######## block 1 ########
Figure 1. Congestion heat map (block 1).
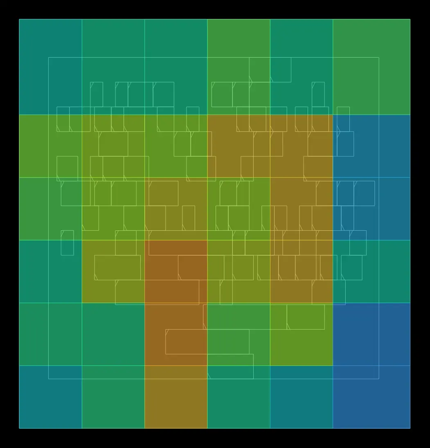

<file path="src/rtl/controller_fsm_pkg.sv">
// Shared types for the multi-cycle RISC-V controller: opcodes,
// ALU ops, datapath select encodings and controller states.
package pa_riscv;

  typedef enum logic [6:0] {
    OP_LOAD   = 7'b0000011,
    OP_STORE  = 7'b0100011,
    OP_R_ALU  = 7'b0110011,
    OP_I_ALU  = 7'b0010011,
    OP_BRANCH = 7'b1100011,
    OP_JAL    = 7'b1101111
  } ty_OPERAND;

  typedef enum logic [3:0] {
    ALU_ADD  = 4'b0000,
    ALU_SLL  = 4'b0001,
    ALU_SLT  = 4'b0010,
    ALU_SLTU = 4'b0011,
    ALU_XOR  = 4'b0100,
    ALU_SRL  = 4'b0101,
    ALU_OR   = 4'b0110,
    ALU_AND  = 4'b0111,
    ALU_SUB  = 4'b1000,
    ALU_SRA  = 4'b1101
  } ty_ALU_OP;

  typedef enum logic [1:0] {
    RESULT_ALU        = 2'b00,
    RESULT_DATAMEMORY = 2'b01,
    RESULT_PCPLUS4    = 2'b10
  } ty_RESULT_SRC;

  typedef enum logic [1:0] {
    SRCA_PC              = 2'b00,
    SRCA_OTHER           = 2'b01,
    SRCA_REG_READ_DATA_1 = 2'b10
  } ty_ALU_SRC_A;

  typedef enum logic [1:0] {
    SRCB_REG_READ_DATA_2     = 2'b00,
    SRCB_IMMEDIATE_EXTENDED  = 2'b01,
    SRCB_FOUR                = 2'b10
  } ty_ALU_SRC_B;

  typedef enum logic [1:0] {
    IMM_I = 2'b00,
    IMM_S = 2'b01,
    IMM_B = 2'b10,
    IMM_J = 2'b11
  } ty_IMM_SRC;

  typedef enum logic [1:0] {
    ALUDEC_ADD   = 2'b00,
    ALUDEC_SUB   = 2'b01,
    ALUDEC_FUNCT = 2'b10
  } ty_ALU_DEC;

  typedef enum logic [3:0] {
    S_FETCH,
    S_DECODE,
    S_MEMADR,
    S_MEMREAD,
    S_MEMWB,
    S_MEMWRITE,
    S_EXECUTER,
    S_EXECUTEI,
    S_ALUWB,
    S_BRANCH,
    S_JAL
  } ty_STATE;

endpackage

</file>
<file path="src/rtl/controller_fsm_alu_decoder.sv">
// ALU control decode: fixed ADD/SUB or funct-driven operation.
// I-type ops ignore funct7b5 (opcode[5] distinguishes R from I).
module alu_decoder
  import pa_riscv::*;
(
  input  logic [1:0] i_alu_op,
  input  logic [2:0] i_funct3,
  input  logic       i_funct7b5,
  input  logic       i_opcode5,
  output logic [3:0] o_alu_control
);

  always_comb begin
    o_alu_control = ALU_ADD;
    unique case (i_alu_op)
      ALUDEC_ADD: o_alu_control = ALU_ADD;
      ALUDEC_SUB: o_alu_control = ALU_SUB;
      default:
        o_alu_control = {i_opcode5 & i_funct7b5, i_funct3};
    endcase
  end

endmodule

</file>
<file path="src/rtl/controller_fsm.sv">
// Multi-cycle RISC-V main controller (Moore FSM).
// Define RISCV_BNE_EN to add BNE and reject other branch funct3.
module controller_fsm
  import pa_riscv::*;
(
  input  logic       i_clk,
  input  logic       i_rst,
  input  logic [6:0] i_opcode,
  input  logic [2:0] i_funct3,
  input  logic       i_funct7b5,
  input  logic       i_zero,
  output logic       o_pcWrite,
  output logic       o_adrSrc,
  output logic       o_memWrite,
  output logic       o_irWrite,
  output logic       o_regWrite,
  output logic [1:0] o_resultSrc,
  output logic [1:0] o_aluSrcA,
  output logic [1:0] o_aluSrcB,
  output logic [1:0] o_immSrc,
  output logic [3:0] o_aluControl,
  output logic       o_illegal
);

  ty_STATE   state;
  ty_STATE   state_next;
  ty_ALU_DEC alu_op;
  logic      pc_write;
  logic      mem_write;
  logic      ir_write;
  logic      reg_write;
  logic      illegal;
  logic      br_taken;

  always_ff @(posedge i_clk or posedge i_rst) begin
    if (i_rst) state <= S_FETCH;
    else       state <= state_next;
  end

`ifdef RISCV_BNE_EN
  assign br_taken = i_funct3[0] ? ~i_zero : i_zero;
`else
  assign br_taken = i_zero;
`endif

  always_comb begin
    state_next  = state;
    pc_write    = 1'b0;
    mem_write   = 1'b0;
    ir_write    = 1'b0;
    reg_write   = 1'b0;
    illegal     = 1'b0;
    o_adrSrc    = 1'b0;
    o_resultSrc = RESULT_ALU;
    o_aluSrcA   = SRCA_PC;
    o_aluSrcB   = SRCB_REG_READ_DATA_2;
    alu_op      = ALUDEC_ADD;
    unique case (state)
      S_FETCH: begin
        ir_write    = 1'b1;
        pc_write    = 1'b1;
        o_aluSrcB   = SRCB_FOUR;
        o_resultSrc = RESULT_PCPLUS4;
        state_next  = S_DECODE;
      end
      S_DECODE: begin
        o_aluSrcA  = SRCA_OTHER;
        o_aluSrcB  = SRCB_IMMEDIATE_EXTENDED;
        state_next = S_FETCH;
        case (i_opcode)
          OP_LOAD,
          OP_STORE:  state_next = S_MEMADR;
          OP_R_ALU:  state_next = S_EXECUTER;
          OP_I_ALU:  state_next = S_EXECUTEI;
          OP_JAL:    state_next = S_JAL;
`ifdef RISCV_BNE_EN
          OP_BRANCH:
            if (i_funct3[2:1] == 2'b00) state_next = S_BRANCH;
            else                        illegal    = 1'b1;
`else
          OP_BRANCH: state_next = S_BRANCH;
`endif
          default:   illegal = 1'b1;
        endcase
      end
      S_MEMADR: begin
        o_aluSrcA  = SRCA_REG_READ_DATA_1;
        o_aluSrcB  = SRCB_IMMEDIATE_EXTENDED;
        state_next = (i_opcode == OP_STORE) ? S_MEMWRITE
                                            : S_MEMREAD;
      end
      S_MEMREAD: begin
        o_adrSrc   = 1'b1;
        state_next = S_MEMWB;
      end
      S_MEMWB: begin
        o_resultSrc = RESULT_DATAMEMORY;
        reg_write   = 1'b1;
        state_next  = S_FETCH;
      end
      S_MEMWRITE: begin
        o_adrSrc   = 1'b1;
        mem_write  = 1'b1;
        state_next = S_FETCH;
      end
      S_EXECUTER: begin
        o_aluSrcA  = SRCA_REG_READ_DATA_1;
        o_aluSrcB  = SRCB_REG_READ_DATA_2;
        alu_op     = ALUDEC_FUNCT;
        state_next = S_ALUWB;
      end
      S_EXECUTEI: begin
        o_aluSrcA  = SRCA_REG_READ_DATA_1;
        o_aluSrcB  = SRCB_IMMEDIATE_EXTENDED;
        alu_op     = ALUDEC_FUNCT;
        state_next = S_ALUWB;
      end
      S_ALUWB: begin
        reg_write  = 1'b1;
        state_next = S_FETCH;
      end
      S_BRANCH: begin
        o_aluSrcA  = SRCA_REG_READ_DATA_1;
        o_aluSrcB  = SRCB_REG_READ_DATA_2;
        alu_op     = ALUDEC_SUB;
        pc_write   = br_taken;
        state_next = S_FETCH;
      end
      S_JAL: begin
        o_aluSrcA  = SRCA_OTHER;
        o_aluSrcB  = SRCB_FOUR;
        pc_write   = 1'b1;
        state_next = S_ALUWB;
      end
      default: state_next = S_FETCH;
    endcase
  end

  always_comb begin
    o_immSrc = IMM_I;
    unique case (1'b1)
      i_opcode == OP_STORE:  o_immSrc = IMM_S;
      i_opcode == OP_BRANCH: o_immSrc = IMM_B;
      i_opcode == OP_JAL:    o_immSrc = IMM_J;
      default:               o_immSrc = IMM_I;
    endcase
  end

  // strobes must be quiet for the whole time reset is held
  assign o_pcWrite  = pc_write  & ~i_rst;
  assign o_memWrite = mem_write & ~i_rst;
  assign o_irWrite  = ir_write  & ~i_rst;
  assign o_regWrite = reg_write & ~i_rst;
  assign o_illegal  = illegal   & ~i_rst;

  alu_decoder u_alu_dec (
    .i_alu_op      (alu_op),
    .i_funct3      (i_funct3),
    .i_funct7b5    (i_funct7b5),
    .i_opcode5     (i_opcode[5]),
    .o_alu_control (o_aluControl)
  );

endmodule
</file>
<file path="config.mk">
export PLATFORM = sky130hd
export DESIGN_NAME = controller_fsm
export DESIGN_NICKNAME = d
export VERILOG_FILES = /design/src/rtl/controller_fsm_pkg.sv /design/src/rtl/controller_fsm_alu_decoder.sv /design/src/rtl/controller_fsm.sv
export SDC_FILE = /design/constraint.sdc
export NUM_CORES = 1
export LEC_CHECK = 0
export CORE_AREA = 3 3 40 42
export CTS_BUF_LIST = sky130_fd_sc_hd__clkbuf_8
export DETAILED_ROUTE_END_ITERATION = 12
export DIE_AREA = 0 0 43 45
export DONT_BUFFER_PORTS = 1
export GPL_TIMING_DRIVEN = 0
export RECOVER_POWER = 25
export SLEW_MARGIN = 30
export SYNTH_ARGS = -nofsm -noshare
export SYNTH_HDL_FRONTEND = slang
export SYNTH_SLANG_ARGS = --single-unit
</file>
<file path="constraint.sdc">
create_clock -name i_clk -period 2.2 [get_ports i_clk]
set_input_delay 0.33 -clock i_clk [delete_from_list [all_inputs] [get_ports i_clk]]
set_output_delay 0.33 -clock i_clk [all_outputs]
set_load 0.01 [all_outputs]
</file>
######## block 2 ########
### config.mk
export PLATFORM = sky130hd
export DESIGN_NAME = bcd_to_binary
export DESIGN_NICKNAME = d
export VERILOG_FILES = /design/src/rtl/bcd_to_binary.sv
export SDC_FILE = /design/constraint.sdc
export NUM_CORES = 1
export LEC_CHECK = 0
export CAP_MARGIN = 20
export CORE_UTILIZATION = 35
export CTS_BUF_LIST = sky130_fd_sc_hd__clkbuf_8
export DETAILED_ROUTE_END_ITERATION = 8
export PLACE_DENSITY = 0.53
export SYNTH_ARGS = -nofsm -noshare
export SYNTH_HDL_FRONTEND = slang
export SYNTH_SLANG_ARGS = --single-unit
### constraint.sdc
create_clock -name clk_i -period 3.1 [get_ports clk_i]
set_clock_uncertainty 0.2 [all_clocks]
set_input_delay 0.62 -clock clk_i [delete_from_list [all_inputs] [get_ports clk_i]]
set_output_delay 0.62 -clock clk_i [all_outputs]
set_load 0.02 [all_outputs]
### src/rtl/bcd_to_binary.sv
// bcd_to_binary: sequential 3-digit BCD (0..100) to 7-bit binary converter using reverse double-dabble
module bcd_to_binary (
    input  logic       clk_i,
    input  logic       rst_ni,
    input  logic       start_i,
    input  logic [3:0] hundreds_i,
    input  logic [3:0] tens_i,
    input  logic [3:0] units_i,
    output logic [6:0] value_o,
    output logic       busy_o,
    output logic       done_o,
    output logic       error_o
);
    typedef enum logic [1:0] {IDLE, SHIFT, DONE} state_t;
    state_t      state_q;
    logic [2:0]  cnt_q;
    logic [18:0] work_q, work_d;
    logic [6:0]  value_q;
    logic        busy_q, done_q, error_q, valid;
    logic [18:0] sh;
    function automatic logic [3:0] fix(input logic [3:0] n);
        return n >= 4'd8 ? n - 4'd3 : n;
    endfunction
    // one reverse double-dabble step: shift right, then correct each BCD nibble independently
    always_comb begin
        sh     = {1'b0, work_q[18:1]};
        work_d = {fix(sh[18:15]), fix(sh[14:11]), fix(sh[10:7]), sh[6:0]};
    end
    // only 0..100 with every digit in 0..9 is accepted
    always_comb begin
        valid = hundreds_i <= 4'd1 && tens_i <= 4'd9 && units_i <= 4'd9 &&
                (hundreds_i == 4'd0 || (tens_i == 4'd0 && units_i == 4'd0));
    end
    // control FSM with registered outputs
    always_ff @(posedge clk_i or negedge rst_ni) begin
        if (!rst_ni) begin
            state_q <= IDLE;
            cnt_q   <= '0;
            work_q  <= '0;
            value_q <= '0;
            busy_q  <= 1'b0;
            done_q  <= 1'b0;
            error_q <= 1'b0;
        end else begin
            case (state_q)
                IDLE: begin
                    done_q <= 1'b0;
                    if (start_i) begin
                        if (valid) begin
                            work_q  <= {hundreds_i, tens_i, units_i, 7'd0};
                            cnt_q   <= '0;
                            error_q <= 1'b0;
                            busy_q  <= 1'b1;
                            state_q <= SHIFT;
                        end else begin
                            error_q <= 1'b1;
                            done_q  <= 1'b1;
                            state_q <= DONE;
                        end
                    end
                end
                SHIFT: begin
                    work_q <= work_d;
                    cnt_q  <= cnt_q + 3'd1;
                    if (cnt_q == 3'd6) begin
                        value_q <= work_d[6:0];
                        busy_q  <= 1'b0;
                        done_q  <= 1'b1;
                        state_q <= DONE;
                    end
                end
                default: begin
                    done_q  <= 1'b0;
                    state_q <= IDLE;
                end
            endcase
        end
    end
    assign value_o = value_q;
    assign busy_o  = busy_q;
    assign done_o  = done_q;
    assign error_o = error_q;
endmodule

######## block 3 ########
## config.mk

```make
export PLATFORM = sky130hd
export DESIGN_NAME = fifo_serial_tx
export DESIGN_NICKNAME = d
export VERILOG_FILES = /design/src/rtl/fifo_serial_tx.sv
export SDC_FILE = /design/constraint.sdc
export NUM_CORES = 1
export LEC_CHECK = 0
export CAP_MARGIN = 30
export CELL_PAD_IN_SITES_DETAIL_PLACEMENT = 0
export CELL_PAD_IN_SITES_GLOBAL_PLACEMENT = 1
export CORE_ASPECT_RATIO = 1.5
export CORE_MARGIN = 5
export CORE_UTILIZATION = 40
export DETAILED_ROUTE_END_ITERATION = 10
export DONT_BUFFER_PORTS = 1
export PLACE_DENSITY = 0.76
export SLEW_MARGIN = 20
export SYNTH_ARGS = -nofsm -noshare
export SYNTH_HDL_FRONTEND = slang
export SYNTH_SLANG_ARGS = --single-unit
```

## constraint.sdc

```tcl
create_clock -name clk -period 3.81 [get_ports clk]
set_clock_uncertainty 0.2 [all_clocks]
set_input_delay 0.762 -clock clk [delete_from_list [all_inputs] [get_ports clk]]
set_output_delay 0.762 -clock clk [all_outputs]
set_load 0.02 [all_outputs]
```

## src/rtl/fifo_serial_tx.sv

```systemverilog
// fifo_serial_tx: drains a FIFO one word at a time and sends each word as a
// UART-style frame on a single wire. The frame is a start bit (0), then
// Word_Length data bits LSB first, then a stop bit (1). Every output is
// registered and is computed from the next-state values.
module fifo_serial_tx #(
  parameter int Word_Length      = 16,
  parameter int Bit_Period       = 4,
  parameter int NBITS_FOR_BITCNT = $clog2(Word_Length),
  parameter int NBITS_FOR_PERIOD = $clog2(Bit_Period)
) (
  input  logic                   clk,
  input  logic                   reset,
  input  logic                   enable,
  input  logic                   fifo_empty,
  input  logic [Word_Length-1:0] fifo_data,
  output logic                   fifo_pop,
  output logic                   serial_out,
  output logic                   busy,
  output logic                   word_done
);

  // Widths of at least one bit, so Word_Length=1 or Bit_Period=1 still elaborate.
  localparam int BW = (NBITS_FOR_BITCNT < 1) ? 1 : NBITS_FOR_BITCNT;
  localparam int PW = (NBITS_FOR_PERIOD < 1) ? 1 : NBITS_FOR_PERIOD;
  localparam logic [BW-1:0] BIT_LAST = BW'(Word_Length - 1);
  localparam logic [PW-1:0] PER_LAST = PW'(Bit_Period - 1);

  typedef enum logic [2:0] {IDLE, POP, LOAD, START, DATA, STOP} state_t;

  state_t                 state, state_nxt;
  logic [PW-1:0]          period_cnt, period_cnt_nxt;
  logic [BW-1:0]          bit_cnt, bit_cnt_nxt;
  logic [Word_Length-1:0] shift, shift_nxt;
  logic                   serial_nxt, pop_nxt, busy_nxt, done_nxt;
  logic                   period_last;
  logic                   can_start;

  assign period_last = (period_cnt == PER_LAST);
  assign can_start   = enable && !fifo_empty;

  // State, counters, shift register and registered outputs.
  always_ff @(posedge clk) begin
    if (reset) begin
      state      <= IDLE;
      period_cnt <= '0;
      bit_cnt    <= '0;
      shift      <= '0;
      serial_out <= 1'b1;
      fifo_pop   <= 1'b0;
      busy       <= 1'b0;
      word_done  <= 1'b0;
    end else begin
      state      <= state_nxt;
      period_cnt <= period_cnt_nxt;
      bit_cnt    <= bit_cnt_nxt;
      shift      <= shift_nxt;
      serial_out <= serial_nxt;
      fifo_pop   <= pop_nxt;
      busy       <= busy_nxt;
      word_done  <= done_nxt;
    end
  end

  // Next-state, counter and shift-register logic; counters wrap at every bit boundary.
  always_comb begin
    state_nxt      = state;
    period_cnt_nxt = '0;
    bit_cnt_nxt    = bit_cnt;
    shift_nxt      = shift;
    case (state)
      IDLE: begin
        if (can_start) state_nxt = POP;
      end
      POP: begin
        state_nxt = LOAD;
      end
      LOAD: begin
        // DataOutput is valid the cycle after the pop request.
        shift_nxt   = fifo_data;
        bit_cnt_nxt = '0;
        state_nxt   = START;
      end
      START: begin
        if (period_last) state_nxt = DATA;
        else period_cnt_nxt = period_cnt + PW'(1);
      end
      DATA: begin
        if (period_last) begin
          shift_nxt = shift >> 1;
          if (bit_cnt == BIT_LAST) begin
            bit_cnt_nxt = '0;
            state_nxt   = STOP;
          end else begin
            bit_cnt_nxt = bit_cnt + BW'(1);
          end
        end else begin
          period_cnt_nxt = period_cnt + PW'(1);
        end
      end
      STOP: begin
        // Chain straight into the next pop so back-to-back frames have no idle gap.
        if (period_last) state_nxt = can_start ? POP : IDLE;
        else period_cnt_nxt = period_cnt + PW'(1);
      end
      default: begin
        state_nxt = IDLE;
      end
    endcase
  end

  // Output values for the coming cycle, derived from the next state.
  always_comb begin
    serial_nxt = 1'b1;
    pop_nxt    = (state_nxt == POP);
    busy_nxt   = (state_nxt != IDLE);
    done_nxt   = (state_nxt == STOP) && (period_cnt_nxt == PER_LAST);
    case (state_nxt)
      START:   serial_nxt = 1'b0;
      DATA:    serial_nxt = shift_nxt[0];
      default: serial_nxt = 1'b1;
    endcase
  end

endmodule

```

######## block 4 ########
--- src/rtl/program_loader_if.sv ---
// Bundled stream, code-RAM, calc and result signals of the program loader.
// slave is the loader's view; master is the view of whatever surrounds it.
interface program_loader_if #(
  parameter int ADDR_W = 10,
  parameter int DATA_W = 16
) ();
  logic              in_valid;
  logic              in_ready;
  logic [DATA_W-1:0] in_data;
  logic [ADDR_W-1:0] mem_addr;
  logic              mem_wr;
  logic [DATA_W-1:0] mem_data;
  logic              calc_start;
  logic              calc_ready;
  logic [DATA_W-1:0] calc_out;
  logic [DATA_W-1:0] result;
  logic              result_valid;
  logic              result_ack;
  logic              timeout;
  logic              err_len;

  modport slave (
    input  in_valid, in_data, calc_ready, calc_out, result_ack,
    output in_ready, mem_addr, mem_wr, mem_data, calc_start,
           result, result_valid, timeout, err_len
  );

  modport master (
    output in_valid, in_data, calc_ready, calc_out, result_ack,
    input  in_ready, mem_addr, mem_wr, mem_data, calc_start,
           result, result_valid, timeout, err_len
  );
endinterface

--- src/rtl/program_loader.sv ---
// Loads a length-prefixed program into the stack machine's code RAM, starts it,
// and hands back the top-of-stack result (or a watchdog timeout) via valid/ack.
module program_loader #(
  parameter int ADDR_W     = 10,
  parameter int DATA_W     = 16,
  parameter int MAX_CYCLES = 65535
) (
  input  logic             clk,
  input  logic             rst,
  program_loader_if.slave  bus
);

  localparam logic [2:0] S_IDLE  = 3'd0;
  localparam logic [2:0] S_LOAD  = 3'd1;
  localparam logic [2:0] S_START = 3'd2;
  localparam logic [2:0] S_WAIT  = 3'd3;
  localparam logic [2:0] S_RUN   = 3'd4;
  localparam logic [2:0] S_DONE  = 3'd5;

  localparam int              CYC_W    = $clog2(MAX_CYCLES);
  localparam logic [CYC_W-1:0] CYC_LAST = CYC_W'(MAX_CYCLES - 1);
  localparam logic [ADDR_W:0]  LEN_MAX  = {1'b1, {ADDR_W{1'b0}}};
  localparam logic [ADDR_W:0]  LEN_ONE  = {{ADDR_W{1'b0}}, 1'b1};

  logic [2:0]        state_q, state_d;
  logic [ADDR_W-1:0] idx_q, idx_d;
  logic [ADDR_W:0]   len_q, len_d;
  logic [CYC_W-1:0]  cyc_q, cyc_d;
  logic [1:0]        wait_q, wait_d;
  logic [ADDR_W-1:0] mem_addr_q, mem_addr_d;
  logic [DATA_W-1:0] mem_data_q, mem_data_d;
  logic              mem_wr_q, mem_wr_d;
  logic              calc_start_q, calc_start_d;
  logic [DATA_W-1:0] result_q, result_d;
  logic              result_valid_q, result_valid_d;
  logic              timeout_q, timeout_d;
  logic              err_len_q, err_len_d;

  logic              in_ready;
  logic              accept;
  logic [ADDR_W:0]   hdr_len;

  assign in_ready = (state_q == S_IDLE) || (state_q == S_LOAD);
  assign accept   = bus.in_valid && in_ready;
  assign hdr_len  = bus.in_data[ADDR_W:0];

  always_comb begin
    state_d        = state_q;
    idx_d          = idx_q;
    len_d          = len_q;
    cyc_d          = cyc_q;
    wait_d         = wait_q;
    mem_addr_d     = mem_addr_q;
    mem_data_d     = mem_data_q;
    mem_wr_d       = 1'b0;
    calc_start_d   = 1'b0;
    result_d       = result_q;
    result_valid_d = result_valid_q;
    timeout_d      = timeout_q;
    err_len_d      = 1'b0;

    case (state_q)
      S_IDLE: begin
        if (accept) begin
          if (hdr_len == '0 || hdr_len > LEN_MAX) begin
            err_len_d = 1'b1;
          end else begin
            len_d   = hdr_len;
            idx_d   = '0;
            state_d = S_LOAD;
          end
        end
      end
      S_LOAD: begin
        if (accept) begin
          mem_addr_d = idx_q;
          mem_data_d = bus.in_data;
          mem_wr_d   = 1'b1;
          idx_d      = idx_q + ADDR_W'(1);
          if ({1'b0, idx_q} == len_q - LEN_ONE) begin
            state_d = S_START;
          end
        end
      end
      S_START: begin
        calc_start_d = 1'b1;
        wait_d       = '0;
        state_d      = S_WAIT;
      end
      S_WAIT: begin
        // A calc that never drops ready is taken as having finished instantly.
        if (!bus.calc_ready) begin
          cyc_d   = '0;
          state_d = S_RUN;
        end else if (wait_q == 2'd3) begin
          result_d       = bus.calc_out;
          result_valid_d = 1'b1;
          timeout_d      = 1'b0;
          state_d        = S_DONE;
        end else begin
          wait_d = wait_q + 2'd1;
        end
      end
      S_RUN: begin
        cyc_d = cyc_q + CYC_W'(1);
        if (bus.calc_ready) begin
          result_d       = bus.calc_out;
          result_valid_d = 1'b1;
          timeout_d      = 1'b0;
          state_d        = S_DONE;
        end else if (cyc_q == CYC_LAST) begin
          result_d       = bus.calc_out;
          result_valid_d = 1'b1;
          timeout_d      = 1'b1;
          state_d        = S_DONE;
        end
      end
      S_DONE: begin
        if (bus.result_ack && result_valid_q) begin
          result_valid_d = 1'b0;
          timeout_d      = 1'b0;
          state_d        = S_IDLE;
        end
      end
      default: state_d = S_IDLE;
    endcase
  end

  always_ff @(posedge clk or posedge rst) begin
    if (rst) begin
      state_q        <= S_IDLE;
      idx_q          <= '0;
      len_q          <= '0;
      cyc_q          <= '0;
      wait_q         <= '0;
      mem_addr_q     <= '0;
      mem_data_q     <= '0;
      mem_wr_q       <= 1'b0;
      calc_start_q   <= 1'b0;
      result_q       <= '0;
      result_valid_q <= 1'b0;
      timeout_q      <= 1'b0;
      err_len_q      <= 1'b0;
    end else begin
      state_q        <= state_d;
      idx_q          <= idx_d;
      len_q          <= len_d;
      cyc_q          <= cyc_d;
      wait_q         <= wait_d;
      mem_addr_q     <= mem_addr_d;
      mem_data_q     <= mem_data_d;
      mem_wr_q       <= mem_wr_d;
      calc_start_q   <= calc_start_d;
      result_q       <= result_d;
      result_valid_q <= result_valid_d;
      timeout_q      <= timeout_d;
      err_len_q      <= err_len_d;
    end
  end

  assign bus.in_ready     = in_ready;
  assign bus.mem_addr     = mem_addr_q;
  assign bus.mem_data     = mem_data_q;
  assign bus.mem_wr       = mem_wr_q;
  assign bus.calc_start   = calc_start_q;
  assign bus.result       = result_q;
  assign bus.result_valid = result_valid_q;
  assign bus.timeout      = timeout_q;
  assign bus.err_len      = err_len_q;

endmodule

--- src/flat_wrapper.sv ---
// flat-port wrapper written by rule: the top's interface ports become plain ports
module program_loader_flat 
#(
  parameter int ADDR_W     = 10,
  parameter int DATA_W     = 16,
  parameter int MAX_CYCLES = 65535
)
  (clk, rst, bus_in_valid, bus_in_data, bus_calc_ready, bus_calc_out, bus_result_ack, bus_in_ready, bus_mem_addr, bus_mem_wr, bus_mem_data, bus_calc_start, bus_result, bus_result_valid, bus_timeout, bus_err_len);
  program_loader_if #(.ADDR_W(ADDR_W), .DATA_W(DATA_W)) bus_i ();
  input  logic clk;
  input  logic rst;
  input wire logic [$bits(bus_i.in_valid)-1:0] bus_in_valid;
  input wire logic [$bits(bus_i.in_data)-1:0] bus_in_data;
  input wire logic [$bits(bus_i.calc_ready)-1:0] bus_calc_ready;
  input wire logic [$bits(bus_i.calc_out)-1:0] bus_calc_out;
  input wire logic [$bits(bus_i.result_ack)-1:0] bus_result_ack;
  output wire logic [$bits(bus_i.in_ready)-1:0] bus_in_ready;
  output wire logic [$bits(bus_i.mem_addr)-1:0] bus_mem_addr;
  output wire logic [$bits(bus_i.mem_wr)-1:0] bus_mem_wr;
  output wire logic [$bits(bus_i.mem_data)-1:0] bus_mem_data;
  output wire logic [$bits(bus_i.calc_start)-1:0] bus_calc_start;
  output wire logic [$bits(bus_i.result)-1:0] bus_result;
  output wire logic [$bits(bus_i.result_valid)-1:0] bus_result_valid;
  output wire logic [$bits(bus_i.timeout)-1:0] bus_timeout;
  output wire logic [$bits(bus_i.err_len)-1:0] bus_err_len;
  assign bus_i.in_valid = bus_in_valid;
  assign bus_i.in_data = bus_in_data;
  assign bus_i.calc_ready = bus_calc_ready;
  assign bus_i.calc_out = bus_calc_out;
  assign bus_i.result_ack = bus_result_ack;
  assign bus_in_ready = bus_i.in_ready;
  assign bus_mem_addr = bus_i.mem_addr;
  assign bus_mem_wr = bus_i.mem_wr;
  assign bus_mem_data = bus_i.mem_data;
  assign bus_calc_start = bus_i.calc_start;
  assign bus_result = bus_i.result;
  assign bus_result_valid = bus_i.result_valid;
  assign bus_timeout = bus_i.timeout;
  assign bus_err_len = bus_i.err_len;
  program_loader #(.ADDR_W(ADDR_W), .DATA_W(DATA_W), .MAX_CYCLES(MAX_CYCLES)) u_core (.clk(clk), .rst(rst), .bus(bus_i));
endmodule
--- config.mk ---
export PLATFORM = sky130hd
export DESIGN_NAME = program_loader_flat
export DESIGN_NICKNAME = d
export VERILOG_FILES = /design/src/rtl/program_loader_if.sv /design/src/rtl/program_loader.sv /design/src/flat_wrapper.sv
export SDC_FILE = /design/constraint.sdc
export NUM_CORES = 1
export LEC_CHECK = 0
export CAP_MARGIN = 25
export CORE_MARGIN = 2
export CORE_UTILIZATION = 56
export DETAILED_ROUTE_END_ITERATION = 10
export HOLD_SLACK_MARGIN = 0.12
export PLACE_DENSITY = 0.95
export SETUP_SLACK_MARGIN = 0.5
export SLEW_MARGIN = 10
export SYNTH_ARGS = -nofsm -noshare
export SYNTH_HDL_FRONTEND = slang
export SYNTH_SLANG_ARGS = --single-unit
--- constraint.sdc ---
create_clock -name clk -period 8.65 [get_ports clk]
set_input_delay 1.73 -clock clk [delete_from_list [all_inputs] [get_ports clk]]
set_output_delay 1.73 -clock clk [all_outputs]
set_load 0.05 [all_outputs]
Figure 2. The metal 2 layer (block 3).
Scale: 4 px per micron.
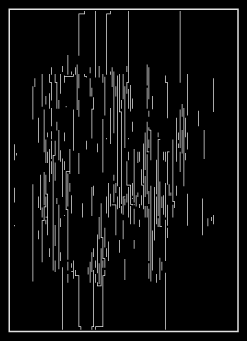
main direction: vertical
share of all routed wire: 51%
longest straight run: 28.7 microns

==> reports/qor.yml, block 3 <==
finish:
  clock_area_frac: 0.06261
  inv_count: 3
  largest_reg_flops: 16
setup_path:
  crit_path_end_kind: "flip-flop"
  worst-path-max-fanout: 20
  max_stage_delay_ns: 0.81
synth:
  adder_share: 0.01905
  top_logic_kind: "AND-OR/OR-AND gates"
  yosys_warnings: 0
  yosysTopAreaCellShare: 0.4419
global_route:
  grt_util_all_layers: 0.1254
  grt_overflow_total: 0
  busiest_layer: "met2"
power:
  vdd_drop_max_mv: 0.2431
status:
  status: "completed"
route:
  drtPass1Iterations: 4
clocking:
  post_cts_resized: 0
  h-tree-depth: 2
job:
  warning_count: 26
place:
  dp.cells: 174
==> block 3: stage by stage <==
stage / setup WS [ns] / utilization / power [mW] / hold WS, ns
after floorplan: 1.977 / - / 0.3740 / 0.2293
after global placement: 1.324 / 0.4091 / 0.3752 / 0.2356
after detailed placement: 1.261 / 0.4091 / 0.3769 / 0.2371
after CTS: 1.252 / 0.4364 / 0.6283 / 0.2447
after global routing: 1.029 / 0.4364 / 0.6503 / 0.2603
final: 1.238 / 0.4364 / 0.6159 / 0.2436
==> block 3: final timing paths <==
path                          from               endpoint  slack, ns  depth (start not counted)
max reg2reg    state[2]$_SDFF_PP0_  serial_out$_SDFF_PP1_       1.24                          4
max            state[2]$_SDFF_PP0_  serial_out$_SDFF_PP1_       1.24                          4
min reg2reg  shift[9]$_SDFFE_PP0P_  shift[9]$_SDFFE_PP0P_       0.24                          2
min          shift[9]$_SDFFE_PP0P_  shift[9]$_SDFFE_PP0P_       0.24                          2
==> block 3: power by group <==
group	switching, mW	internal [mW]
clock	0.103	0.143
combinational	0.0218	0.0170
sequential	0.0147	0.316
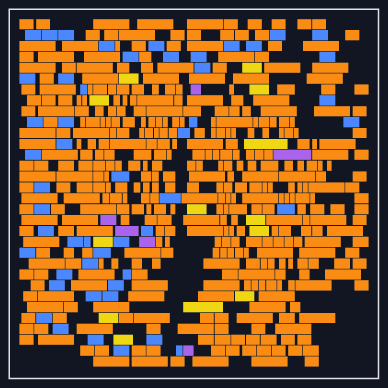
Figure 3: block 4, cell sizes after repair.
Scale: 4 px per micron.
legend:
  yellow:
    size: x6 and larger
    cells: 13
    share: 2.8%
  orange:
    size: x1 and smaller
    cells: 395
    share: 85%
  blue:
    size: x2
    cells: 50
    share: 11%
  purple:
    size: x3 and x4
    cells: 6
    share: 1.3%

Figure 4. Where the registers sit (block 4).
Scale: 4 px per micron. Other sequential cells in the stronger gray, the rest of the logic in the fainter gray.
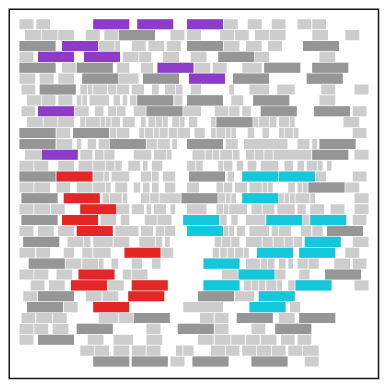
legend:
  red:
    netlist_name: u_core.len_q
    sequential_cells: 11
  cyan:
    netlist_name: u_core.cyc_q
    sequential_cells: 16
  purple:
    netlist_name: u_core.bus.mem_addr
    sequential_cells: 10
not colored: 52

==> reports/qor.yml, block 4 <==
synth:
  area_leaders: "dfrtp_1 (51%), mux2_2 (10%), mux2_1 (3.6%)"
  top_area_cell: "dfrtp_1"
  ys_cells: 379
power:
  p_sw_mw: 0.7572
  seqPwrFrac: 0.395
  p_clk_mw: 0.287
  p_per_area_nw_per_um2: 324.6
finish:
  fin_util: 0.7194
  antennaDiodeCount: 0
  seq_area_sq_um: 2227
  layout.nets: 502
setup_path:
  path_class: "primary input to flip-flop"
  ff2ff_path_depth: 4
  r2r_setup_slack_ns: 5.77
timing:
  hold_violations: 0
  fin_hold_ws_ns: 0.4978
hold_path:
  min_from: "u_core.bus.timeout$_DFFE_PP0P_"
status:
  status: "completed"
global_route:
  met1_usage: 0.2843
  grt_max_degree: 55
  grtUsageMet2: 0.4289
[block 4: how the worst max path moves through the flow]
stage	startpoint	endpoint	cells past startpoint
after floorplan	rst	u_core.bus.calc_start$_DFF_PP0_	1
after global placement	bus_in_data[6]	u_core.len_q[7]$_DFFE_PP0P_	5
after detailed placement	bus_in_data[6]	u_core.len_q[8]$_DFFE_PP0P_	5
after CTS	bus_in_data[6]	u_core.len_q[7]$_DFFE_PP0P_	5
after global routing	bus_in_data[7]	u_core.len_q[7]$_DFFE_PP0P_	5
final	bus_in_data[6]	u_core.len_q[7]$_DFFE_PP0P_	5
[block 4: state kept, by name, summed over array words and instances, names as in the netlist]
signal                   count
u_core.idx_q                10
u_core.bus.mem_wr            1
u_core.wait_q                2
u_core.bus.calc_start        1
u_core.state_q               3
u_core.len_q                11
u_core.bus.result_valid      1
u_core.bus.result           16
u_core.cyc_q                16
u_core.bus.mem_data         16
u_core.bus.err_len           1
u_core.bus.timeout           1
u_core.bus.mem_addr         10
[block 4: worst reg2reg max path, cell delays in order (launching register included)]
cell	delay [ns]
dfrtp_1	0.61
inv_1	0.43
nand2b_1	0.39
o311ai_4	0.92
mux2_2	0.42
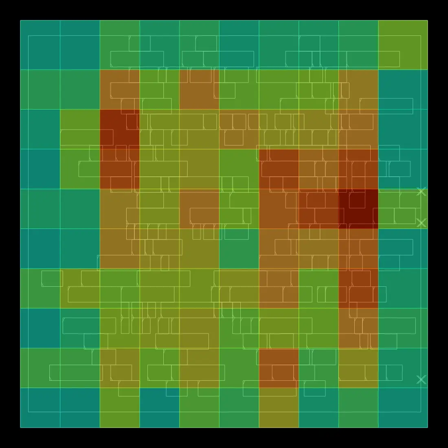
Figure 5: block 2, congestion heat map.
GRT Util Overall: 0.1682
routed len/inst: 15.80 microns
grt peak-use layer: met2
utilization after layout: 0.4566
grt met1 use: 0.2222

==> reports/qor.yml, block 2 <==
status:
  status: "finished, violations left"
  violations: "DRC"
finish:
  final_area_sq_um: 2029
synth:
  synth_cell_type_count: 36
  edf_count: 0
  syn_area_sq_um: 1649
  yosys.area_share.aoi: 0.1897
  top_logic_kind: "AND-OR/OR-AND gates"
  yosys_warnings: 0
  fp_nets: 177
  adder_share: 0.04552
floorplan:
  placement_rows: 24
clocking:
  postCtsHoldBufs: 0
  cts_tree: "built"
setup_path:
  cp.required_ns: 3.12
hold_path:
  min_path_type: "flip-flop to flip-flop"
  worstHoldEndpoint: "work_q[17]$_DFFE_PN0P_"
power:
  seqPwrFrac: 0.509
  p_clk_mw: 0.297
  vdd_drop_max_mv: 0.1955
  p_sw_mw: 0.4485
route:
  drtPass1Iterations: 6
  drc: 6
timing:
  layout_setup_ws_ns: 0.3661
global_route:
  grt_max_degree: 34
## block 2: critical path, stage by stage
cell and delay (ns):
clkdlybuf4s50_1 0.46, nor4_1 0.55, a21boi_2 0.26, nor4b_4 0.59
a221o_2 0.26
## block 2: cell type report
type	count	area share
Sequential cell	33	0.4069
Multi-Input combinational cell	111	0.3822
Timing Repair Buffer	27	0.1295
Clock buffer	5	0.03391
Tap cell	52	0.03206
Inverter	7	0.01295
Clock inverter	1	0.002466
## block 2: routing by layer
metal | GRT usage | vias up | share of wire
met1 | 0.2222 | 604 | 0.46
met4 | 0.07556 | 0 | 0.025
met2 | 0.2632 | 35 | 0.46
met3 | 0.04131 | 11 | 0.054
met5 | 0 | - | 0
li1 | - | 622 | -
## block 2: registers in the layout (all words and copies together), names as in the netlist
register and count:
work_q 18, value_o 7, cnt_q 3, state_q 2
busy_o 1, done_o 1, error_o 1
## block 2: cells in the final DEF, fill, tap and decap left out, drive strengths merged, types with 3 or more instances in the layout
cell	instances
nor2	11
o21ai	15
a22oi	4
a221o	4
clkbuf	5
dfrtp	33
ha	6
a31oi	3
clkdlybuf4s50	24
xnor2	4
buf	3
a21oi	5
mux2	8
inv	7
nand2	18
nor2b	3
a41oi	5
Figure 6. Cell density map (block 1).
Scale: 8 px per micron. The die is cut into 9 by 9 equal tiles; black is low, pale yellow is high, 0 to 100% covered.
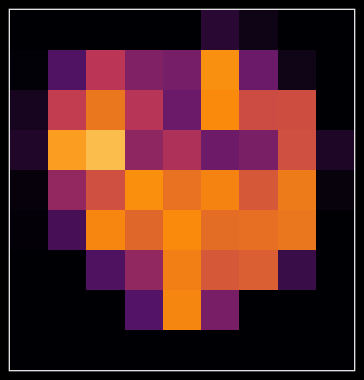
mean over tiles: 29%
densest ninth of the die: center
nearly empty tiles: 40%

About Figure 1:
GR Util met2: 0.2006
routed len/inst: 14.08 microns
met3 Track Usage GR: 0.04781

==> reports/qor.yml, block 1 <==
status:
  status: "completed"
clocking:
  clockRootBuffer: "clkbuf_8"
  path_clk_slew_ns: 0.03
  cts_setup_buffers: 0
  clock_path_buffers: 2
  clk_latency_ns: 0.21
  cts_tree: "built"
timing:
  fin_hold_ws_ns: 0.2955
  setup_violations: 0
  final.min_clock_period_ns: 1.853
  maxSlewHeadroom: 0.5051
  finClkSkew_ns: 0.002086
  hold_violations: 0
finish:
  final_area_sq_um: 571.8
  stdcell_count: 95
  fin_util: 0.4450
  reg_top3: "state (4)"
  nFillCells: 150
  drive_gt1_frac: 0.06250
synth:
  yosys_warnings: 0
  top_cell: "nor2_1"
  ys_seq_share: 0.1995
  synthArstFlopShare: 1.000
  fp_nets: 90
  mux_share: 0
  avgSynthCellArea_sq_um: 6.602
  adder_share: 0
  yosys.area_share.aoi: 0.2195
  ys.flops: 4
  ys_sh_simple: 0.4190
  area_leaders: "dfrtp_1 (20%), nor3_1 (7.0%), nor2_1 (6.7%)"
place:
  port_buffers: 0
setup_path:
  cp_num_buf_inv: 2
  regToRegStartpoint: "state[2]$_DFF_PP0_"
  max_stage_delay_ns: 0.47
  cp.arrival_ns: 1.52
  path_cells: "buf_6 > or2_1 > buf_2 > nor4_1"
  cp-endpoint: "o_illegal"
  r2r_setup_slack_ns: 0.47
  ff2ff_path_depth: 6
  worstReg2RegEnd: "state[0]$_DFF_PP0_"
  crit_family: "simple AND/OR/NAND/NOR gates"
  crit_cells: 4
power:
  total_power_mw: 0.5056
  leakagePower_nw: 0.2303
  vdd_drop_max_mv: 0.6512
global_route:
  grt_overflow_total: 0
  grt_util_all_layers: 0.1444
route:
  drtPass1Iterations: 4
  via_count: 566
  wirelength_mm: 1.338
  via_per_inst: 5.958
job:
  drv_cap: 0
hold_path:
  min_path_type: "primary input to flip-flop"
block 1: routing by layer:
layer  vias to the layer above  wire length (microns)  track usage
met5                         -                      0            0
met4                         0                     16      0.07229
met3                         2                    122      0.04781
met2                        25                    577       0.2006
met1                       252                    622       0.1990
li1                        287                      -            -
block 1: cells in the final DEF, fill, tap and decap left out, types with 2 or more instances in the layout:
cell	netlist	final
nor2_1	9	9
nor3_1	7	7
nand2_1	5	5
and3_1	4	4
nor4_1	4	4
inv_1	4	4
a21oi_1	4	4
dfrtp_1	4	4
nand2b_1	3	3
a31oi_1	3	3
clkbuf_1	3	3
o21ai_0	3	3
xnor2_1	3	3
nand3_1	3	3
clkbuf_8	0	3
or2_1	2	2
nor2b_1	2	2
block 1: final cells by class:
class	count	area, sq um	area share
well taps	15	18.77	0.03282
repair buffers	1	10.01	0.01751
inverters	4	15.01	0.02626
multi-input cells	62	355.3	0.6214
clock buffers	3	41.29	0.07221
plain buffers	6	31.28	0.05470
flip-flops and latches	4	100.1	0.1751
block 1: power by group:
group          internal, mW  leakage (nW)  switching [mW]
combinational        0.0836         0.155           0.165
clock                 0.116        0.0216          0.0340
sequential           0.0872        0.0534          0.0196

######## block 5 ########
Figure 7. The metal 2 layer (block 5).
Scale: 4 px per micron.
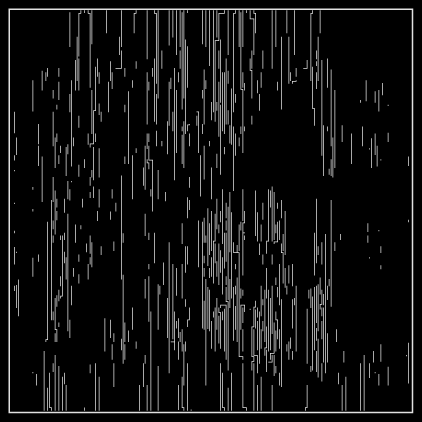

`config.mk`:
```
export PLATFORM = sky130hd
export DESIGN_NAME = mac_seq
export DESIGN_NICKNAME = d
export VERILOG_FILES = /design/src/rtl/mac_seq.sv
export SDC_FILE = /design/constraint.sdc
export NUM_CORES = 1
export LEC_CHECK = 0
export CELL_PAD_IN_SITES_DETAIL_PLACEMENT = 1
export CELL_PAD_IN_SITES_GLOBAL_PLACEMENT = 1
export CORE_MARGIN = 5
export CORE_UTILIZATION = 26
export CTS_CLUSTER_DIAMETER = 50
export CTS_CLUSTER_SIZE = 28
export DETAILED_ROUTE_END_ITERATION = 8
export GPL_TIMING_DRIVEN = 0
export PLACE_DENSITY = 0.76
export SETUP_SLACK_MARGIN = 0.05
export SKIP_LAST_GASP = 1
export SLEW_MARGIN = 5
export SYNTH_ARGS = -nofsm -noshare
export SYNTH_HDL_FRONTEND = slang
export SYNTH_SLANG_ARGS = --single-unit
```
`constraint.sdc`:
```
create_clock -name clk -period 1.8 [get_ports clk]
set_input_delay 0.27 -clock clk [delete_from_list [all_inputs] [get_ports clk]]
set_output_delay 0.27 -clock clk [all_outputs]
set_load 0.01 [all_outputs]
```
`src/rtl/mac_seq.sv`:
```
// rtl/mac_seq.sv - dot-product sequencer driving one 3-stage mac processing element
//
// Purpose:
//   Runs one dot product of programmable length through an external mac.
//   Operand pairs arrive on a valid/ready stream and are forwarded straight
//   to the mac together with its load/mult/acc enables. The mac accumulator
//   is cleared at job start, and the final accumulator value is captured and
//   offered on a valid/ready result port.
//
// Ports:
//   clk          clock
//   reset        synchronous, active-low reset
//   start        begin a job (sampled only in IDLE)
//   len          number of operand pairs, sampled with start
//   in_a, in_b   operand pair
//   in_valid     operand pair valid
//   in_ready     sequencer accepts the pair (FEED only)
//   mac_a/mac_b  operands to the mac
//   mac_load_en  mac operand register enable
//   mac_mult_en  mac product register enable (load delayed 1 cycle)
//   mac_acc_en   mac accumulator enable (load delayed 2 cycles)
//   mac_reset_n  mac accumulator clear, active-low
//   mac_acc      mac accumulator output
//   res_data     captured dot-product result
//   res_valid    result valid (OUT)
//   res_ready    result consumer ready
//   busy         high whenever the sequencer is not IDLE

module mac_seq #(
  parameter int WIDTH = 8,
  parameter int LEN_W = 8
) (
  input  logic               clk,
  input  logic               reset,
  input  logic               start,
  input  logic [LEN_W-1:0]   len,
  input  logic [WIDTH-1:0]   in_a,
  input  logic [WIDTH-1:0]   in_b,
  input  logic               in_valid,
  output logic               in_ready,
  output logic [WIDTH-1:0]   mac_a,
  output logic [WIDTH-1:0]   mac_b,
  output logic               mac_load_en,
  output logic               mac_mult_en,
  output logic               mac_acc_en,
  output logic               mac_reset_n,
  input  logic [4*WIDTH-1:0] mac_acc,
  output logic [4*WIDTH-1:0] res_data,
  output logic               res_valid,
  input  logic               res_ready,
  output logic               busy
);

  typedef enum logic [2:0] {
    S_IDLE  = 3'd0,
    S_CLEAR = 3'd1,
    S_FEED  = 3'd2,
    S_DRAIN = 3'd3,
    S_OUT   = 3'd4
  } state_t;

  state_t             state;
  state_t             state_nxt;
  logic [LEN_W-1:0]   cnt;
  logic [LEN_W-1:0]   cnt_nxt;
  logic [1:0]         drain_cnt;
  logic [1:0]         drain_cnt_nxt;
  logic [4*WIDTH-1:0] res_data_nxt;
  logic               mult_d;
  logic               acc_d;
  logic               accept;

  // Operands go to the mac untouched; the mac registers them on the load edge.
  assign mac_a = in_a;
  assign mac_b = in_b;

  assign in_ready    = (state == S_FEED);
  assign accept      = in_valid & in_ready;
  assign mac_load_en = accept;

  // Enable shift register matching the mac's load -> mult -> acc stages.
  // Bubbles on in_valid travel through as zeros, so gaps need no special care.
  assign mac_mult_en = mult_d;
  assign mac_acc_en  = acc_d;

  // The mac accumulator is cleared both by our reset and by the CLEAR state.
  assign mac_reset_n = reset & (state != S_CLEAR);

  assign res_valid = (state == S_OUT);
  assign busy      = (state != S_IDLE);

  always_ff @(posedge clk) begin
    if (!reset) begin
      state     <= S_IDLE;
      cnt       <= '0;
      drain_cnt <= '0;
      res_data  <= '0;
      mult_d    <= 1'b0;
      acc_d     <= 1'b0;
    end else begin
      state     <= state_nxt;
      cnt       <= cnt_nxt;
      drain_cnt <= drain_cnt_nxt;
      res_data  <= res_data_nxt;
      mult_d    <= mac_load_en;
      acc_d     <= mult_d;
    end
  end

  always_comb begin
    state_nxt     = state;
    cnt_nxt       = cnt;
    drain_cnt_nxt = drain_cnt;
    res_data_nxt  = res_data;

    case (state)
      S_IDLE: begin
        if (start) begin
          state_nxt = S_CLEAR;
          cnt_nxt   = len;
        end
      end

      // One cycle of mac_reset_n=0. A zero-length job skips FEED entirely.
      S_CLEAR: begin
        drain_cnt_nxt = 2'd0;
        if (cnt != '0) begin
          state_nxt = S_FEED;
        end else begin
          state_nxt = S_DRAIN;
        end
      end

      S_FEED: begin
        if (accept) begin
          cnt_nxt = cnt - LEN_W'(1);
          if (cnt == LEN_W'(1)) begin
            state_nxt     = S_DRAIN;
            drain_cnt_nxt = 2'd0;
          end
        end
      end

      // Last load edge ends the final FEED cycle; mult follows one edge later,
      // acc one more, and acc_out is valid the cycle after that. That is the
      // third DRAIN cycle, so capture happens on the edge that ends it.
      S_DRAIN: begin
        if (drain_cnt == 2'd2) begin
          res_data_nxt = mac_acc;
          state_nxt    = S_OUT;
        end else begin
          drain_cnt_nxt = drain_cnt + 2'd1;
        end
      end

      S_OUT: begin
        if (res_ready) begin
          state_nxt = S_IDLE;
        end
      end

      default: begin
        state_nxt = S_IDLE;
      end
    endcase
  end

endmodule
```
######## block 6 ########
$ cat config.mk
export PLATFORM = sky130hd
export DESIGN_NAME = debug_scan_controller_flat
export DESIGN_NICKNAME = d
export VERILOG_FILES = /design/src/rtl/debug_scan_controller_if.sv /design/src/rtl/debug_scan_controller.sv /design/src/flat_wrapper.sv
export SDC_FILE = /design/constraint.sdc
export NUM_CORES = 1
export LEC_CHECK = 0
export CAP_MARGIN = 15
export CORE_MARGIN = 4
export CORE_UTILIZATION = 45
export DETAILED_ROUTE_END_ITERATION = 8
export DONT_BUFFER_PORTS = 1
export MAX_ROUTING_LAYER = met4
export PLACE_DENSITY = 0.59
export SKIP_LAST_GASP = 1
export SLEW_MARGIN = 10
export SYNTH_ARGS = -nofsm -noshare
export SYNTH_HDL_FRONTEND = slang
export SYNTH_SLANG_ARGS = --single-unit
$ cat constraint.sdc
create_clock -name clk -period 3.75 [get_ports clk]
set_clock_uncertainty 0.15 [all_clocks]
set_input_delay 0.75 -clock clk [delete_from_list [all_inputs] [get_ports clk]]
set_output_delay 0.75 -clock clk [all_outputs]
set_load 0.01 [all_outputs]
$ cat src/rtl/debug_scan_controller_if.sv
// Debug-mux and byte-stream bundle between the scan controller (master) and its
// responder/host shim (slave).
interface debug_scan_controller_if;
  logic [7:0] debug_config_out;
  logic       debug_en;
  logic [7:0] debug_data_in;
  logic       out_valid;
  logic       out_ready;
  logic [7:0] out_data;
  logic       out_last;

  modport master (
    output debug_config_out, debug_en, out_valid, out_data, out_last,
    input  debug_data_in, out_ready
  );

  modport slave (
    input  debug_config_out, debug_en, out_valid, out_data, out_last,
    output debug_data_in, out_ready
  );
endinterface

$ cat src/rtl/debug_scan_controller.sv
// Sweeps the debug selector over all membrane slots plus the spike code, snapshots each word,
// then streams the snapshot. Optional XOR trailer byte under DEBUG_SCAN_CHECKSUM_EN.
module debug_scan_controller #(
  parameter int unsigned NUM_NEURONS   = 10,
  parameter logic [7:0]  SPIKE_SEL     = 8'hFF,
  parameter int unsigned SETTLE_CYCLES = 2
) (
  input  logic                    clk,
  input  logic                    rst_n,
  input  logic                    start,
  debug_scan_controller_if.master bus,
  output logic                    busy,
  output logic                    done
);
  localparam int unsigned ENTRIES = NUM_NEURONS + 1;
`ifdef DEBUG_SCAN_CHECKSUM_EN
  localparam int unsigned STREAM_LEN = ENTRIES + 1;
`else
  localparam int unsigned STREAM_LEN = ENTRIES;
`endif
  localparam int unsigned IDX_W = (STREAM_LEN > 1) ? $clog2(STREAM_LEN) : 1;
  localparam int unsigned CNT_W = (SETTLE_CYCLES > 1) ? $clog2(SETTLE_CYCLES) : 1;
  localparam logic [IDX_W-1:0] LAST_ENTRY = IDX_W'(ENTRIES - 1);
  localparam logic [IDX_W-1:0] LAST_BYTE  = IDX_W'(STREAM_LEN - 1);
  localparam logic [CNT_W-1:0] LAST_WAIT  = CNT_W'(SETTLE_CYCLES - 1);

  typedef enum logic [2:0] {IDLE, LOAD, WAIT, STREAM, DONE} state_t;

  state_t           state_q, state_d;
  logic [IDX_W-1:0] idx_q, idx_d;
  logic [CNT_W-1:0] cnt_q, cnt_d;
  logic             capture;
  logic [7:0]       snap_q [ENTRIES];

  logic [7:0]       cfg_d, data_d, byte_d;
  logic             en_d, valid_d, last_d, busy_d, done_d;
  logic [IDX_W-1:0] rd_idx;

  function automatic logic [7:0] selector(input logic [IDX_W-1:0] i);
    return (32'(i) < NUM_NEURONS) ? 8'(i) : SPIKE_SEL;
  endfunction

`ifdef DEBUG_SCAN_CHECKSUM_EN
  logic [7:0] csum_q;

  // Running XOR of the words captured in the current scan.
  always_ff @(posedge clk or negedge rst_n) begin
    if (!rst_n) begin
      csum_q <= 8'h00;
    end else if (state_q == IDLE && start) begin
      csum_q <= 8'h00;
    end else if (capture) begin
      csum_q <= csum_q ^ bus.debug_data_in;
    end
  end
`endif

  // Next-state, capture strobe and next values of the registered outputs.
  always_comb begin
    state_d = state_q;
    idx_d   = idx_q;
    cnt_d   = cnt_q;
    capture = 1'b0;
    cfg_d   = bus.debug_config_out;

    unique case (state_q)
      IDLE: begin
        if (start) begin
          state_d = LOAD;
          idx_d   = '0;
        end
      end
      LOAD: begin
        state_d = WAIT;
        cnt_d   = '0;
      end
      WAIT: begin
        if (cnt_q == LAST_WAIT) begin
          capture = 1'b1;
          if (idx_q == LAST_ENTRY) begin
            state_d = STREAM;
            idx_d   = '0;
          end else begin
            state_d = LOAD;
            idx_d   = idx_q + IDX_W'(1);
          end
        end else begin
          cnt_d = cnt_q + CNT_W'(1);
        end
      end
      STREAM: begin
        if (bus.out_valid && bus.out_ready) begin
          if (idx_q == LAST_BYTE) begin
            state_d = DONE;
            idx_d   = '0;
          end else begin
            idx_d = idx_q + IDX_W'(1);
          end
        end
      end
      DONE:    state_d = IDLE;
      default: state_d = IDLE;
    endcase

    // Outputs are registered, so they are decoded from the upcoming state/index.
    en_d = (state_d == LOAD);
    if (state_d == LOAD) cfg_d = selector(idx_d);

    rd_idx = (idx_d > LAST_ENTRY) ? LAST_ENTRY : idx_d;
    byte_d = snap_q[rd_idx];
`ifdef DEBUG_SCAN_CHECKSUM_EN
    if (idx_d == LAST_BYTE) byte_d = csum_q;
`endif
    valid_d = (state_d == STREAM);
    data_d  = valid_d ? byte_d : 8'h00;
    last_d  = valid_d && (idx_d == LAST_BYTE);
    busy_d  = (state_d != IDLE) && (state_d != DONE);
    done_d  = (state_d == DONE);
  end

  always_ff @(posedge clk or negedge rst_n) begin
    if (!rst_n) begin
      state_q              <= IDLE;
      idx_q                <= '0;
      cnt_q                <= '0;
      bus.debug_config_out <= 8'h00;
      bus.debug_en         <= 1'b0;
      bus.out_valid        <= 1'b0;
      bus.out_data         <= 8'h00;
      bus.out_last         <= 1'b0;
      busy                 <= 1'b0;
      done                 <= 1'b0;
    end else begin
      state_q              <= state_d;
      idx_q                <= idx_d;
      cnt_q                <= cnt_d;
      bus.debug_config_out <= cfg_d;
      bus.debug_en         <= en_d;
      bus.out_valid        <= valid_d;
      bus.out_data         <= data_d;
      bus.out_last         <= last_d;
      busy                 <= busy_d;
      done                 <= done_d;
    end
  end

  // Snapshot storage is deliberately not reset; stale entries are always rescanned first.
  always_ff @(posedge clk) begin
    if (capture) snap_q[idx_q[IDX_W-1:0] > LAST_ENTRY ? LAST_ENTRY : idx_q] <= bus.debug_data_in;
  end
endmodule

$ cat src/flat_wrapper.sv
// flat-port wrapper written by rule: the top's interface ports become plain ports
module debug_scan_controller_flat 
#(
  parameter int unsigned NUM_NEURONS   = 10,
  parameter logic [7:0]  SPIKE_SEL     = 8'hFF,
  parameter int unsigned SETTLE_CYCLES = 2
)
  (clk, rst_n, start, busy, done, bus_debug_config_out, bus_debug_en, bus_out_valid, bus_out_data, bus_out_last, bus_debug_data_in, bus_out_ready);
  debug_scan_controller_if bus_i ();
  input  logic clk;
  input  logic rst_n;
  input  logic start;
  output logic busy;
  output logic done;
  output wire logic [$bits(bus_i.debug_config_out)-1:0] bus_debug_config_out;
  output wire logic [$bits(bus_i.debug_en)-1:0] bus_debug_en;
  output wire logic [$bits(bus_i.out_valid)-1:0] bus_out_valid;
  output wire logic [$bits(bus_i.out_data)-1:0] bus_out_data;
  output wire logic [$bits(bus_i.out_last)-1:0] bus_out_last;
  input wire logic [$bits(bus_i.debug_data_in)-1:0] bus_debug_data_in;
  input wire logic [$bits(bus_i.out_ready)-1:0] bus_out_ready;
  assign bus_debug_config_out = bus_i.debug_config_out;
  assign bus_debug_en = bus_i.debug_en;
  assign bus_out_valid = bus_i.out_valid;
  assign bus_out_data = bus_i.out_data;
  assign bus_out_last = bus_i.out_last;
  assign bus_i.debug_data_in = bus_debug_data_in;
  assign bus_i.out_ready = bus_out_ready;
  debug_scan_controller #(.NUM_NEURONS(NUM_NEURONS), .SPIKE_SEL(SPIKE_SEL), .SETTLE_CYCLES(SETTLE_CYCLES)) u_core (.clk(clk), .rst_n(rst_n), .start(start), .bus(bus_i), .busy(busy), .done(done));
endmodule
Figure 8. Congestion heat map (block 6).
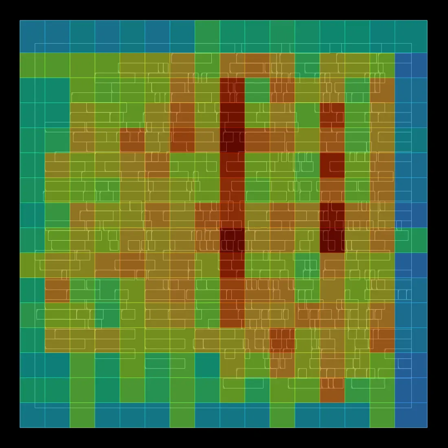
grt peak-use layer: met2
GR Util met2: 0.2968
grt met1 use: 0.2592
utilization after layout: 0.5458
GRT Util Overall: 0.1970

==> reports/qor.yml, block 6 <==
synth:
  syn_area_sq_um: 4908
  yosysChipArea_sq_um: 4908
  mux_share: 0.05506
  synthArstFlopShare: 0.2281
  adder_share: 0.005098
  syn_inst: 368
  top_logic_kind: "simple AND/OR/NAND/NOR gates"
timing:
  layout_setup_ws_ns: 0.4782
  worst_pin_slew_ns: 0.9335
  fin_hold_ws_ns: 0.1764
  maxSlewHeadroom: 0.3754
  rsz0062_at_grt: "no"
  final_max_slew_viol_count: 0
clocking:
  clock_path_buffers: 2
  path_clk_slew_ns: 0.06
  post_cts_resized: 0
  clk_latency_ns: 0.52
  clock-sinks: 114
setup_path:
  crit_path_end_kind: "flip-flop"
  max_stage_delay_ns: 0.63
  worst-path-max-fanout: 14
  crit_family: "AND-OR/OR-AND gates"
  cp_num_buf_inv: 0
  path_class: "flip-flop to flip-flop"
finish:
  antennaDiodeCount: 0
  stdcell_count: 532
  area.combinational_sq_um: 1429
  syn_to_final_growth_pct: 16.34
  seq_cell_count: 114
  largest_reg_flops: 88
  logic_gates: 219
global_route:
  grt_overflow_total: 0
  grt_max_degree: 28
hold_path:
  worstHoldEndpoint: "u_core.snap_q[0][6]$_DFFE_PP_"
route:
  drt_first_iter_violations: 299
  drc: 0
power:
  p_int_mw: 3.349
  pwr-share-clk: 0.317
  power-top-group: "combinational cells"
floorplan:
  chipWidth_microns: 112.4
status:
  status: "completed"
place:
  port_buffers: 0
block 6: synth_stat cells (all sizes together) (2+ instances only):
library cell	count	area share
nor4	6	0.0089
buf	17	0.025
nor2b	4	0.0051
a311oi	6	0.011
edfxtp	88	0.54
nand2b	3	0.0038
a211oi	5	0.011
or2	2	0.0026
dfrtp	26	0.13
nor4b	3	0.0066
o211ai	3	0.0046
a221oi	2	0.0036
mux2i	21	0.043
a21oi	6	0.0061
o21bai	2	0.0031
nor3	13	0.017
or3	5	0.0064
o21ai	13	0.014
ha	2	0.0051
nand2	42	0.032
nor3b	2	0.0031
o311ai	2	0.0036
a31oi	7	0.0089
mux2	5	0.012
o211a	3	0.0076
o22ai	2	0.0025
nand3	8	0.0082
nor2	34	0.026
a21o	3	0.0046
o311a	2	0.0041
inv	12	0.0097
and3	3	0.0038
a41oi	2	0.0066
clkbuf	6	0.0046
a2111oi	2	0.0038
block 6: repair_timing:
item                                   in CTS  in global routing
endpoints found under the hold margin      26                  0
hold buffers                                2                  0
buffers inserted                            0                  0
block 6: layer usage:
layer | vias to the layer above | share of wire
li1 | 1409 | -
met1 | 1516 | 0.45
met2 | 104 | 0.48
met3 | 8 | 0.061
met4 | 0 | 0.010
met5 | - | 0
Figure 9. Congestion heat map (block 5).
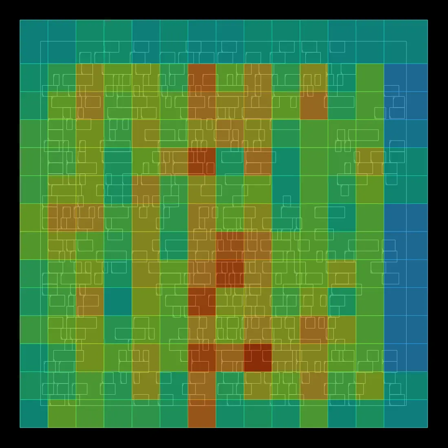
routed len/inst: 14.31 microns
utilization after layout: 0.4253
grt met1 use: 0.1492
grt peak-use layer: met2
GR Util met2: 0.2477

Figure 10. Close-up of the layout (block 5).
Window x 38 to 63, y 38 to 63 microns. Cells in gray, sequential cells in the stronger gray; small squares are vias.
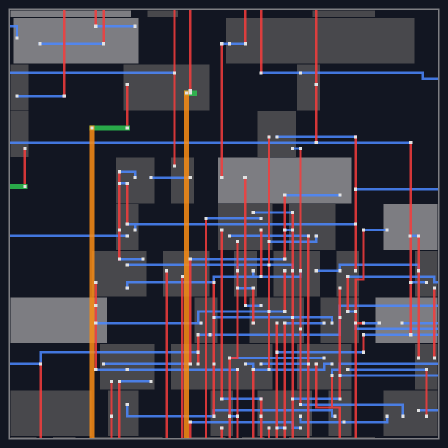
legend:
  orange:
    layer: M4
  red:
    layer: M2
  blue:
    layer: M1
  green:
    layer: M3
most frequent: nor2_1 (3)
cells with their middle in the window: 30
netlist names of flops here include: state (2), res_data (1)
sequential cells in the window: 3

About Figure 7:
nets with wire on the layer: 390
wire length on this layer: 3570 microns
share of all routed wire: 52%

==> reports/qor.yml, block 5 <==
synth:
  yosysTopAreaCellShare: 0.4424
  top_logic_kind: "simple AND/OR/NAND/NOR gates"
  top_cell: "nand2_1"
  syn_inst: 270
  yosys_warnings: 0
  adder_share: 0.02353
floorplan:
  die_y_microns: 100.5
  placement_rows: 33
  chipWidth_microns: 100.5
  initCoreUtil: 0.2628
  core_area_sq_um: 8093
clocking:
  cts_made_buffers: 5
  post_cts_resized: 17
finish:
  final_area_sq_um: 3442
  largest_reg_flops: 32
  reg_top3: "res_data (32), cnt (8), state (3)"
  syn_to_final_growth_pct: 61.82
  drive_gt1_frac: 0.1266
  antennaDiodeCount: 0
  area.combinational_sq_um: 959.7
route:
  wl_met1_mm: 2.784
  met3_length_microns: 492
  via_per_inst: 4.589
  wirelength_mm: 6.925
  antenna_left: 0
  drt_first_iter_violations: 40
place:
  dp.cells: 474
  place_ws_ns: -0.5320
setup_path:
  cp-start-kind: "flip-flop"
  worst-path-max-fanout: 7
power:
  total_power_mw: 2.576
global_route:
  grt_max_degree: 16
status:
  status: "completed"
timing:
  fin_hold_ws_ns: 0.4594
==> block 5: critical path: cells and delay by family, from the launching register on <==
family,cells,cell delay [ns]
and+or+nand+nor,2,0.52
DFF,1,0.35
buffers and inverters,3,0.29
==> block 5: power by group <==
part / total (mW) / internal, mW / switching (mW)
clock network: 0.924 / 0.554 / 0.370
registers: 1.11 / 1.07 / 0.0365
logic: 0.541 / 0.286 / 0.255
==> block 5: final cells by class <==
type,count,share of cell area
Buffer,31,0.05852
Clock buffer,5,0.01999
Clock inverter,3,0.01963
Inverter,8,0.01200
Multi-Input combinational cell,182,0.2788
Sequential cell,47,0.2741
Tap cell,105,0.03817
Timing Repair Buffer,103,0.2988
==> block 5: path summary, 6_finish.rpt <==
kind,start,end,slack [ns]
max,state[2]$_SDFFE_PN0P_,mac_load_en,0.08
min,res_data[29]$_SDFFE_PN0P_,res_data[29]$_SDFFE_PN0P_,0.46
max reg2reg,state[2]$_SDFFE_PN0P_,cnt[6]$_SDFFE_PN0P_,0.16
min reg2reg,res_data[29]$_SDFFE_PN0P_,res_data[29]$_SDFFE_PN0P_,0.46

==> notes/layouts.md <==
Pictures saved along the way, in no particular order.

Where the registers sit.
panel A
Scale: 4 px per micron. Other sequential cells in the stronger gray, the rest of the logic in the fainter gray.
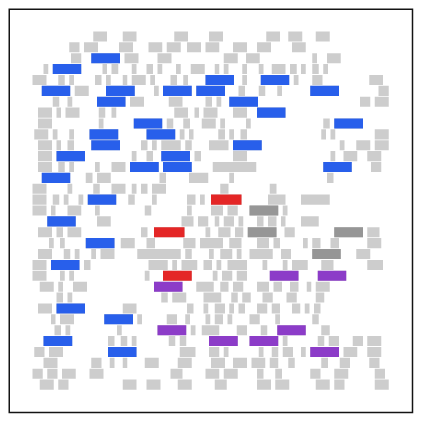
panel B
Scale: 3 px per micron. Other sequential cells in the stronger gray, the rest of the logic in the fainter gray.
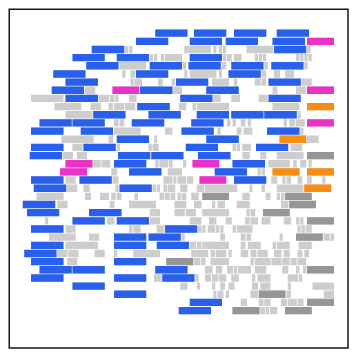
panel B -> block 6
panel A -> block 5
Of these, largest die: panel B
Of these, most sequential cells: panel B

Key to panel A:
legend:
  purple:
    netlist_name: cnt
    sequential_cells: 8
  blue:
    netlist_name: res_data
    sequential_cells: 32
  red:
    netlist_name: state
    sequential_cells: 3


######## block 7 ########
Figure 11. Close-up of the layout (block 7).
Window x 109 to 134, y 109 to 134 microns. Cells in gray, sequential cells in the stronger gray; small squares are vias.
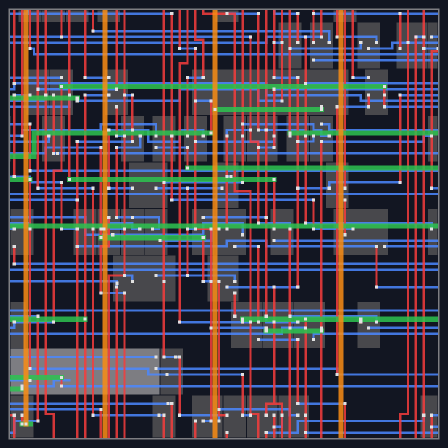

[config.mk]
export PLATFORM = sky130hd
export DESIGN_NAME = module_muldiv
export DESIGN_NICKNAME = d
export VERILOG_FILES = /design/src/rtl/module_muldiv.sv
export SDC_FILE = /design/constraint.sdc
export NUM_CORES = 1
export LEC_CHECK = 0
export ABC_AREA = 1
export CAP_MARGIN = 20
export CORE_MARGIN = 8
export CORE_UTILIZATION = 37
export DETAILED_ROUTE_END_ITERATION = 6
export HOLD_SLACK_MARGIN = 0.08
export PLACE_DENSITY = 0.62
export SLEW_MARGIN = 20
export SYNTH_ARGS = -nofsm -noshare
export SYNTH_HDL_FRONTEND = slang
export SYNTH_SLANG_ARGS = --single-unit
[constraint.sdc]
create_clock -name clk -period 2.9 [get_ports clk]
set_input_delay 0.29 -clock clk [delete_from_list [all_inputs] [get_ports clk]]
set_output_delay 0.29 -clock clk [all_outputs]
set_load 0.005 [all_outputs]
[src/rtl/module_muldiv.sv]
// Sequential RV32M multiply/divide unit: one multiplier/quotient bit per clock,
// fixed 33-edge latency from accept to done, registered result.
module module_muldiv #(
  parameter int WIDTH = 32
) (
  input  logic             clk,
  input  logic             rst_n,
  input  logic             start,
  input  logic [2:0]       func,
  input  logic [WIDTH-1:0] reg_in_a,
  input  logic [WIDTH-1:0] reg_in_b,
  output logic             busy,
  output logic             done,
  output logic [WIDTH-1:0] out
);
  localparam int CW = $clog2(WIDTH);

  typedef enum logic [1:0] {IDLE, CALC, FIN} state_t;

  state_t                 state, state_nxt;
  logic [CW-1:0]          cnt;
  logic [2:0]             op;
  logic [WIDTH-1:0]       a_mag, b_mag;
  logic                   neg;
  logic [2*WIDTH-1:0]     acc;   // mul: {partial product, multiplier}; div: low half is dividend/quotient
  logic [WIDTH:0]         rem;

  // operand decode at accept
  logic                   a_neg, b_neg, neg_in;
  logic [WIDTH-1:0]       a_mag_in, b_mag_in;

  always_comb begin
    a_neg  = (func inside {3'd1, 3'd2, 3'd4, 3'd6}) && reg_in_a[WIDTH-1];
    b_neg  = (func inside {3'd1, 3'd4, 3'd6}) && reg_in_b[WIDTH-1];
    a_mag_in = a_neg ? -reg_in_a : reg_in_a;
    b_mag_in = b_neg ? -reg_in_b : reg_in_b;
    case (func)
      3'd4:    neg_in = (a_neg ^ b_neg) && (reg_in_b != '0);  // x/0 keeps all-ones quotient
      3'd6:    neg_in = a_neg;
      3'd5,
      3'd7:    neg_in = 1'b0;
      default: neg_in = a_neg ^ b_neg;
    endcase
  end

  // one iteration of shift-add multiply and restoring divide
  logic [WIDTH:0]     msum;
  logic [WIDTH:0]     rsh;
  logic [WIDTH+1:0]   diff;

  always_comb begin
    msum = {1'b0, acc[2*WIDTH-1:WIDTH]} + (acc[0] ? {1'b0, a_mag} : '0);
    rsh  = {rem[WIDTH-1:0], acc[WIDTH-1]};
    diff = {1'b0, rsh} - {2'b00, b_mag};
  end

  // sign-corrected result selection
  logic [2*WIDTH-1:0] prod;
  logic [WIDTH-1:0]   quo, rmd, res;

  always_comb begin
    prod = neg ? -acc : acc;
    quo  = neg ? -acc[WIDTH-1:0] : acc[WIDTH-1:0];
    rmd  = neg ? -rem[WIDTH-1:0] : rem[WIDTH-1:0];
    case (op)
      3'd0:          res = prod[WIDTH-1:0];
      3'd1, 3'd2,
      3'd3:          res = prod[2*WIDTH-1:WIDTH];
      3'd4, 3'd5:    res = quo;
      default:       res = rmd;
    endcase
  end

  always_ff @(posedge clk or negedge rst_n) begin
    if (!rst_n) state <= IDLE;
    else        state <= state_nxt;
  end

  always_comb begin
    state_nxt = state;
    case (state)
      IDLE:    if (start) state_nxt = CALC;
      CALC:    if (cnt == CW'(WIDTH-1)) state_nxt = FIN;
      FIN:     if (done) state_nxt = IDLE;
      default: state_nxt = IDLE;
    endcase
  end

  always_ff @(posedge clk or negedge rst_n) begin
    if (!rst_n) begin
      cnt   <= '0;
      op    <= '0;
      a_mag <= '0;
      b_mag <= '0;
      neg   <= 1'b0;
      acc   <= '0;
      rem   <= '0;
      done  <= 1'b0;
      out   <= '0;
    end else begin
      case (state)
        IDLE: if (start) begin
          op    <= func;
          a_mag <= a_mag_in;
          b_mag <= b_mag_in;
          neg   <= neg_in;
          cnt   <= '0;
          acc   <= {{WIDTH{1'b0}}, (func[2] ? a_mag_in : b_mag_in)};
          rem   <= '0;
        end
        CALC: begin
          cnt <= cnt + 1'b1;
          if (op[2]) begin
            rem                 <= diff[WIDTH+1] ? rsh : diff[WIDTH:0];
            acc[WIDTH-1:0]      <= {acc[WIDTH-2:0], ~diff[WIDTH+1]};
          end else begin
            acc <= {msum, acc[WIDTH-1:1]};
          end
        end
        FIN: begin
          // two FIN cycles: register result, then drop done and return to idle
          if (!done) begin
            out  <= res;
            done <= 1'b1;
          end else begin
            done <= 1'b0;
          end
        end
        default: ;
      endcase
    end
  end

  assign busy = (state != IDLE);

endmodule

######## block 8 ########
$ cat src/rtl/stream_token_fifo.sv
// First-word-fall-through FIFO carrying payload words and close tokens.
// The top bit of each word marks a close (end-of-transfer) token; the block
// counts stored words and stored close tokens, and keeps sticky error flags
// for writes while full and reads while empty.
module stream_token_fifo #(
    parameter int DATA_WIDTH = 33,
    parameter int DEPTH      = 4,
    parameter int ADDR_WIDTH = 2
) (
    input  logic                  ap_clk,
    input  logic                  ap_rst_n,
    input  logic [DATA_WIDTH-1:0] s_din,
    input  logic                  s_write,
    output logic                  s_full_n,
    output logic [DATA_WIDTH-1:0] s_dout,
    output logic [DATA_WIDTH-1:0] s_peek,
    output logic                  s_empty_n,
    input  logic                  s_read,
    output logic [ADDR_WIDTH:0]   occupancy,
    output logic [ADDR_WIDTH:0]   close_pending,
    output logic                  err_overflow,
    output logic                  err_underflow
);

    localparam logic [ADDR_WIDTH-1:0] PTR_ONE   = 1;
    localparam logic [ADDR_WIDTH:0]   CNT_ONE   = 1;
    localparam logic [ADDR_WIDTH:0]   DEPTH_CNT = (ADDR_WIDTH+1)'(DEPTH);

    logic [DATA_WIDTH-1:0] mem [DEPTH];
    logic [ADDR_WIDTH-1:0] wr_ptr;
    logic [ADDR_WIDTH-1:0] rd_ptr;
    logic [ADDR_WIDTH:0]   occ;
    logic [ADDR_WIDTH:0]   occ_next;
    logic [ADDR_WIDTH:0]   cp;
    logic [ADDR_WIDTH:0]   cp_next;
    logic                  full_n_q;
    logic                  empty_n_q;
    logic                  ovf;
    logic                  unf;
    logic                  wr_acc;
    logic                  rd_acc;
    logic                  close_in;
    logic                  close_out;
    logic [DATA_WIDTH-1:0] head;

    // Handshake qualification uses the registered flags, so a full FIFO never
    // takes a write even when a read frees an entry on the same edge.
    assign wr_acc    = s_write & full_n_q;
    assign rd_acc    = s_read & empty_n_q;
    assign head      = empty_n_q ? mem[rd_ptr] : '0;
    assign close_in  = s_din[DATA_WIDTH-1];
    assign close_out = head[DATA_WIDTH-1];

    assign s_dout        = head;
    assign s_peek        = head;
    assign s_full_n      = full_n_q;
    assign s_empty_n     = empty_n_q;
    assign occupancy     = occ;
    assign close_pending = cp;
    assign err_overflow  = ovf;
    assign err_underflow = unf;

    // Next-state word and close-token counts from the accepted operations.
    always_comb begin
        occ_next = occ;
        cp_next  = cp;
        if (wr_acc && !rd_acc) begin
            occ_next = occ + CNT_ONE;
        end else if (rd_acc && !wr_acc) begin
            occ_next = occ - CNT_ONE;
        end
        if ((wr_acc && close_in) && !(rd_acc && close_out)) begin
            cp_next = cp + CNT_ONE;
        end else if ((rd_acc && close_out) && !(wr_acc && close_in)) begin
            cp_next = cp - CNT_ONE;
        end
    end

    // Storage array; contents survive reset since the pointers and flags
    // already hide any stale words.
    always_ff @(posedge ap_clk) begin
        if (wr_acc) begin
            mem[wr_ptr] <= s_din;
        end
    end

    // Pointers, counters, registered full/empty flags and sticky errors.
    always_ff @(posedge ap_clk or negedge ap_rst_n) begin
        if (!ap_rst_n) begin
            wr_ptr    <= '0;
            rd_ptr    <= '0;
            occ       <= '0;
            cp        <= '0;
            full_n_q  <= 1'b0;
            empty_n_q <= 1'b0;
            ovf       <= 1'b0;
            unf       <= 1'b0;
        end else begin
            if (wr_acc) begin
                wr_ptr <= wr_ptr + PTR_ONE;
            end
            if (rd_acc) begin
                rd_ptr <= rd_ptr + PTR_ONE;
            end
            occ       <= occ_next;
            cp        <= cp_next;
            full_n_q  <= (occ_next != DEPTH_CNT);
            empty_n_q <= (occ_next != '0);
            if (s_write && !full_n_q) begin
                ovf <= 1'b1;
            end
            if (s_read && !empty_n_q) begin
                unf <= 1'b1;
            end
        end
    end

endmodule

$ cat config.mk
export PLATFORM = sky130hd
export DESIGN_NAME = stream_token_fifo
export DESIGN_NICKNAME = d
export VERILOG_FILES = /design/src/rtl/stream_token_fifo.sv
export SDC_FILE = /design/constraint.sdc
export NUM_CORES = 1
export LEC_CHECK = 0
export CORE_AREA = 4 4 137 139
export DETAILED_ROUTE_END_ITERATION = 7
export DIE_AREA = 0 0 141 143
export PLACE_DENSITY_LB_ADDON = 0.12
export SLEW_MARGIN = 40
export SYNTH_ARGS = -nofsm -noshare
export SYNTH_HDL_FRONTEND = slang
export SYNTH_SLANG_ARGS = --single-unit
$ cat constraint.sdc
create_clock -name ap_clk -period 2.45 [get_ports ap_clk]
set_clock_uncertainty 0.05 [all_clocks]
set_input_delay 0.49 -clock ap_clk [delete_from_list [all_inputs] [get_ports ap_clk]]
set_output_delay 0.49 -clock ap_clk [all_outputs]
set_load 0.02 [all_outputs]
######## block 9 ########
<file path="src/rtl/serial_add_ctrl.sv">
// serial_add_ctrl
//   Bit-serial adder sequencer. It adds two WIDTH-bit operands one bit per
//   clock, LSB first. The sum bit comes from a pair of half-adders:
//     HA1 = a^b / a&b
//     HA2 = s1^carry / s1&carry
//   and the carry is c1|c2. A start/busy/done handshake controls it, and the
//   result stays on sum/cout until the next accepted start.
//
// Ports
//   clk    in   1      clock, rising edge
//   rst_n  in   1      asynchronous reset, active HIGH (legacy pin name)
//   start  in   1      operation request, sampled only in IDLE
//   a, b   in   WIDTH  operands, captured when start is accepted
//   busy   out  1      high while bits are being resolved (RUN)
//   done   out  1      one-cycle pulse, sum/cout valid
//   sum    out  WIDTH  (a+b) mod 2^WIDTH, held after done
//   cout   out  1      carry out of bit WIDTH-1, held after done
//
// state | meaning
// IDLE  | waiting for start; sum/cout hold the last result
// RUN   | one operand bit resolved per clock, WIDTH clocks
// DONE  | single-cycle done pulse, then back to IDLE
module serial_add_ctrl #(
  parameter int WIDTH = 8
) (
  input  logic             clk,
  input  logic             rst_n,
  input  logic             start,
  input  logic [WIDTH-1:0] a,
  input  logic [WIDTH-1:0] b,
  output logic             busy,
  output logic             done,
  output logic [WIDTH-1:0] sum,
  output logic             cout
);

  localparam int CW = $clog2(WIDTH + 1);
  localparam logic [CW-1:0] LAST_CNT = CW'(WIDTH - 1);

  typedef enum logic [1:0] {
    IDLE = 2'd0,
    RUN  = 2'd1,
    DONE = 2'd2
  } state_t;

  state_t state, state_nxt;

  logic [WIDTH-1:0] a_sh, b_sh, sum_sh, sum_sh_nxt;
  logic [CW-1:0]    cnt;
  logic             carry;
  logic             s1, c1, c2, sum_bit, carry_nxt, last_bit;

  // Shared half-adder pair.
  assign s1        = a_sh[0] ^ b_sh[0];
  assign c1        = a_sh[0] & b_sh[0];
  assign sum_bit   = s1 ^ carry;
  assign c2        = s1 & carry;
  assign carry_nxt = c1 | c2;

  // The bit resolved in the cycle where cnt == WIDTH-1 is the MSB.
  assign last_bit  = (cnt == LAST_CNT);

  generate
    if (WIDTH == 1) begin : g_w1
      assign sum_sh_nxt = sum_bit;
    end else begin : g_wn
      assign sum_sh_nxt = {sum_bit, sum_sh[WIDTH-1:1]};
    end
  endgenerate

  always_ff @(posedge clk or posedge rst_n) begin
    if (rst_n) state <= IDLE;
    else       state <= state_nxt;
  end

  always_comb begin
    state_nxt = state;
    case (state)
      IDLE:    if (start)    state_nxt = RUN;
      RUN:     if (last_bit) state_nxt = DONE;
      DONE:                  state_nxt = IDLE;
      default:               state_nxt = IDLE;
    endcase
  end

  assign busy = (state == RUN);
  assign done = (state == DONE);

  // The shift register is kept apart from the output register. This way
  // sum/cout keep the previous result for the whole RUN phase and change
  // only on the RUN->DONE edge.
  always_ff @(posedge clk or posedge rst_n) begin
    if (rst_n) begin
      a_sh   <= '0;
      b_sh   <= '0;
      sum_sh <= '0;
      carry  <= 1'b0;
      cnt    <= '0;
      sum    <= '0;
      cout   <= 1'b0;
    end else begin
      case (state)
        IDLE: begin
          if (start) begin
            a_sh   <= a;
            b_sh   <= b;
            sum_sh <= '0;
            carry  <= 1'b0;
            cnt    <= '0;
          end
        end
        RUN: begin
          a_sh   <= a_sh >> 1;
          b_sh   <= b_sh >> 1;
          sum_sh <= sum_sh_nxt;
          carry  <= carry_nxt;
          cnt    <= cnt + CW'(1);
          if (last_bit) begin
            sum  <= sum_sh_nxt;
            cout <= carry_nxt;
          end
        end
        default: ;
      endcase
    end
  end

endmodule
</file>
<file path="config.mk">
export PLATFORM = sky130hd
export DESIGN_NAME = serial_add_ctrl
export DESIGN_NICKNAME = d
export VERILOG_FILES = /design/src/rtl/serial_add_ctrl.sv
export SDC_FILE = /design/constraint.sdc
export NUM_CORES = 1
export LEC_CHECK = 0
export ABC_AREA = 1
export ABC_CLOCK_PERIOD_IN_PS = 2800
export CAP_MARGIN = 20
export CORE_AREA = 3 3 57 86
export DETAILED_ROUTE_END_ITERATION = 8
export DIE_AREA = 0 0 60 89
export MAX_ROUTING_LAYER = met4
export SYNTH_ARGS = -nofsm -noshare
export SYNTH_HDL_FRONTEND = slang
export SYNTH_SLANG_ARGS = --single-unit
</file>
<file path="constraint.sdc">
create_clock -name clk -period 2.8 [get_ports clk]
set_input_delay 0.56 -clock clk [delete_from_list [all_inputs] [get_ports clk]]
set_output_delay 0.56 -clock clk [all_outputs]
set_load 0.02 [all_outputs]
</file>
######## block 10 ########
## src/rtl/arb_pkg.sv

```systemverilog
// Shared encodings for the two-master Wishbone arbiter: FSM states, master
// indices and the watchdog counter sizing helper.
package arb_pkg;

    typedef enum logic {
        S_IDLE = 1'b0,
        S_WAIT = 1'b1
    } arb_state_t;

    localparam logic M_CPU = 1'b0;
    localparam logic M_DBG = 1'b1;

    // Watchdog counter must hold TIMEOUT itself; a disabled watchdog still needs 1 bit.
    function automatic int cnt_width(input int timeout);
        int w;
        w = $clog2(timeout + 1);
        return (w < 1) ? 1 : w;
    endfunction

endpackage

```

## src/rtl/wb_req_latch.sv

```systemverilog
// Per-master request holding register: captures a single strobe and keeps it
// pending until the arbiter completes or aborts it.
module wb_req_latch #(
    parameter int ADDR_W = 32,
    parameter int DATA_W = 32,
    parameter int SEL_W  = 4
) (
    input  logic              i_clk,
    input  logic              i_reset,
    input  logic              i_stb,
    input  logic              i_we,
    input  logic [ADDR_W-1:0] i_addr,
    input  logic [DATA_W-1:0] i_data,
    input  logic [SEL_W-1:0]  i_sel,
    input  logic              i_ack,
    input  logic              i_clear,
    output logic              o_pending,
    output logic              o_we,
    output logic [ADDR_W-1:0] o_addr,
    output logic [DATA_W-1:0] o_data,
    output logic [SEL_W-1:0]  o_sel
);

    logic accept;

    // A master still holding stb while it sees its ack must not be re-accepted.
    assign accept = i_stb && !o_pending && !i_ack;

    // NOTE: state registers use non-blocking (<=) so every flop samples the
    // pre-edge values; blocking here would create order-dependent races.
    always_ff @(posedge i_clk or posedge i_reset) begin
        if (i_reset) begin
            o_pending <= 1'b0;
        end else if (i_clear) begin
            o_pending <= 1'b0;
        end else if (accept) begin
            o_pending <= 1'b1;
        end
    end

    // NOTE: the payload is a plain data register qualified by o_pending, so it
    // needs no reset; leaving it out keeps the reset tree to control state only.
    always_ff @(posedge i_clk) begin
        if (accept) begin
            o_we   <= i_we;
            o_addr <= i_addr;
            o_data <= i_data;
            o_sel  <= i_sel;
        end
    end

endmodule

```

## src/rtl/wb_bus_arbiter.sv

```systemverilog
// Two-master, one-slave Wishbone arbiter with per-master request latches,
// round-robin selection and a slave-ack watchdog.
module wb_bus_arbiter
    import arb_pkg::*;
#(
    parameter int ADDR_W  = 32,
    parameter int DATA_W  = 32,
    parameter int SEL_W   = 4,
    parameter int TIMEOUT = 255
) (
    input  logic              i_clk,
    input  logic              i_reset,
    input  logic              i_m0_stb,
    input  logic              i_m1_stb,
    input  logic              i_m0_we,
    input  logic              i_m1_we,
    input  logic [ADDR_W-1:0] i_m0_addr,
    input  logic [ADDR_W-1:0] i_m1_addr,
    input  logic [DATA_W-1:0] i_m0_data,
    input  logic [DATA_W-1:0] i_m1_data,
    input  logic [SEL_W-1:0]  i_m0_sel,
    input  logic [SEL_W-1:0]  i_m1_sel,
    output logic [DATA_W-1:0] o_m0_data,
    output logic [DATA_W-1:0] o_m1_data,
    output logic              o_m0_ack,
    output logic              o_m1_ack,
    output logic              o_m0_err,
    output logic              o_m1_err,
    output logic              o_m0_stall,
    output logic              o_m1_stall,
    output logic              o_s_stb,
    output logic              o_s_we,
    output logic [ADDR_W-1:0] o_s_addr,
    output logic [DATA_W-1:0] o_s_data,
    output logic [SEL_W-1:0]  o_s_sel,
    input  logic [DATA_W-1:0] i_s_data,
    input  logic              i_s_ack,
    input  logic              i_s_stall,
    output logic              o_grant
);

    localparam int CNT_W = cnt_width(TIMEOUT);
    localparam logic [CNT_W-1:0] CNT_LAST = CNT_W'(TIMEOUT - 1);

    arb_state_t        state;
    logic [CNT_W-1:0]  count;
    logic [1:0]        ack_q;
    logic [1:0]        err_q;
    logic [DATA_W-1:0] rdata_q [2];

    logic [1:0]        req_stb;
    logic [1:0]        req_we_in;
    logic [ADDR_W-1:0] req_addr_in [2];
    logic [DATA_W-1:0] req_data_in [2];
    logic [SEL_W-1:0]  req_sel_in  [2];

    logic [1:0]        pend;
    logic [1:0]        clear;
    logic [1:0]        lat_we;
    logic [ADDR_W-1:0] lat_addr [2];
    logic [DATA_W-1:0] lat_data [2];
    logic [SEL_W-1:0]  lat_sel  [2];

    logic              next_g;
    logic              timeout_hit;

    assign req_stb        = {i_m1_stb, i_m0_stb};
    assign req_we_in      = {i_m1_we, i_m0_we};
    assign req_addr_in[0] = i_m0_addr;
    assign req_addr_in[1] = i_m1_addr;
    assign req_data_in[0] = i_m0_data;
    assign req_data_in[1] = i_m1_data;
    assign req_sel_in[0]  = i_m0_sel;
    assign req_sel_in[1]  = i_m1_sel;

    for (genvar g = 0; g < 2; g++) begin : g_req
        wb_req_latch #(
            .ADDR_W (ADDR_W),
            .DATA_W (DATA_W),
            .SEL_W  (SEL_W)
        ) u_req (
            .i_clk     (i_clk),
            .i_reset   (i_reset),
            .i_stb     (req_stb[g]),
            .i_we      (req_we_in[g]),
            .i_addr    (req_addr_in[g]),
            .i_data    (req_data_in[g]),
            .i_sel     (req_sel_in[g]),
            .i_ack     (ack_q[g]),
            .i_clear   (clear[g]),
            .o_pending (pend[g]),
            .o_we      (lat_we[g]),
            .o_addr    (lat_addr[g]),
            .o_data    (lat_data[g]),
            .o_sel     (lat_sel[g])
        );
    end

    // On a tie the master that was not granted last wins.
    assign next_g      = (pend == 2'b11) ? ~o_grant : (pend[1] ? M_DBG : M_CPU);
    assign timeout_hit = (TIMEOUT != 0) && (count == CNT_LAST);

    // NOTE: every output of a combinational block gets a default first, so no
    // path leaves it unassigned and no latch is inferred.
    always_comb begin
        clear = 2'b00;
        if (state == S_WAIT && (i_s_ack || timeout_hit)) begin
            clear[o_grant] = 1'b1;
        end
    end

    always_ff @(posedge i_clk or posedge i_reset) begin
        if (i_reset) begin
            state      <= S_IDLE;
            count      <= '0;
            o_grant    <= M_DBG;
            o_s_stb    <= 1'b0;
            o_s_we     <= 1'b0;
            o_s_addr   <= '1;
            o_s_data   <= '1;
            o_s_sel    <= '0;
            ack_q      <= 2'b00;
            err_q      <= 2'b00;
            rdata_q[0] <= '1;
            rdata_q[1] <= '1;
        end else begin
            ack_q   <= 2'b00;
            err_q   <= 2'b00;
            o_s_stb <= 1'b0;
            case (state)
                S_IDLE: begin
                    if ((|pend) && !i_s_stall) begin
                        o_s_stb  <= 1'b1;
                        o_s_we   <= lat_we[next_g];
                        o_s_addr <= lat_addr[next_g];
                        o_s_data <= lat_data[next_g];
                        o_s_sel  <= lat_sel[next_g];
                        o_grant  <= next_g;
                        count    <= '0;
                        state    <= S_WAIT;
                    end
                end
                S_WAIT: begin
                    count <= count + 1'b1;
                    // Ack takes precedence over a watchdog expiry in the same cycle.
                    if (i_s_ack) begin
                        rdata_q[o_grant] <= i_s_data;
                        ack_q[o_grant]   <= 1'b1;
                        state            <= S_IDLE;
                    end else if (timeout_hit) begin
                        err_q[o_grant] <= 1'b1;
                        state          <= S_IDLE;
                    end
                end
                default: state <= S_IDLE;
            endcase
        end
    end

    assign o_m0_ack   = ack_q[0];
    assign o_m1_ack   = ack_q[1];
    assign o_m0_err   = err_q[0];
    assign o_m1_err   = err_q[1];
    assign o_m0_data  = rdata_q[0];
    assign o_m1_data  = rdata_q[1];
    assign o_m0_stall = pend[0];
    assign o_m1_stall = pend[1];

endmodule

```

## config.mk

```make
export PLATFORM = sky130hd
export DESIGN_NAME = wb_bus_arbiter
export DESIGN_NICKNAME = d
export VERILOG_FILES = /design/src/rtl/arb_pkg.sv /design/src/rtl/wb_req_latch.sv /design/src/rtl/wb_bus_arbiter.sv
export SDC_FILE = /design/constraint.sdc
export NUM_CORES = 1
export LEC_CHECK = 0
export CAP_MARGIN = 10
export CORE_AREA = 2 2 152 154
export DETAILED_ROUTE_END_ITERATION = 8
export DIE_AREA = 0 0 154 156
export HOLD_SLACK_MARGIN = 0.05
export PLACE_DENSITY = 0.9
export REMOVE_ABC_BUFFERS = 1
export SLEW_MARGIN = 10
export SYNTH_ARGS = -nofsm -noshare
export SYNTH_HDL_FRONTEND = slang
export SYNTH_SLANG_ARGS = --single-unit
export TNS_END_PERCENT = 20
```

## constraint.sdc

```tcl
create_clock -name i_clk -period 11.2 [get_ports i_clk]
set_input_delay 2.24 -clock i_clk [delete_from_list [all_inputs] [get_ports i_clk]]
set_output_delay 2.24 -clock i_clk [all_outputs]
set_load 0.02 [all_outputs]
```

######## block 11 ########
## src/rtl/ex_pipe_reg_pkg.sv

```systemverilog
// ex_pipe_reg_pkg: shared definitions for the decode-to-execute pipeline register.
//   - default bundle widths (control, data, register tags)
//   - bit offsets of the fields inside the control bundle
package ex_pipe_reg_pkg;

    localparam int unsigned CTRL_W_DEF = 9;
    localparam int unsigned DATA_W_DEF = 96;
    localparam int unsigned TAG_W_DEF  = 15;

    // Control bundle layout, msb first:
    // {regwrite, memtoreg, memwrite, alusrc, regdst, alucontrol[2:0], branch}
    localparam int unsigned REGWRITE    = 8;
    localparam int unsigned MEMTOREG    = 7;
    localparam int unsigned MEMWRITE    = 6;
    localparam int unsigned ALUSRC      = 5;
    localparam int unsigned REGDST      = 4;
    localparam int unsigned ALUCTRL_MSB = 3;
    localparam int unsigned ALUCTRL_LSB = 1;
    localparam int unsigned BRANCH      = 0;

endpackage

```

## src/rtl/ex_pipe_reg_entry.sv

```systemverilog
// pipe_entry: one valid + payload slot.
//   clk, rst_n : clock, asynchronous active-low reset (slot empty, payload 0)
//   clear      : synchronous flush; empties the slot and zeroes the payload
//   load       : capture d and mark valid
//   drop       : mark invalid, payload holds its last value
//   d          : payload in
//   valid, q   : slot state
module pipe_entry
    import ex_pipe_reg_pkg::*;
#(
    parameter int unsigned W = CTRL_W_DEF
) (
    input  logic         clk,
    input  logic         rst_n,
    input  logic         clear,
    input  logic         load,
    input  logic         drop,
    input  logic [W-1:0] d,
    output logic         valid,
    output logic [W-1:0] q
);

    always_ff @(posedge clk or negedge rst_n) begin
        if (!rst_n) begin
            valid <= 1'b0;
            q     <= '0;
        end else if (clear) begin
            valid <= 1'b0;
            q     <= '0;
        end else if (load) begin
            valid <= 1'b1;
            q     <= d;
        end else if (drop) begin
            valid <= 1'b0;
        end
    end

endmodule

```

## src/rtl/ex_pipe_reg.sv

```systemverilog
// ex_pipe_reg: decode-to-execute pipeline register with valid/ready flow control.
//   clk, rst_n        : clock, asynchronous active-low reset
//   valid_i, ready_o  : decode-side handshake
//   ctrl_i/data_i/tag_i : control, data and register-tag bundles in
//   flush_i           : discard held and incoming beats (highest priority)
//   valid_o, ready_i  : execute-side handshake
//   ctrl_o/data_o/tag_o : bundles out; ctrl_o reads 0 when no beat is valid
//   flush_cnt_o       : saturating count of flushes that discarded something
// SKID=1 adds a second entry so ready_o comes straight from a flop.
module ex_pipe_reg
    import ex_pipe_reg_pkg::*;
#(
    parameter int unsigned CTRL_W = CTRL_W_DEF,
    parameter int unsigned DATA_W = DATA_W_DEF,
    parameter int unsigned TAG_W  = TAG_W_DEF,
    parameter int unsigned SKID   = 1,
    parameter int unsigned CNT_W  = 8
) (
    input  logic              clk,
    input  logic              rst_n,
    input  logic              valid_i,
    output logic              ready_o,
    input  logic [CTRL_W-1:0] ctrl_i,
    input  logic [DATA_W-1:0] data_i,
    input  logic [TAG_W-1:0]  tag_i,
    input  logic              flush_i,
    output logic              valid_o,
    input  logic              ready_i,
    output logic [CTRL_W-1:0] ctrl_o,
    output logic [DATA_W-1:0] data_o,
    output logic [TAG_W-1:0]  tag_o,
    output logic [CNT_W-1:0]  flush_cnt_o
);

    localparam int unsigned PW = CTRL_W + DATA_W + TAG_W;

    logic [PW-1:0]     in_pl;
    logic [PW-1:0]     m_d;
    logic [PW-1:0]     m_q;
    logic              m_valid;
    logic              m_load;
    logic              m_drop;
    logic              accept;
    logic              issue;
    logic              held;
    logic [CTRL_W-1:0] m_ctrl;
    logic [CNT_W-1:0]  cnt;

    assign in_pl  = {ctrl_i, data_i, tag_i};
    assign accept = valid_i & ready_o;
    assign issue  = m_valid & ready_i;

    pipe_entry #(.W(PW)) u_main (
        .clk   (clk),
        .rst_n (rst_n),
        .clear (flush_i),
        .load  (m_load),
        .drop  (m_drop),
        .d     (m_d),
        .valid (m_valid),
        .q     (m_q)
    );

    generate
        if (SKID != 0) begin : g_skid
            logic          s_valid;
            logic          s_load;
            logic          s_drop;
            logic [PW-1:0] s_q;

            pipe_entry #(.W(PW)) u_skid (
                .clk   (clk),
                .rst_n (rst_n),
                .clear (flush_i),
                .load  (s_load),
                .drop  (s_drop),
                .d     (in_pl),
                .valid (s_valid),
                .q     (s_q)
            );

            // S only fills while M is full, so S valid means "both full" and
            // ready_o can be the inverted S flop with no path from ready_i.
            always_comb begin
                m_load = 1'b0;
                m_drop = 1'b0;
                m_d    = in_pl;
                s_load = 1'b0;
                s_drop = 1'b0;
                if (s_valid) begin
                    if (issue) begin
                        m_load = 1'b1;
                        m_d    = s_q;
                        s_drop = 1'b1;
                    end
                end else if (accept && (!m_valid || issue)) begin
                    m_load = 1'b1;
                end else if (accept) begin
                    s_load = 1'b1;
                end else if (issue) begin
                    m_drop = 1'b1;
                end
            end

            assign ready_o = ~s_valid;
            assign held    = m_valid | s_valid;
        end else begin : g_single
            assign ready_o = ready_i | ~m_valid;
            assign m_load  = accept;
            assign m_drop  = issue & ~accept;
            assign m_d     = in_pl;
            assign held    = m_valid;
        end
    endgenerate

    always_ff @(posedge clk or negedge rst_n) begin
        if (!rst_n) begin
            cnt <= '0;
        end else if (flush_i && (held || accept) && (cnt != '1)) begin
            cnt <= cnt + 1'b1;
        end
    end

    assign {m_ctrl, data_o, tag_o} = m_q;
    assign valid_o     = m_valid;
    assign ctrl_o      = m_valid ? m_ctrl : '0;
    assign flush_cnt_o = cnt;

endmodule

```

## config.mk

```make
export PLATFORM = sky130hd
export DESIGN_NAME = ex_pipe_reg
export DESIGN_NICKNAME = d
export VERILOG_FILES = /design/src/rtl/ex_pipe_reg_pkg.sv /design/src/rtl/ex_pipe_reg_entry.sv /design/src/rtl/ex_pipe_reg.sv
export SDC_FILE = /design/constraint.sdc
export NUM_CORES = 1
export LEC_CHECK = 0
export CAP_MARGIN = 10
export CORE_ASPECT_RATIO = 0.5
export CORE_MARGIN = 10
export CORE_UTILIZATION = 54
export DETAILED_ROUTE_END_ITERATION = 8
export PLACE_DENSITY = 0.85
export SLEW_MARGIN = 15
export SYNTH_ARGS = -nofsm -noshare
export SYNTH_HDL_FRONTEND = slang
export SYNTH_SLANG_ARGS = --single-unit
```

## constraint.sdc

```tcl
create_clock -name clk -period 3.9 [get_ports clk]
set_input_delay 0.78 -clock clk [delete_from_list [all_inputs] [get_ports clk]]
set_output_delay 0.78 -clock clk [all_outputs]
set_load 0.02 [all_outputs]
```

Figure 12. Congestion heat map (block 9).
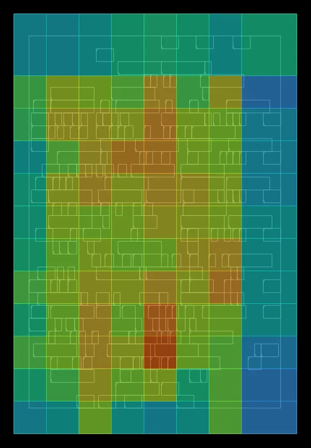
grt met1 use: 0.1701
met3 Track Usage GR: 0.04335
routed len/inst: 12.22 microns

Figure 13. Cell sizes after repair (block 9).
Scale: 6 px per micron.
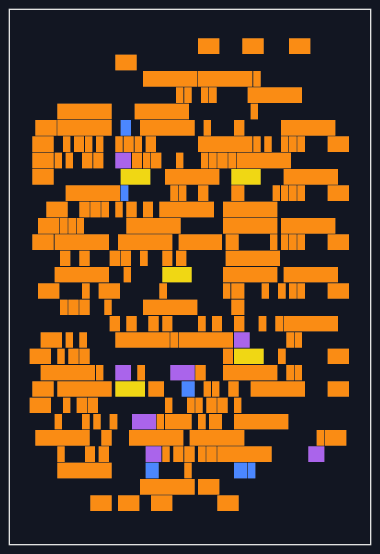
legend:
  purple:
    size: x3 and x4
    cells: 7
    share: 3.2%
  yellow:
    size: x6 and larger
    cells: 5
    share: 2.3%
  blue:
    size: x2
    cells: 6
    share: 2.7%
  orange:
    size: x1 and smaller
    cells: 201
    share: 92%

==> reports/qor.yml, block 9 <==
finish:
  lay_top_count: "nand2_1"
  final_cell_mix: "nand2_1 (71), nand3_1 (39), dfrtp_1 (39)"
  nFillCells: 423
floorplan:
  initCoreUtil: 0.3983
timing:
  rsz0062_at_grt: "no"
  setup_violations: 0
job:
  drv_cap: 0
global_route:
  grtUsageMet2: 0.2441
  grt_antenna_before_repair: 0
  grt_util_all_layers: 0.1488
  grt_pass1_wl_mm: 5.754
setup_path:
  r2r_setup_slack_ns: 1.37
  cp-start-kind: "flip-flop"
  cp_slowest_cell: "clkdlybuf4s50_1"
  cp.required_ns: 2.24
  worstSetupStartpoint: "state[0]$_DFFE_PP0P_"
  regToRegStartpoint: "state[1]$_DFFE_PP0P_"
  crit_family: "buffers and inverters"
synth:
  syn_area_sq_um: 1677
  ys.flops: 39
  synthArstFlopShare: 1.000
  ys_cells: 187
  yosys_warnings: 0
  synth-xor-area-share: 0
  yosys.area_share.aoi: 0.03134
power:
  seqPwrFrac: 0.441
  seq_cell_power_mw: 0.947
  p_clk_mw: 0.374
  p_sw_mw: 0.8325
clocking:
  post_cts_resized: 0
  clock_path_buffers: 2
status:
  status: "completed"
route:
  wl_met1_mm: 1.388
  antenna_left: 0
==> block 9: worst reg2reg max path, stage by stage, from the launching register on <==
cell	delay, ns
dfrtp_1	0.38
inv_2	0.08
nand2_2	0.28
nor2_4	0.41
nand2_1	0.13
nand3_1	0.09
==> block 9: area by class of cell <==
cell class              instances  area, sq um  share of cell area
repair buffers                 32        312.8              0.1505
multi-input cells             131        609.3              0.2932
clock buffers                   5        68.82             0.03311
inverters                       9        33.78             0.01626
clock inverters                 3        20.02            0.009633
well taps                      46        57.56             0.02769
flip-flops and latches         39        975.9              0.4696
==> block 9: per-stage QoR <==
step | power (mW) | cells | utilization | instance area (sq um)
detailed placement | 1.797 | 257 | 0.4727 | 1989
floorplan | 1.538 | 187 | - | 1677
CTS | 2.180 | 265 | 0.4938 | 2078
finish | 2.149 | 265 | 0.4938 | 2078
global placement | 1.786 | 257 | 0.4727 | 1989
global route | 2.346 | 265 | 0.4938 | 2078
==> block 9: registers in the layout, summed over array words and instances (netlist names) <==
name    flops
a_sh        8
b_sh        8
carry       1
cnt         4
cout        1
state       2
sum         8
sum_sh      7
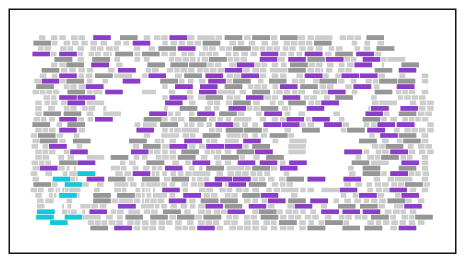
Figure 14: block 11, where the registers sit.
Scale: 2 px per micron. Other sequential cells in the stronger gray, the rest of the logic in the fainter gray.
legend:
  purple:
    netlist_name: g_skid.u_skid.q
    sequential_cells: 120
    where: all over the die
  cyan:
    netlist_name: flush_cnt_o
    sequential_cells: 8
    where: south-west
not colored: 122

==> reports/qor.yml, block 11 <==
status:
  status: "completed"
clocking:
  clock-sinks: 250
  postCtsHoldBufs: 0
  clk_latency_ns: 0.50
hold_path:
  min_path_type: "primary input to asynchronous set/reset pin"
synth:
  yosys_warnings: 0
  top_logic_kind: "AND-OR/OR-AND gates"
  yosysChipArea_sq_um: 11070
  area_leaders: "dfrtp_1 (56%), mux2i_1 (11%), a22o_1 (9.5%)"
  common_cells: "dfrtp_1 (250), buf_4 (121), a22o_1 (120), mux2i_1 (120), o2bb2ai_1 (120)"
  ys_seq_share: 0.5650
finish:
  syn_to_final_growth_pct: 23.31
  fin_util: 0.6905
  lay_top_count: "clkdlybuf4s50_1"
route:
  drtPass1Iterations: 5
  via_per_inst: 5.946
floorplan:
  core_area_sq_um: 19770
  placement_rows: 36
timing:
  final.min_clock_period_ns: 2.910
  final_max_slew_viol_count: 0
  worst_pin_slew_ns: 0.8427
place:
  gp_congestion: 0.8162
global_route:
  grt_antenna_before_repair: 1
power:
  p_clk_mw: 2.06
-- block 11: path summary, 6_finish.rpt --
check                                     startpoint                               to  slack (ns)  cells after the start
max in group asynchronous                      rst_n  g_skid.u_skid.q[53]$_DFFE_PN0P_        2.64                      2
max                         u_main.valid$_DFFE_PN0P_                        ctrl_o[0]        0.99                      2
min in group clk           u_main.q[111]$_DFFE_PN0P_        u_main.q[111]$_DFFE_PN0P_        0.48                      1
min                                            rst_n       flush_cnt_o[2]$_DFFE_PN0P_        0.32                      1
max reg2reg                 u_main.valid$_DFFE_PN0P_         u_main.q[64]$_DFFE_PN0P_        1.74                      4
min reg2reg                u_main.q[111]$_DFFE_PN0P_        u_main.q[111]$_DFFE_PN0P_        0.48                      1
-- block 11: per-layer routing --
layer / global-route usage / vias up / routed length, microns
met5: 0 / - / 0
met4: 0.05875 / 0 / 795
met3: 0.03728 / 48 / 1277
met2: 0.3634 / 194 / 15010
met1: 0.2617 / 3829 / 11800
li1: - / 3243 / -
-- block 11: state kept, by name, summed over array words and instances (netlist names) --
| register | count |
|---|---|
| u_main.q | 120 |
| flush_cnt_o | 8 |
| g_skid.u_skid.q | 120 |
| g_skid.u_skid.valid | 1 |
| u_main.valid | 1 |
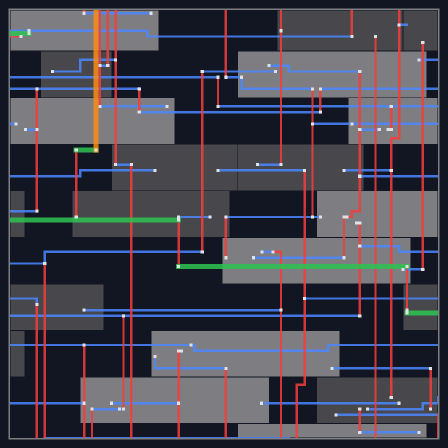
Figure 15: block 8, close-up of the layout.
Window x 58 to 83, y 59 to 84 microns. Cells in gray, sequential cells in the stronger gray; small squares are vias.
legend:
  orange:
    layer: M4
  red:
    layer: M2
  blue:
    layer: M1
  green:
    layer: M3
netlist names of flops here include: mem (7)
sequential cells in the window: 7
most frequent: edfxtp_1 (7), buf_12 (4)
cells with their middle in the window: 14

Figure 16. Where the registers sit (block 8).
Scale: 2 px per micron. Other sequential cells in the stronger gray, the rest of the logic in the fainter gray.
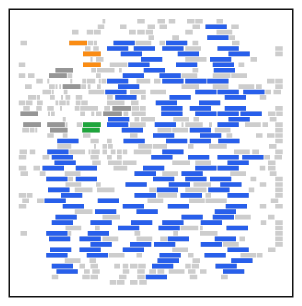
legend:
  green:
    netlist_name: wr_ptr
    sequential_cells: 2
  orange:
    netlist_name: close_pending
    sequential_cells: 3
  blue:
    netlist_name: mem
    sequential_cells: 132

==> reports/qor.yml, block 8 <==
clocking:
  cts_tree: "built"
  post_cts_resized: 410
  clk_latency_ns: 0.40
  clockRootBuffer: "clkbuf_16"
synth:
  area_leaders: "edfxtp_1 (65%), mux4_2 (10%), dfrtp_1 (5.8%)"
  common_cells: "edfxtp_1 (132), and2_1 (33), buf_4 (33)"
  top_area_cell: "edfxtp_1"
  yosys_warnings: 0
  top_cell: "edfxtp_1"
finish:
  n_all_buffers: 139
  final_cell_mix: "edfxtp_1 (132), buf_6 (67), clkdlybuf4s50_1 (46)"
  area_dominant_class: "flip-flops and latches"
  seq_share: 0.5266
  seq_cell_count: 146
  clock_area_frac: 0.07236
  layout.nets: 470
  nFillCells: 1499
timing:
  hold_violations: 0
  rsz0062_at_grt: "yes"
  fin_crit_sh: 0.9969
power:
  p_per_area_nw_per_um2: 1491
setup_path:
  cp_slowest_cell: "mux4_2"
  worstReg2RegEnd: "close_pending[2]$_DFFE_PN0P_"
  cp-start-kind: "flip-flop"
  crit_cells: 5
  worst-path-max-fanout: 5
  cp.arrival_ns: 1.90
  max_stage_delay_ns: 0.50
status:
  status: "completed"
floorplan:
  placement_rows: 49
global_route:
  grt_util_all_layers: 0.1271
place:
  gp_congestion: 0.6829
  place_ws_ns: -0.05764
hold_path:
  min_path_cells: 1
  worstHoldEndpoint: "err_underflow$_DFFE_PN0P_"
route:
  antenna_left: 0
job:
  warning_count: 32
-- block 8: power breakdown --
part / internal, mW / leakage [nW] / switching, mW
Combinational: 3.28 / 1.36 / 2.80
Sequential: 3.35 / 1.36 / 0.236
Clock: 1.59 / 0.274 / 0.957
Total: 8.22 / 2.99 / 4.00
-- block 8: sequential cells by signal (all words and copies together), names as in the netlist --
register       flops
mem              132
close_pending      3
occupancy          3
rd_ptr             2
wr_ptr             2
err_overflow       1
err_underflow      1
s_empty_n          1
s_full_n           1
-- block 8: layer usage --
layer / track usage / wire length, microns
met1: 0.1699 / 5287
met2: 0.2031 / 5857
met3: 0.03115 / 623
met4: 0.04742 / 191
met5: 0 / 0
-- block 8: cell families after synthesis --
family                     synth area share
DFF                                  0.7121
buffers and inverters               0.06423
and+or+nand+nor                     0.04998
muxes                                0.1328
xor gates and xnor gates            0.01301
AOI/OAI and AO/OA                   0.01012
adders and majority gates           0.01776
-- block 8: per-stage QoR --
step	utilization	area, sq um
detailed placement	0.4166	7356
finish	0.4642	8197
global route	0.4642	8197
floorplan	-	6058
global placement	0.4166	7356
CTS	0.4603	8128
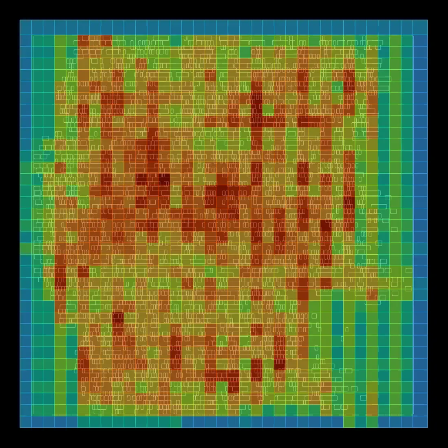
Figure 17: block 7, congestion heat map.
utilization after layout: 0.4288
grt met1 use: 0.3716
grt peak-use layer: met2

Figure 18. Cell sizes after repair (block 7).
Scale: 2 px per micron.
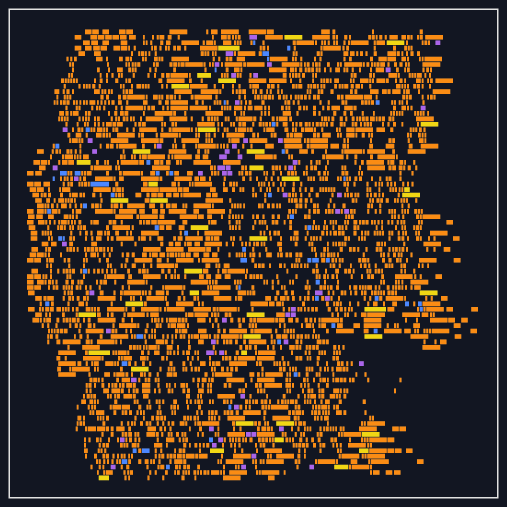
legend:
  purple:
    size: x3 and x4
    cells: 61
    share: 1.8%
  blue:
    size: x2
    cells: 55
    share: 1.7%
  yellow:
    size: x6 and larger
    cells: 40
    share: 1.2%
  orange:
    size: x1 and smaller
    cells: 3150
    share: 95%

## Picture notes: Figure 11
legend:
  red:
    layer: M2
  green:
    layer: M3
  orange:
    layer: M4
  blue:
    layer: M1
most frequent: nor2_1 (13), nand2_1 (9), inv_1 (6)
sequential cells in the window: 1
cells with their middle in the window: 43
netlist names of flops here include: acc (1)

==> reports/qor.yml, block 7 <==
route:
  drtPass1Iterations: 6
  drt_first_iter_violations: 2387
  highest_layer: "met4"
  antenna_left: 0
  drt-wirelength-per-cell_microns: 19.64
  dr_wl_met2_mm: 33.33
  wl_met1_mm: 36.52
  via_per_inst: 5.402
timing:
  setup_violations: 0
  fmax_mhz: 385.9
  rsz0062_at_grt: "no"
  final.min_clock_period_ns: 2.592
synth:
  yosysChipArea_sq_um: 19140
  fp_nets: 3339
  syn_area_sq_um: 19140
  adder_share: 0.04784
  ys.flops: 204
finish:
  clock_area_frac: 0.03875
  seq_cell_count: 204
  antennaDiodeCount: 0
  final_cell_mix: "nand2_1 (1009), nor2_1 (433), inv_1 (357)"
  inv_count: 367
  lay_top_count: "nand2_1"
  final_area_sq_um: 21950
floorplan:
  initCoreUtil: 0.3739
  taps: 680
  die_y_microns: 243.5
place:
  dpl_cell_area_sq_um: 21090
power:
  comb_power_share: 0.654
  vdd_drop_max_mv: 0.5196
  p_clk_mw: 3.32
  leakagePower_nw: 10.79
  p_int_mw: 11.99
  p_per_area_nw_per_um2: 1235
setup_path:
  cp_slowest_cell: "dfrtp_1"
  cp_common_cell: "nand2_1"
  crit_family: "simple AND/OR/NAND/NOR gates"
  cp.required_ns: 3.31
status:
  status: "completed"
clocking:
  clk_latency_ns: 0.56
  cts_made_buffers: 25
global_route:
  grtUsageMet2: 0.3827
## block 7: stage by stage
stage               hold slack (ns)  std cells  setup slack (ns)
global route                 0.2978       3986           0.01920
finish                       0.2639       3986            0.3085
detailed placement           0.2929       3939            0.2148
floorplan                 -0.005591       3197            0.6202
CTS                          0.2920       3986            0.1967
global placement             0.2892       3939            0.2392
## block 7: Yosys cell counts, drive strengths merged (36+ instances only)
| cell | instances | area (sq um) |
|---|---|---|
| buf | 48 | 254.0 |
| nor3 | 36 | 180.2 |
| xor2 | 36 | 315.3 |
| a21oi | 123 | 626.9 |
| inv | 365 | 1370 |
| ha | 70 | 875.8 |
| dfrtp | 204 | 5105 |
| o21ai | 183 | 915.9 |
| nand2 | 1016 | 3831 |
| nand4 | 42 | 262.8 |
| clkbuf | 50 | 187.7 |
| nand3 | 356 | 1802 |
| nor2 | 448 | 1742 |
## block 7: what timing repair did
action | 4_1_cts | 5_1_grt
setup endpoints to repair | 0 | 3
hold endpoints to repair | 63 | 0
resized | 0 | 1
hold buffers | 1 | 0
Figure 19. Congestion heat map (block 10).
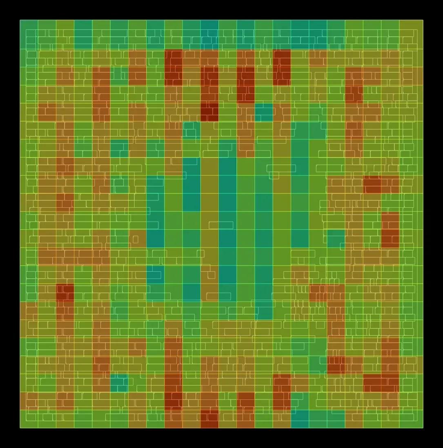
met3 Track Usage GR: 0.06583
grt peak-use layer: met2
GRT Util Overall: 0.2046

Figure 20. Cell sizes after repair (block 10).
Scale: 3 px per micron.
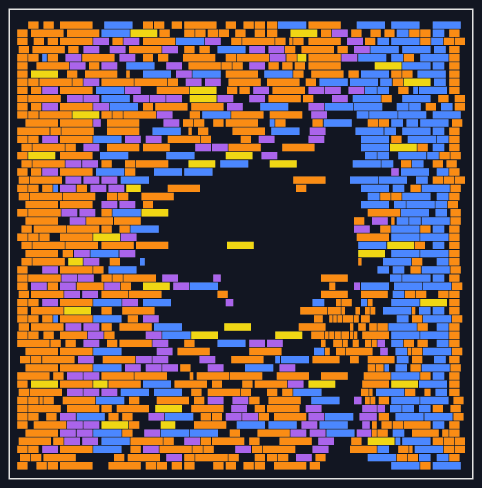
legend:
  purple:
    size: x3 and x4
    cells: 151
    share: 16%
  blue:
    size: x2
    cells: 205
    share: 22%
  orange:
    size: x1 and smaller
    cells: 530
    share: 58%
  yellow:
    size: x6 and larger
    cells: 35
    share: 3.8%

==> reports/qor.yml, block 10 <==
status:
  status: "completed"
floorplan:
  initCoreUtil: 0.5098
global_route:
  grt_antenna_before_repair: 1
  grt_pass1_vias: 6577
synth:
  avgSynthCellArea_sq_um: 20.11
  flop_cell: "edfxtp_1"
setup_path:
  cp_slowest_cell: "buf_4"
  r2r_setup_slack_ns: 8.47
  path_cells: "clkdlybuf4s50_1 > o21bai_1 > or2_2 > inv_4 > buf_4 > mux2_4"
finish:
  antennaDiodeCount: 0
  seq_area_sq_um: 8059
  fin_util: 0.7018
route:
  via_per_inst: 5.026
  drt-wirelength-per-cell_microns: 20.60
power:
  comb_power_share: 0.396
clocking:
  path_clk_slew_ns: 0.06
  post_cts_resized: 0
  postCtsHoldBufs: 0
timing:
  fmax_mhz: 232.0
place:
  hpwl_mm: 16.76
[block 10: state kept, by name, indices dropped and copies added, names as in the netlist]
signal                 cells
count                      8
state                      1
o_s_stb                    1
o_s_data                  32
o_s_we                     1
o_s_sel                    4
g_req.u_req.o_sel          8
g_req.u_req.o_addr        64
g_req.u_req.o_data        64
o_m0_data                 32
o_m1_data                 32
o_grant                    1
ack_q                      2
g_req.u_req.o_pending      2
o_s_addr                  32
err_q                      2
g_req.u_req.o_we           2
[block 10: per-stage QoR]
step | hold slack (ns) | setup slack [ns]
after detailed placement | 0.4847 | 6.306
after floorplan | 0.4426 | 5.137
after global routing | 0.5147 | 6.742
after global placement | 0.4575 | 6.336
after CTS | 0.4943 | 6.855
final | 0.4854 | 6.890
[block 10: layer usage]
layer | share of wire | vias to the layer above
met5 | 0.00052 | -
met4 | 0.018 | 2
met3 | 0.091 | 41
met2 | 0.49 | 278
met1 | 0.40 | 2980
li1 | - | 2760
[block 10: area by class of cell]
type | count | area share
Clock buffer | 43 | 0.05389
Clock inverter | 10 | 0.003189
Inverter | 7 | 0.002152
Multi-Input combinational cell | 250 | 0.1997
Sequential cell | 288 | 0.5135
Tap cell | 285 | 0.02272
Timing Repair Buffer | 323 | 0.2049


## Gallery

The metal 2 layer.
image #1
Scale: 1.5 px per micron.
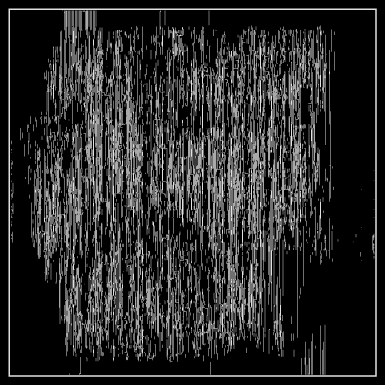
image #2
Scale: 3 px per micron.
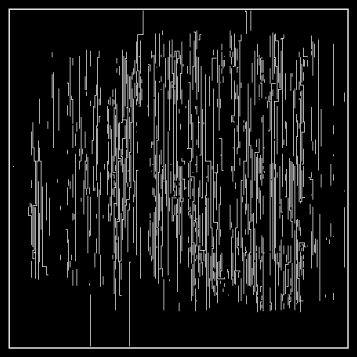
image #3
Scale: 4 px per micron.
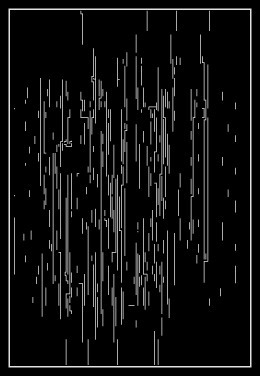
image #4
Scale: 8 px per micron.
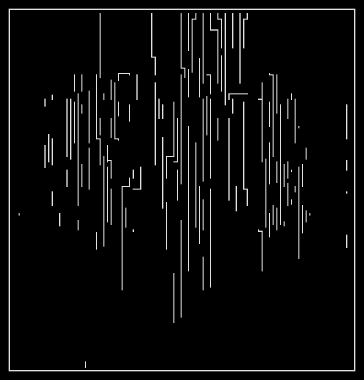
image #5
Scale: 2 px per micron.
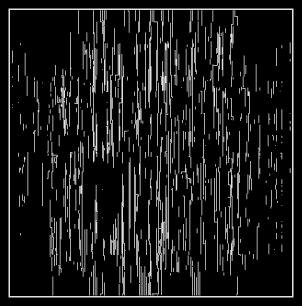
image #6
Scale: 2 px per micron.
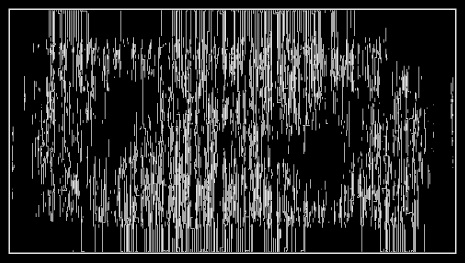
block 1 -> image #4
block 8 -> image #5
block 6 -> image #2
block 9 -> image #3
block 11 -> image #6
block 7 -> image #1

Key to image #3:
longest straight run: 45.6 microns
nets with wire on the layer: 184
wire length on this layer: 1690 microns
share of all routed wire: 52%
main direction: vertical


==> screenshots <==
The metal 2 layer.
Plate I
Scale: 2 px per micron.
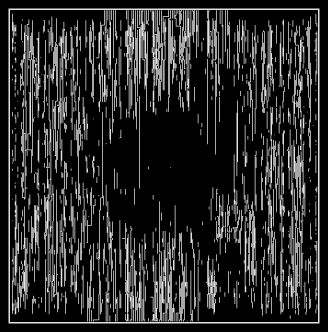
Plate II
Scale: 4 px per micron.
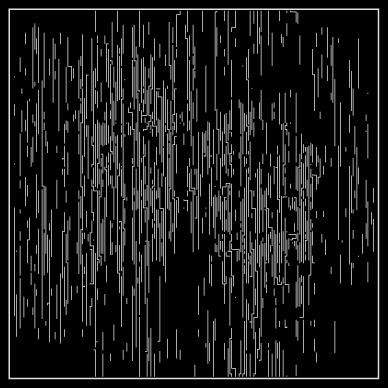
Plate III
Scale: 6 px per micron.
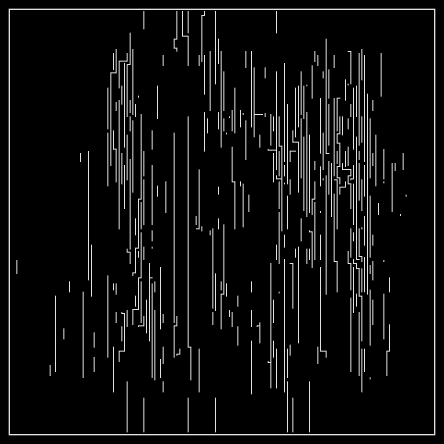
Plate III -> block 2
Plate I -> block 10
Plate II -> block 4

Key to Plate I:
longest straight run: 54.4 microns
wire length on this layer: 12200 microns
nets with wire on the layer: 992
share of all routed wire: 49%
main direction: vertical

Power is estimated from default activity; no workload was simulated.
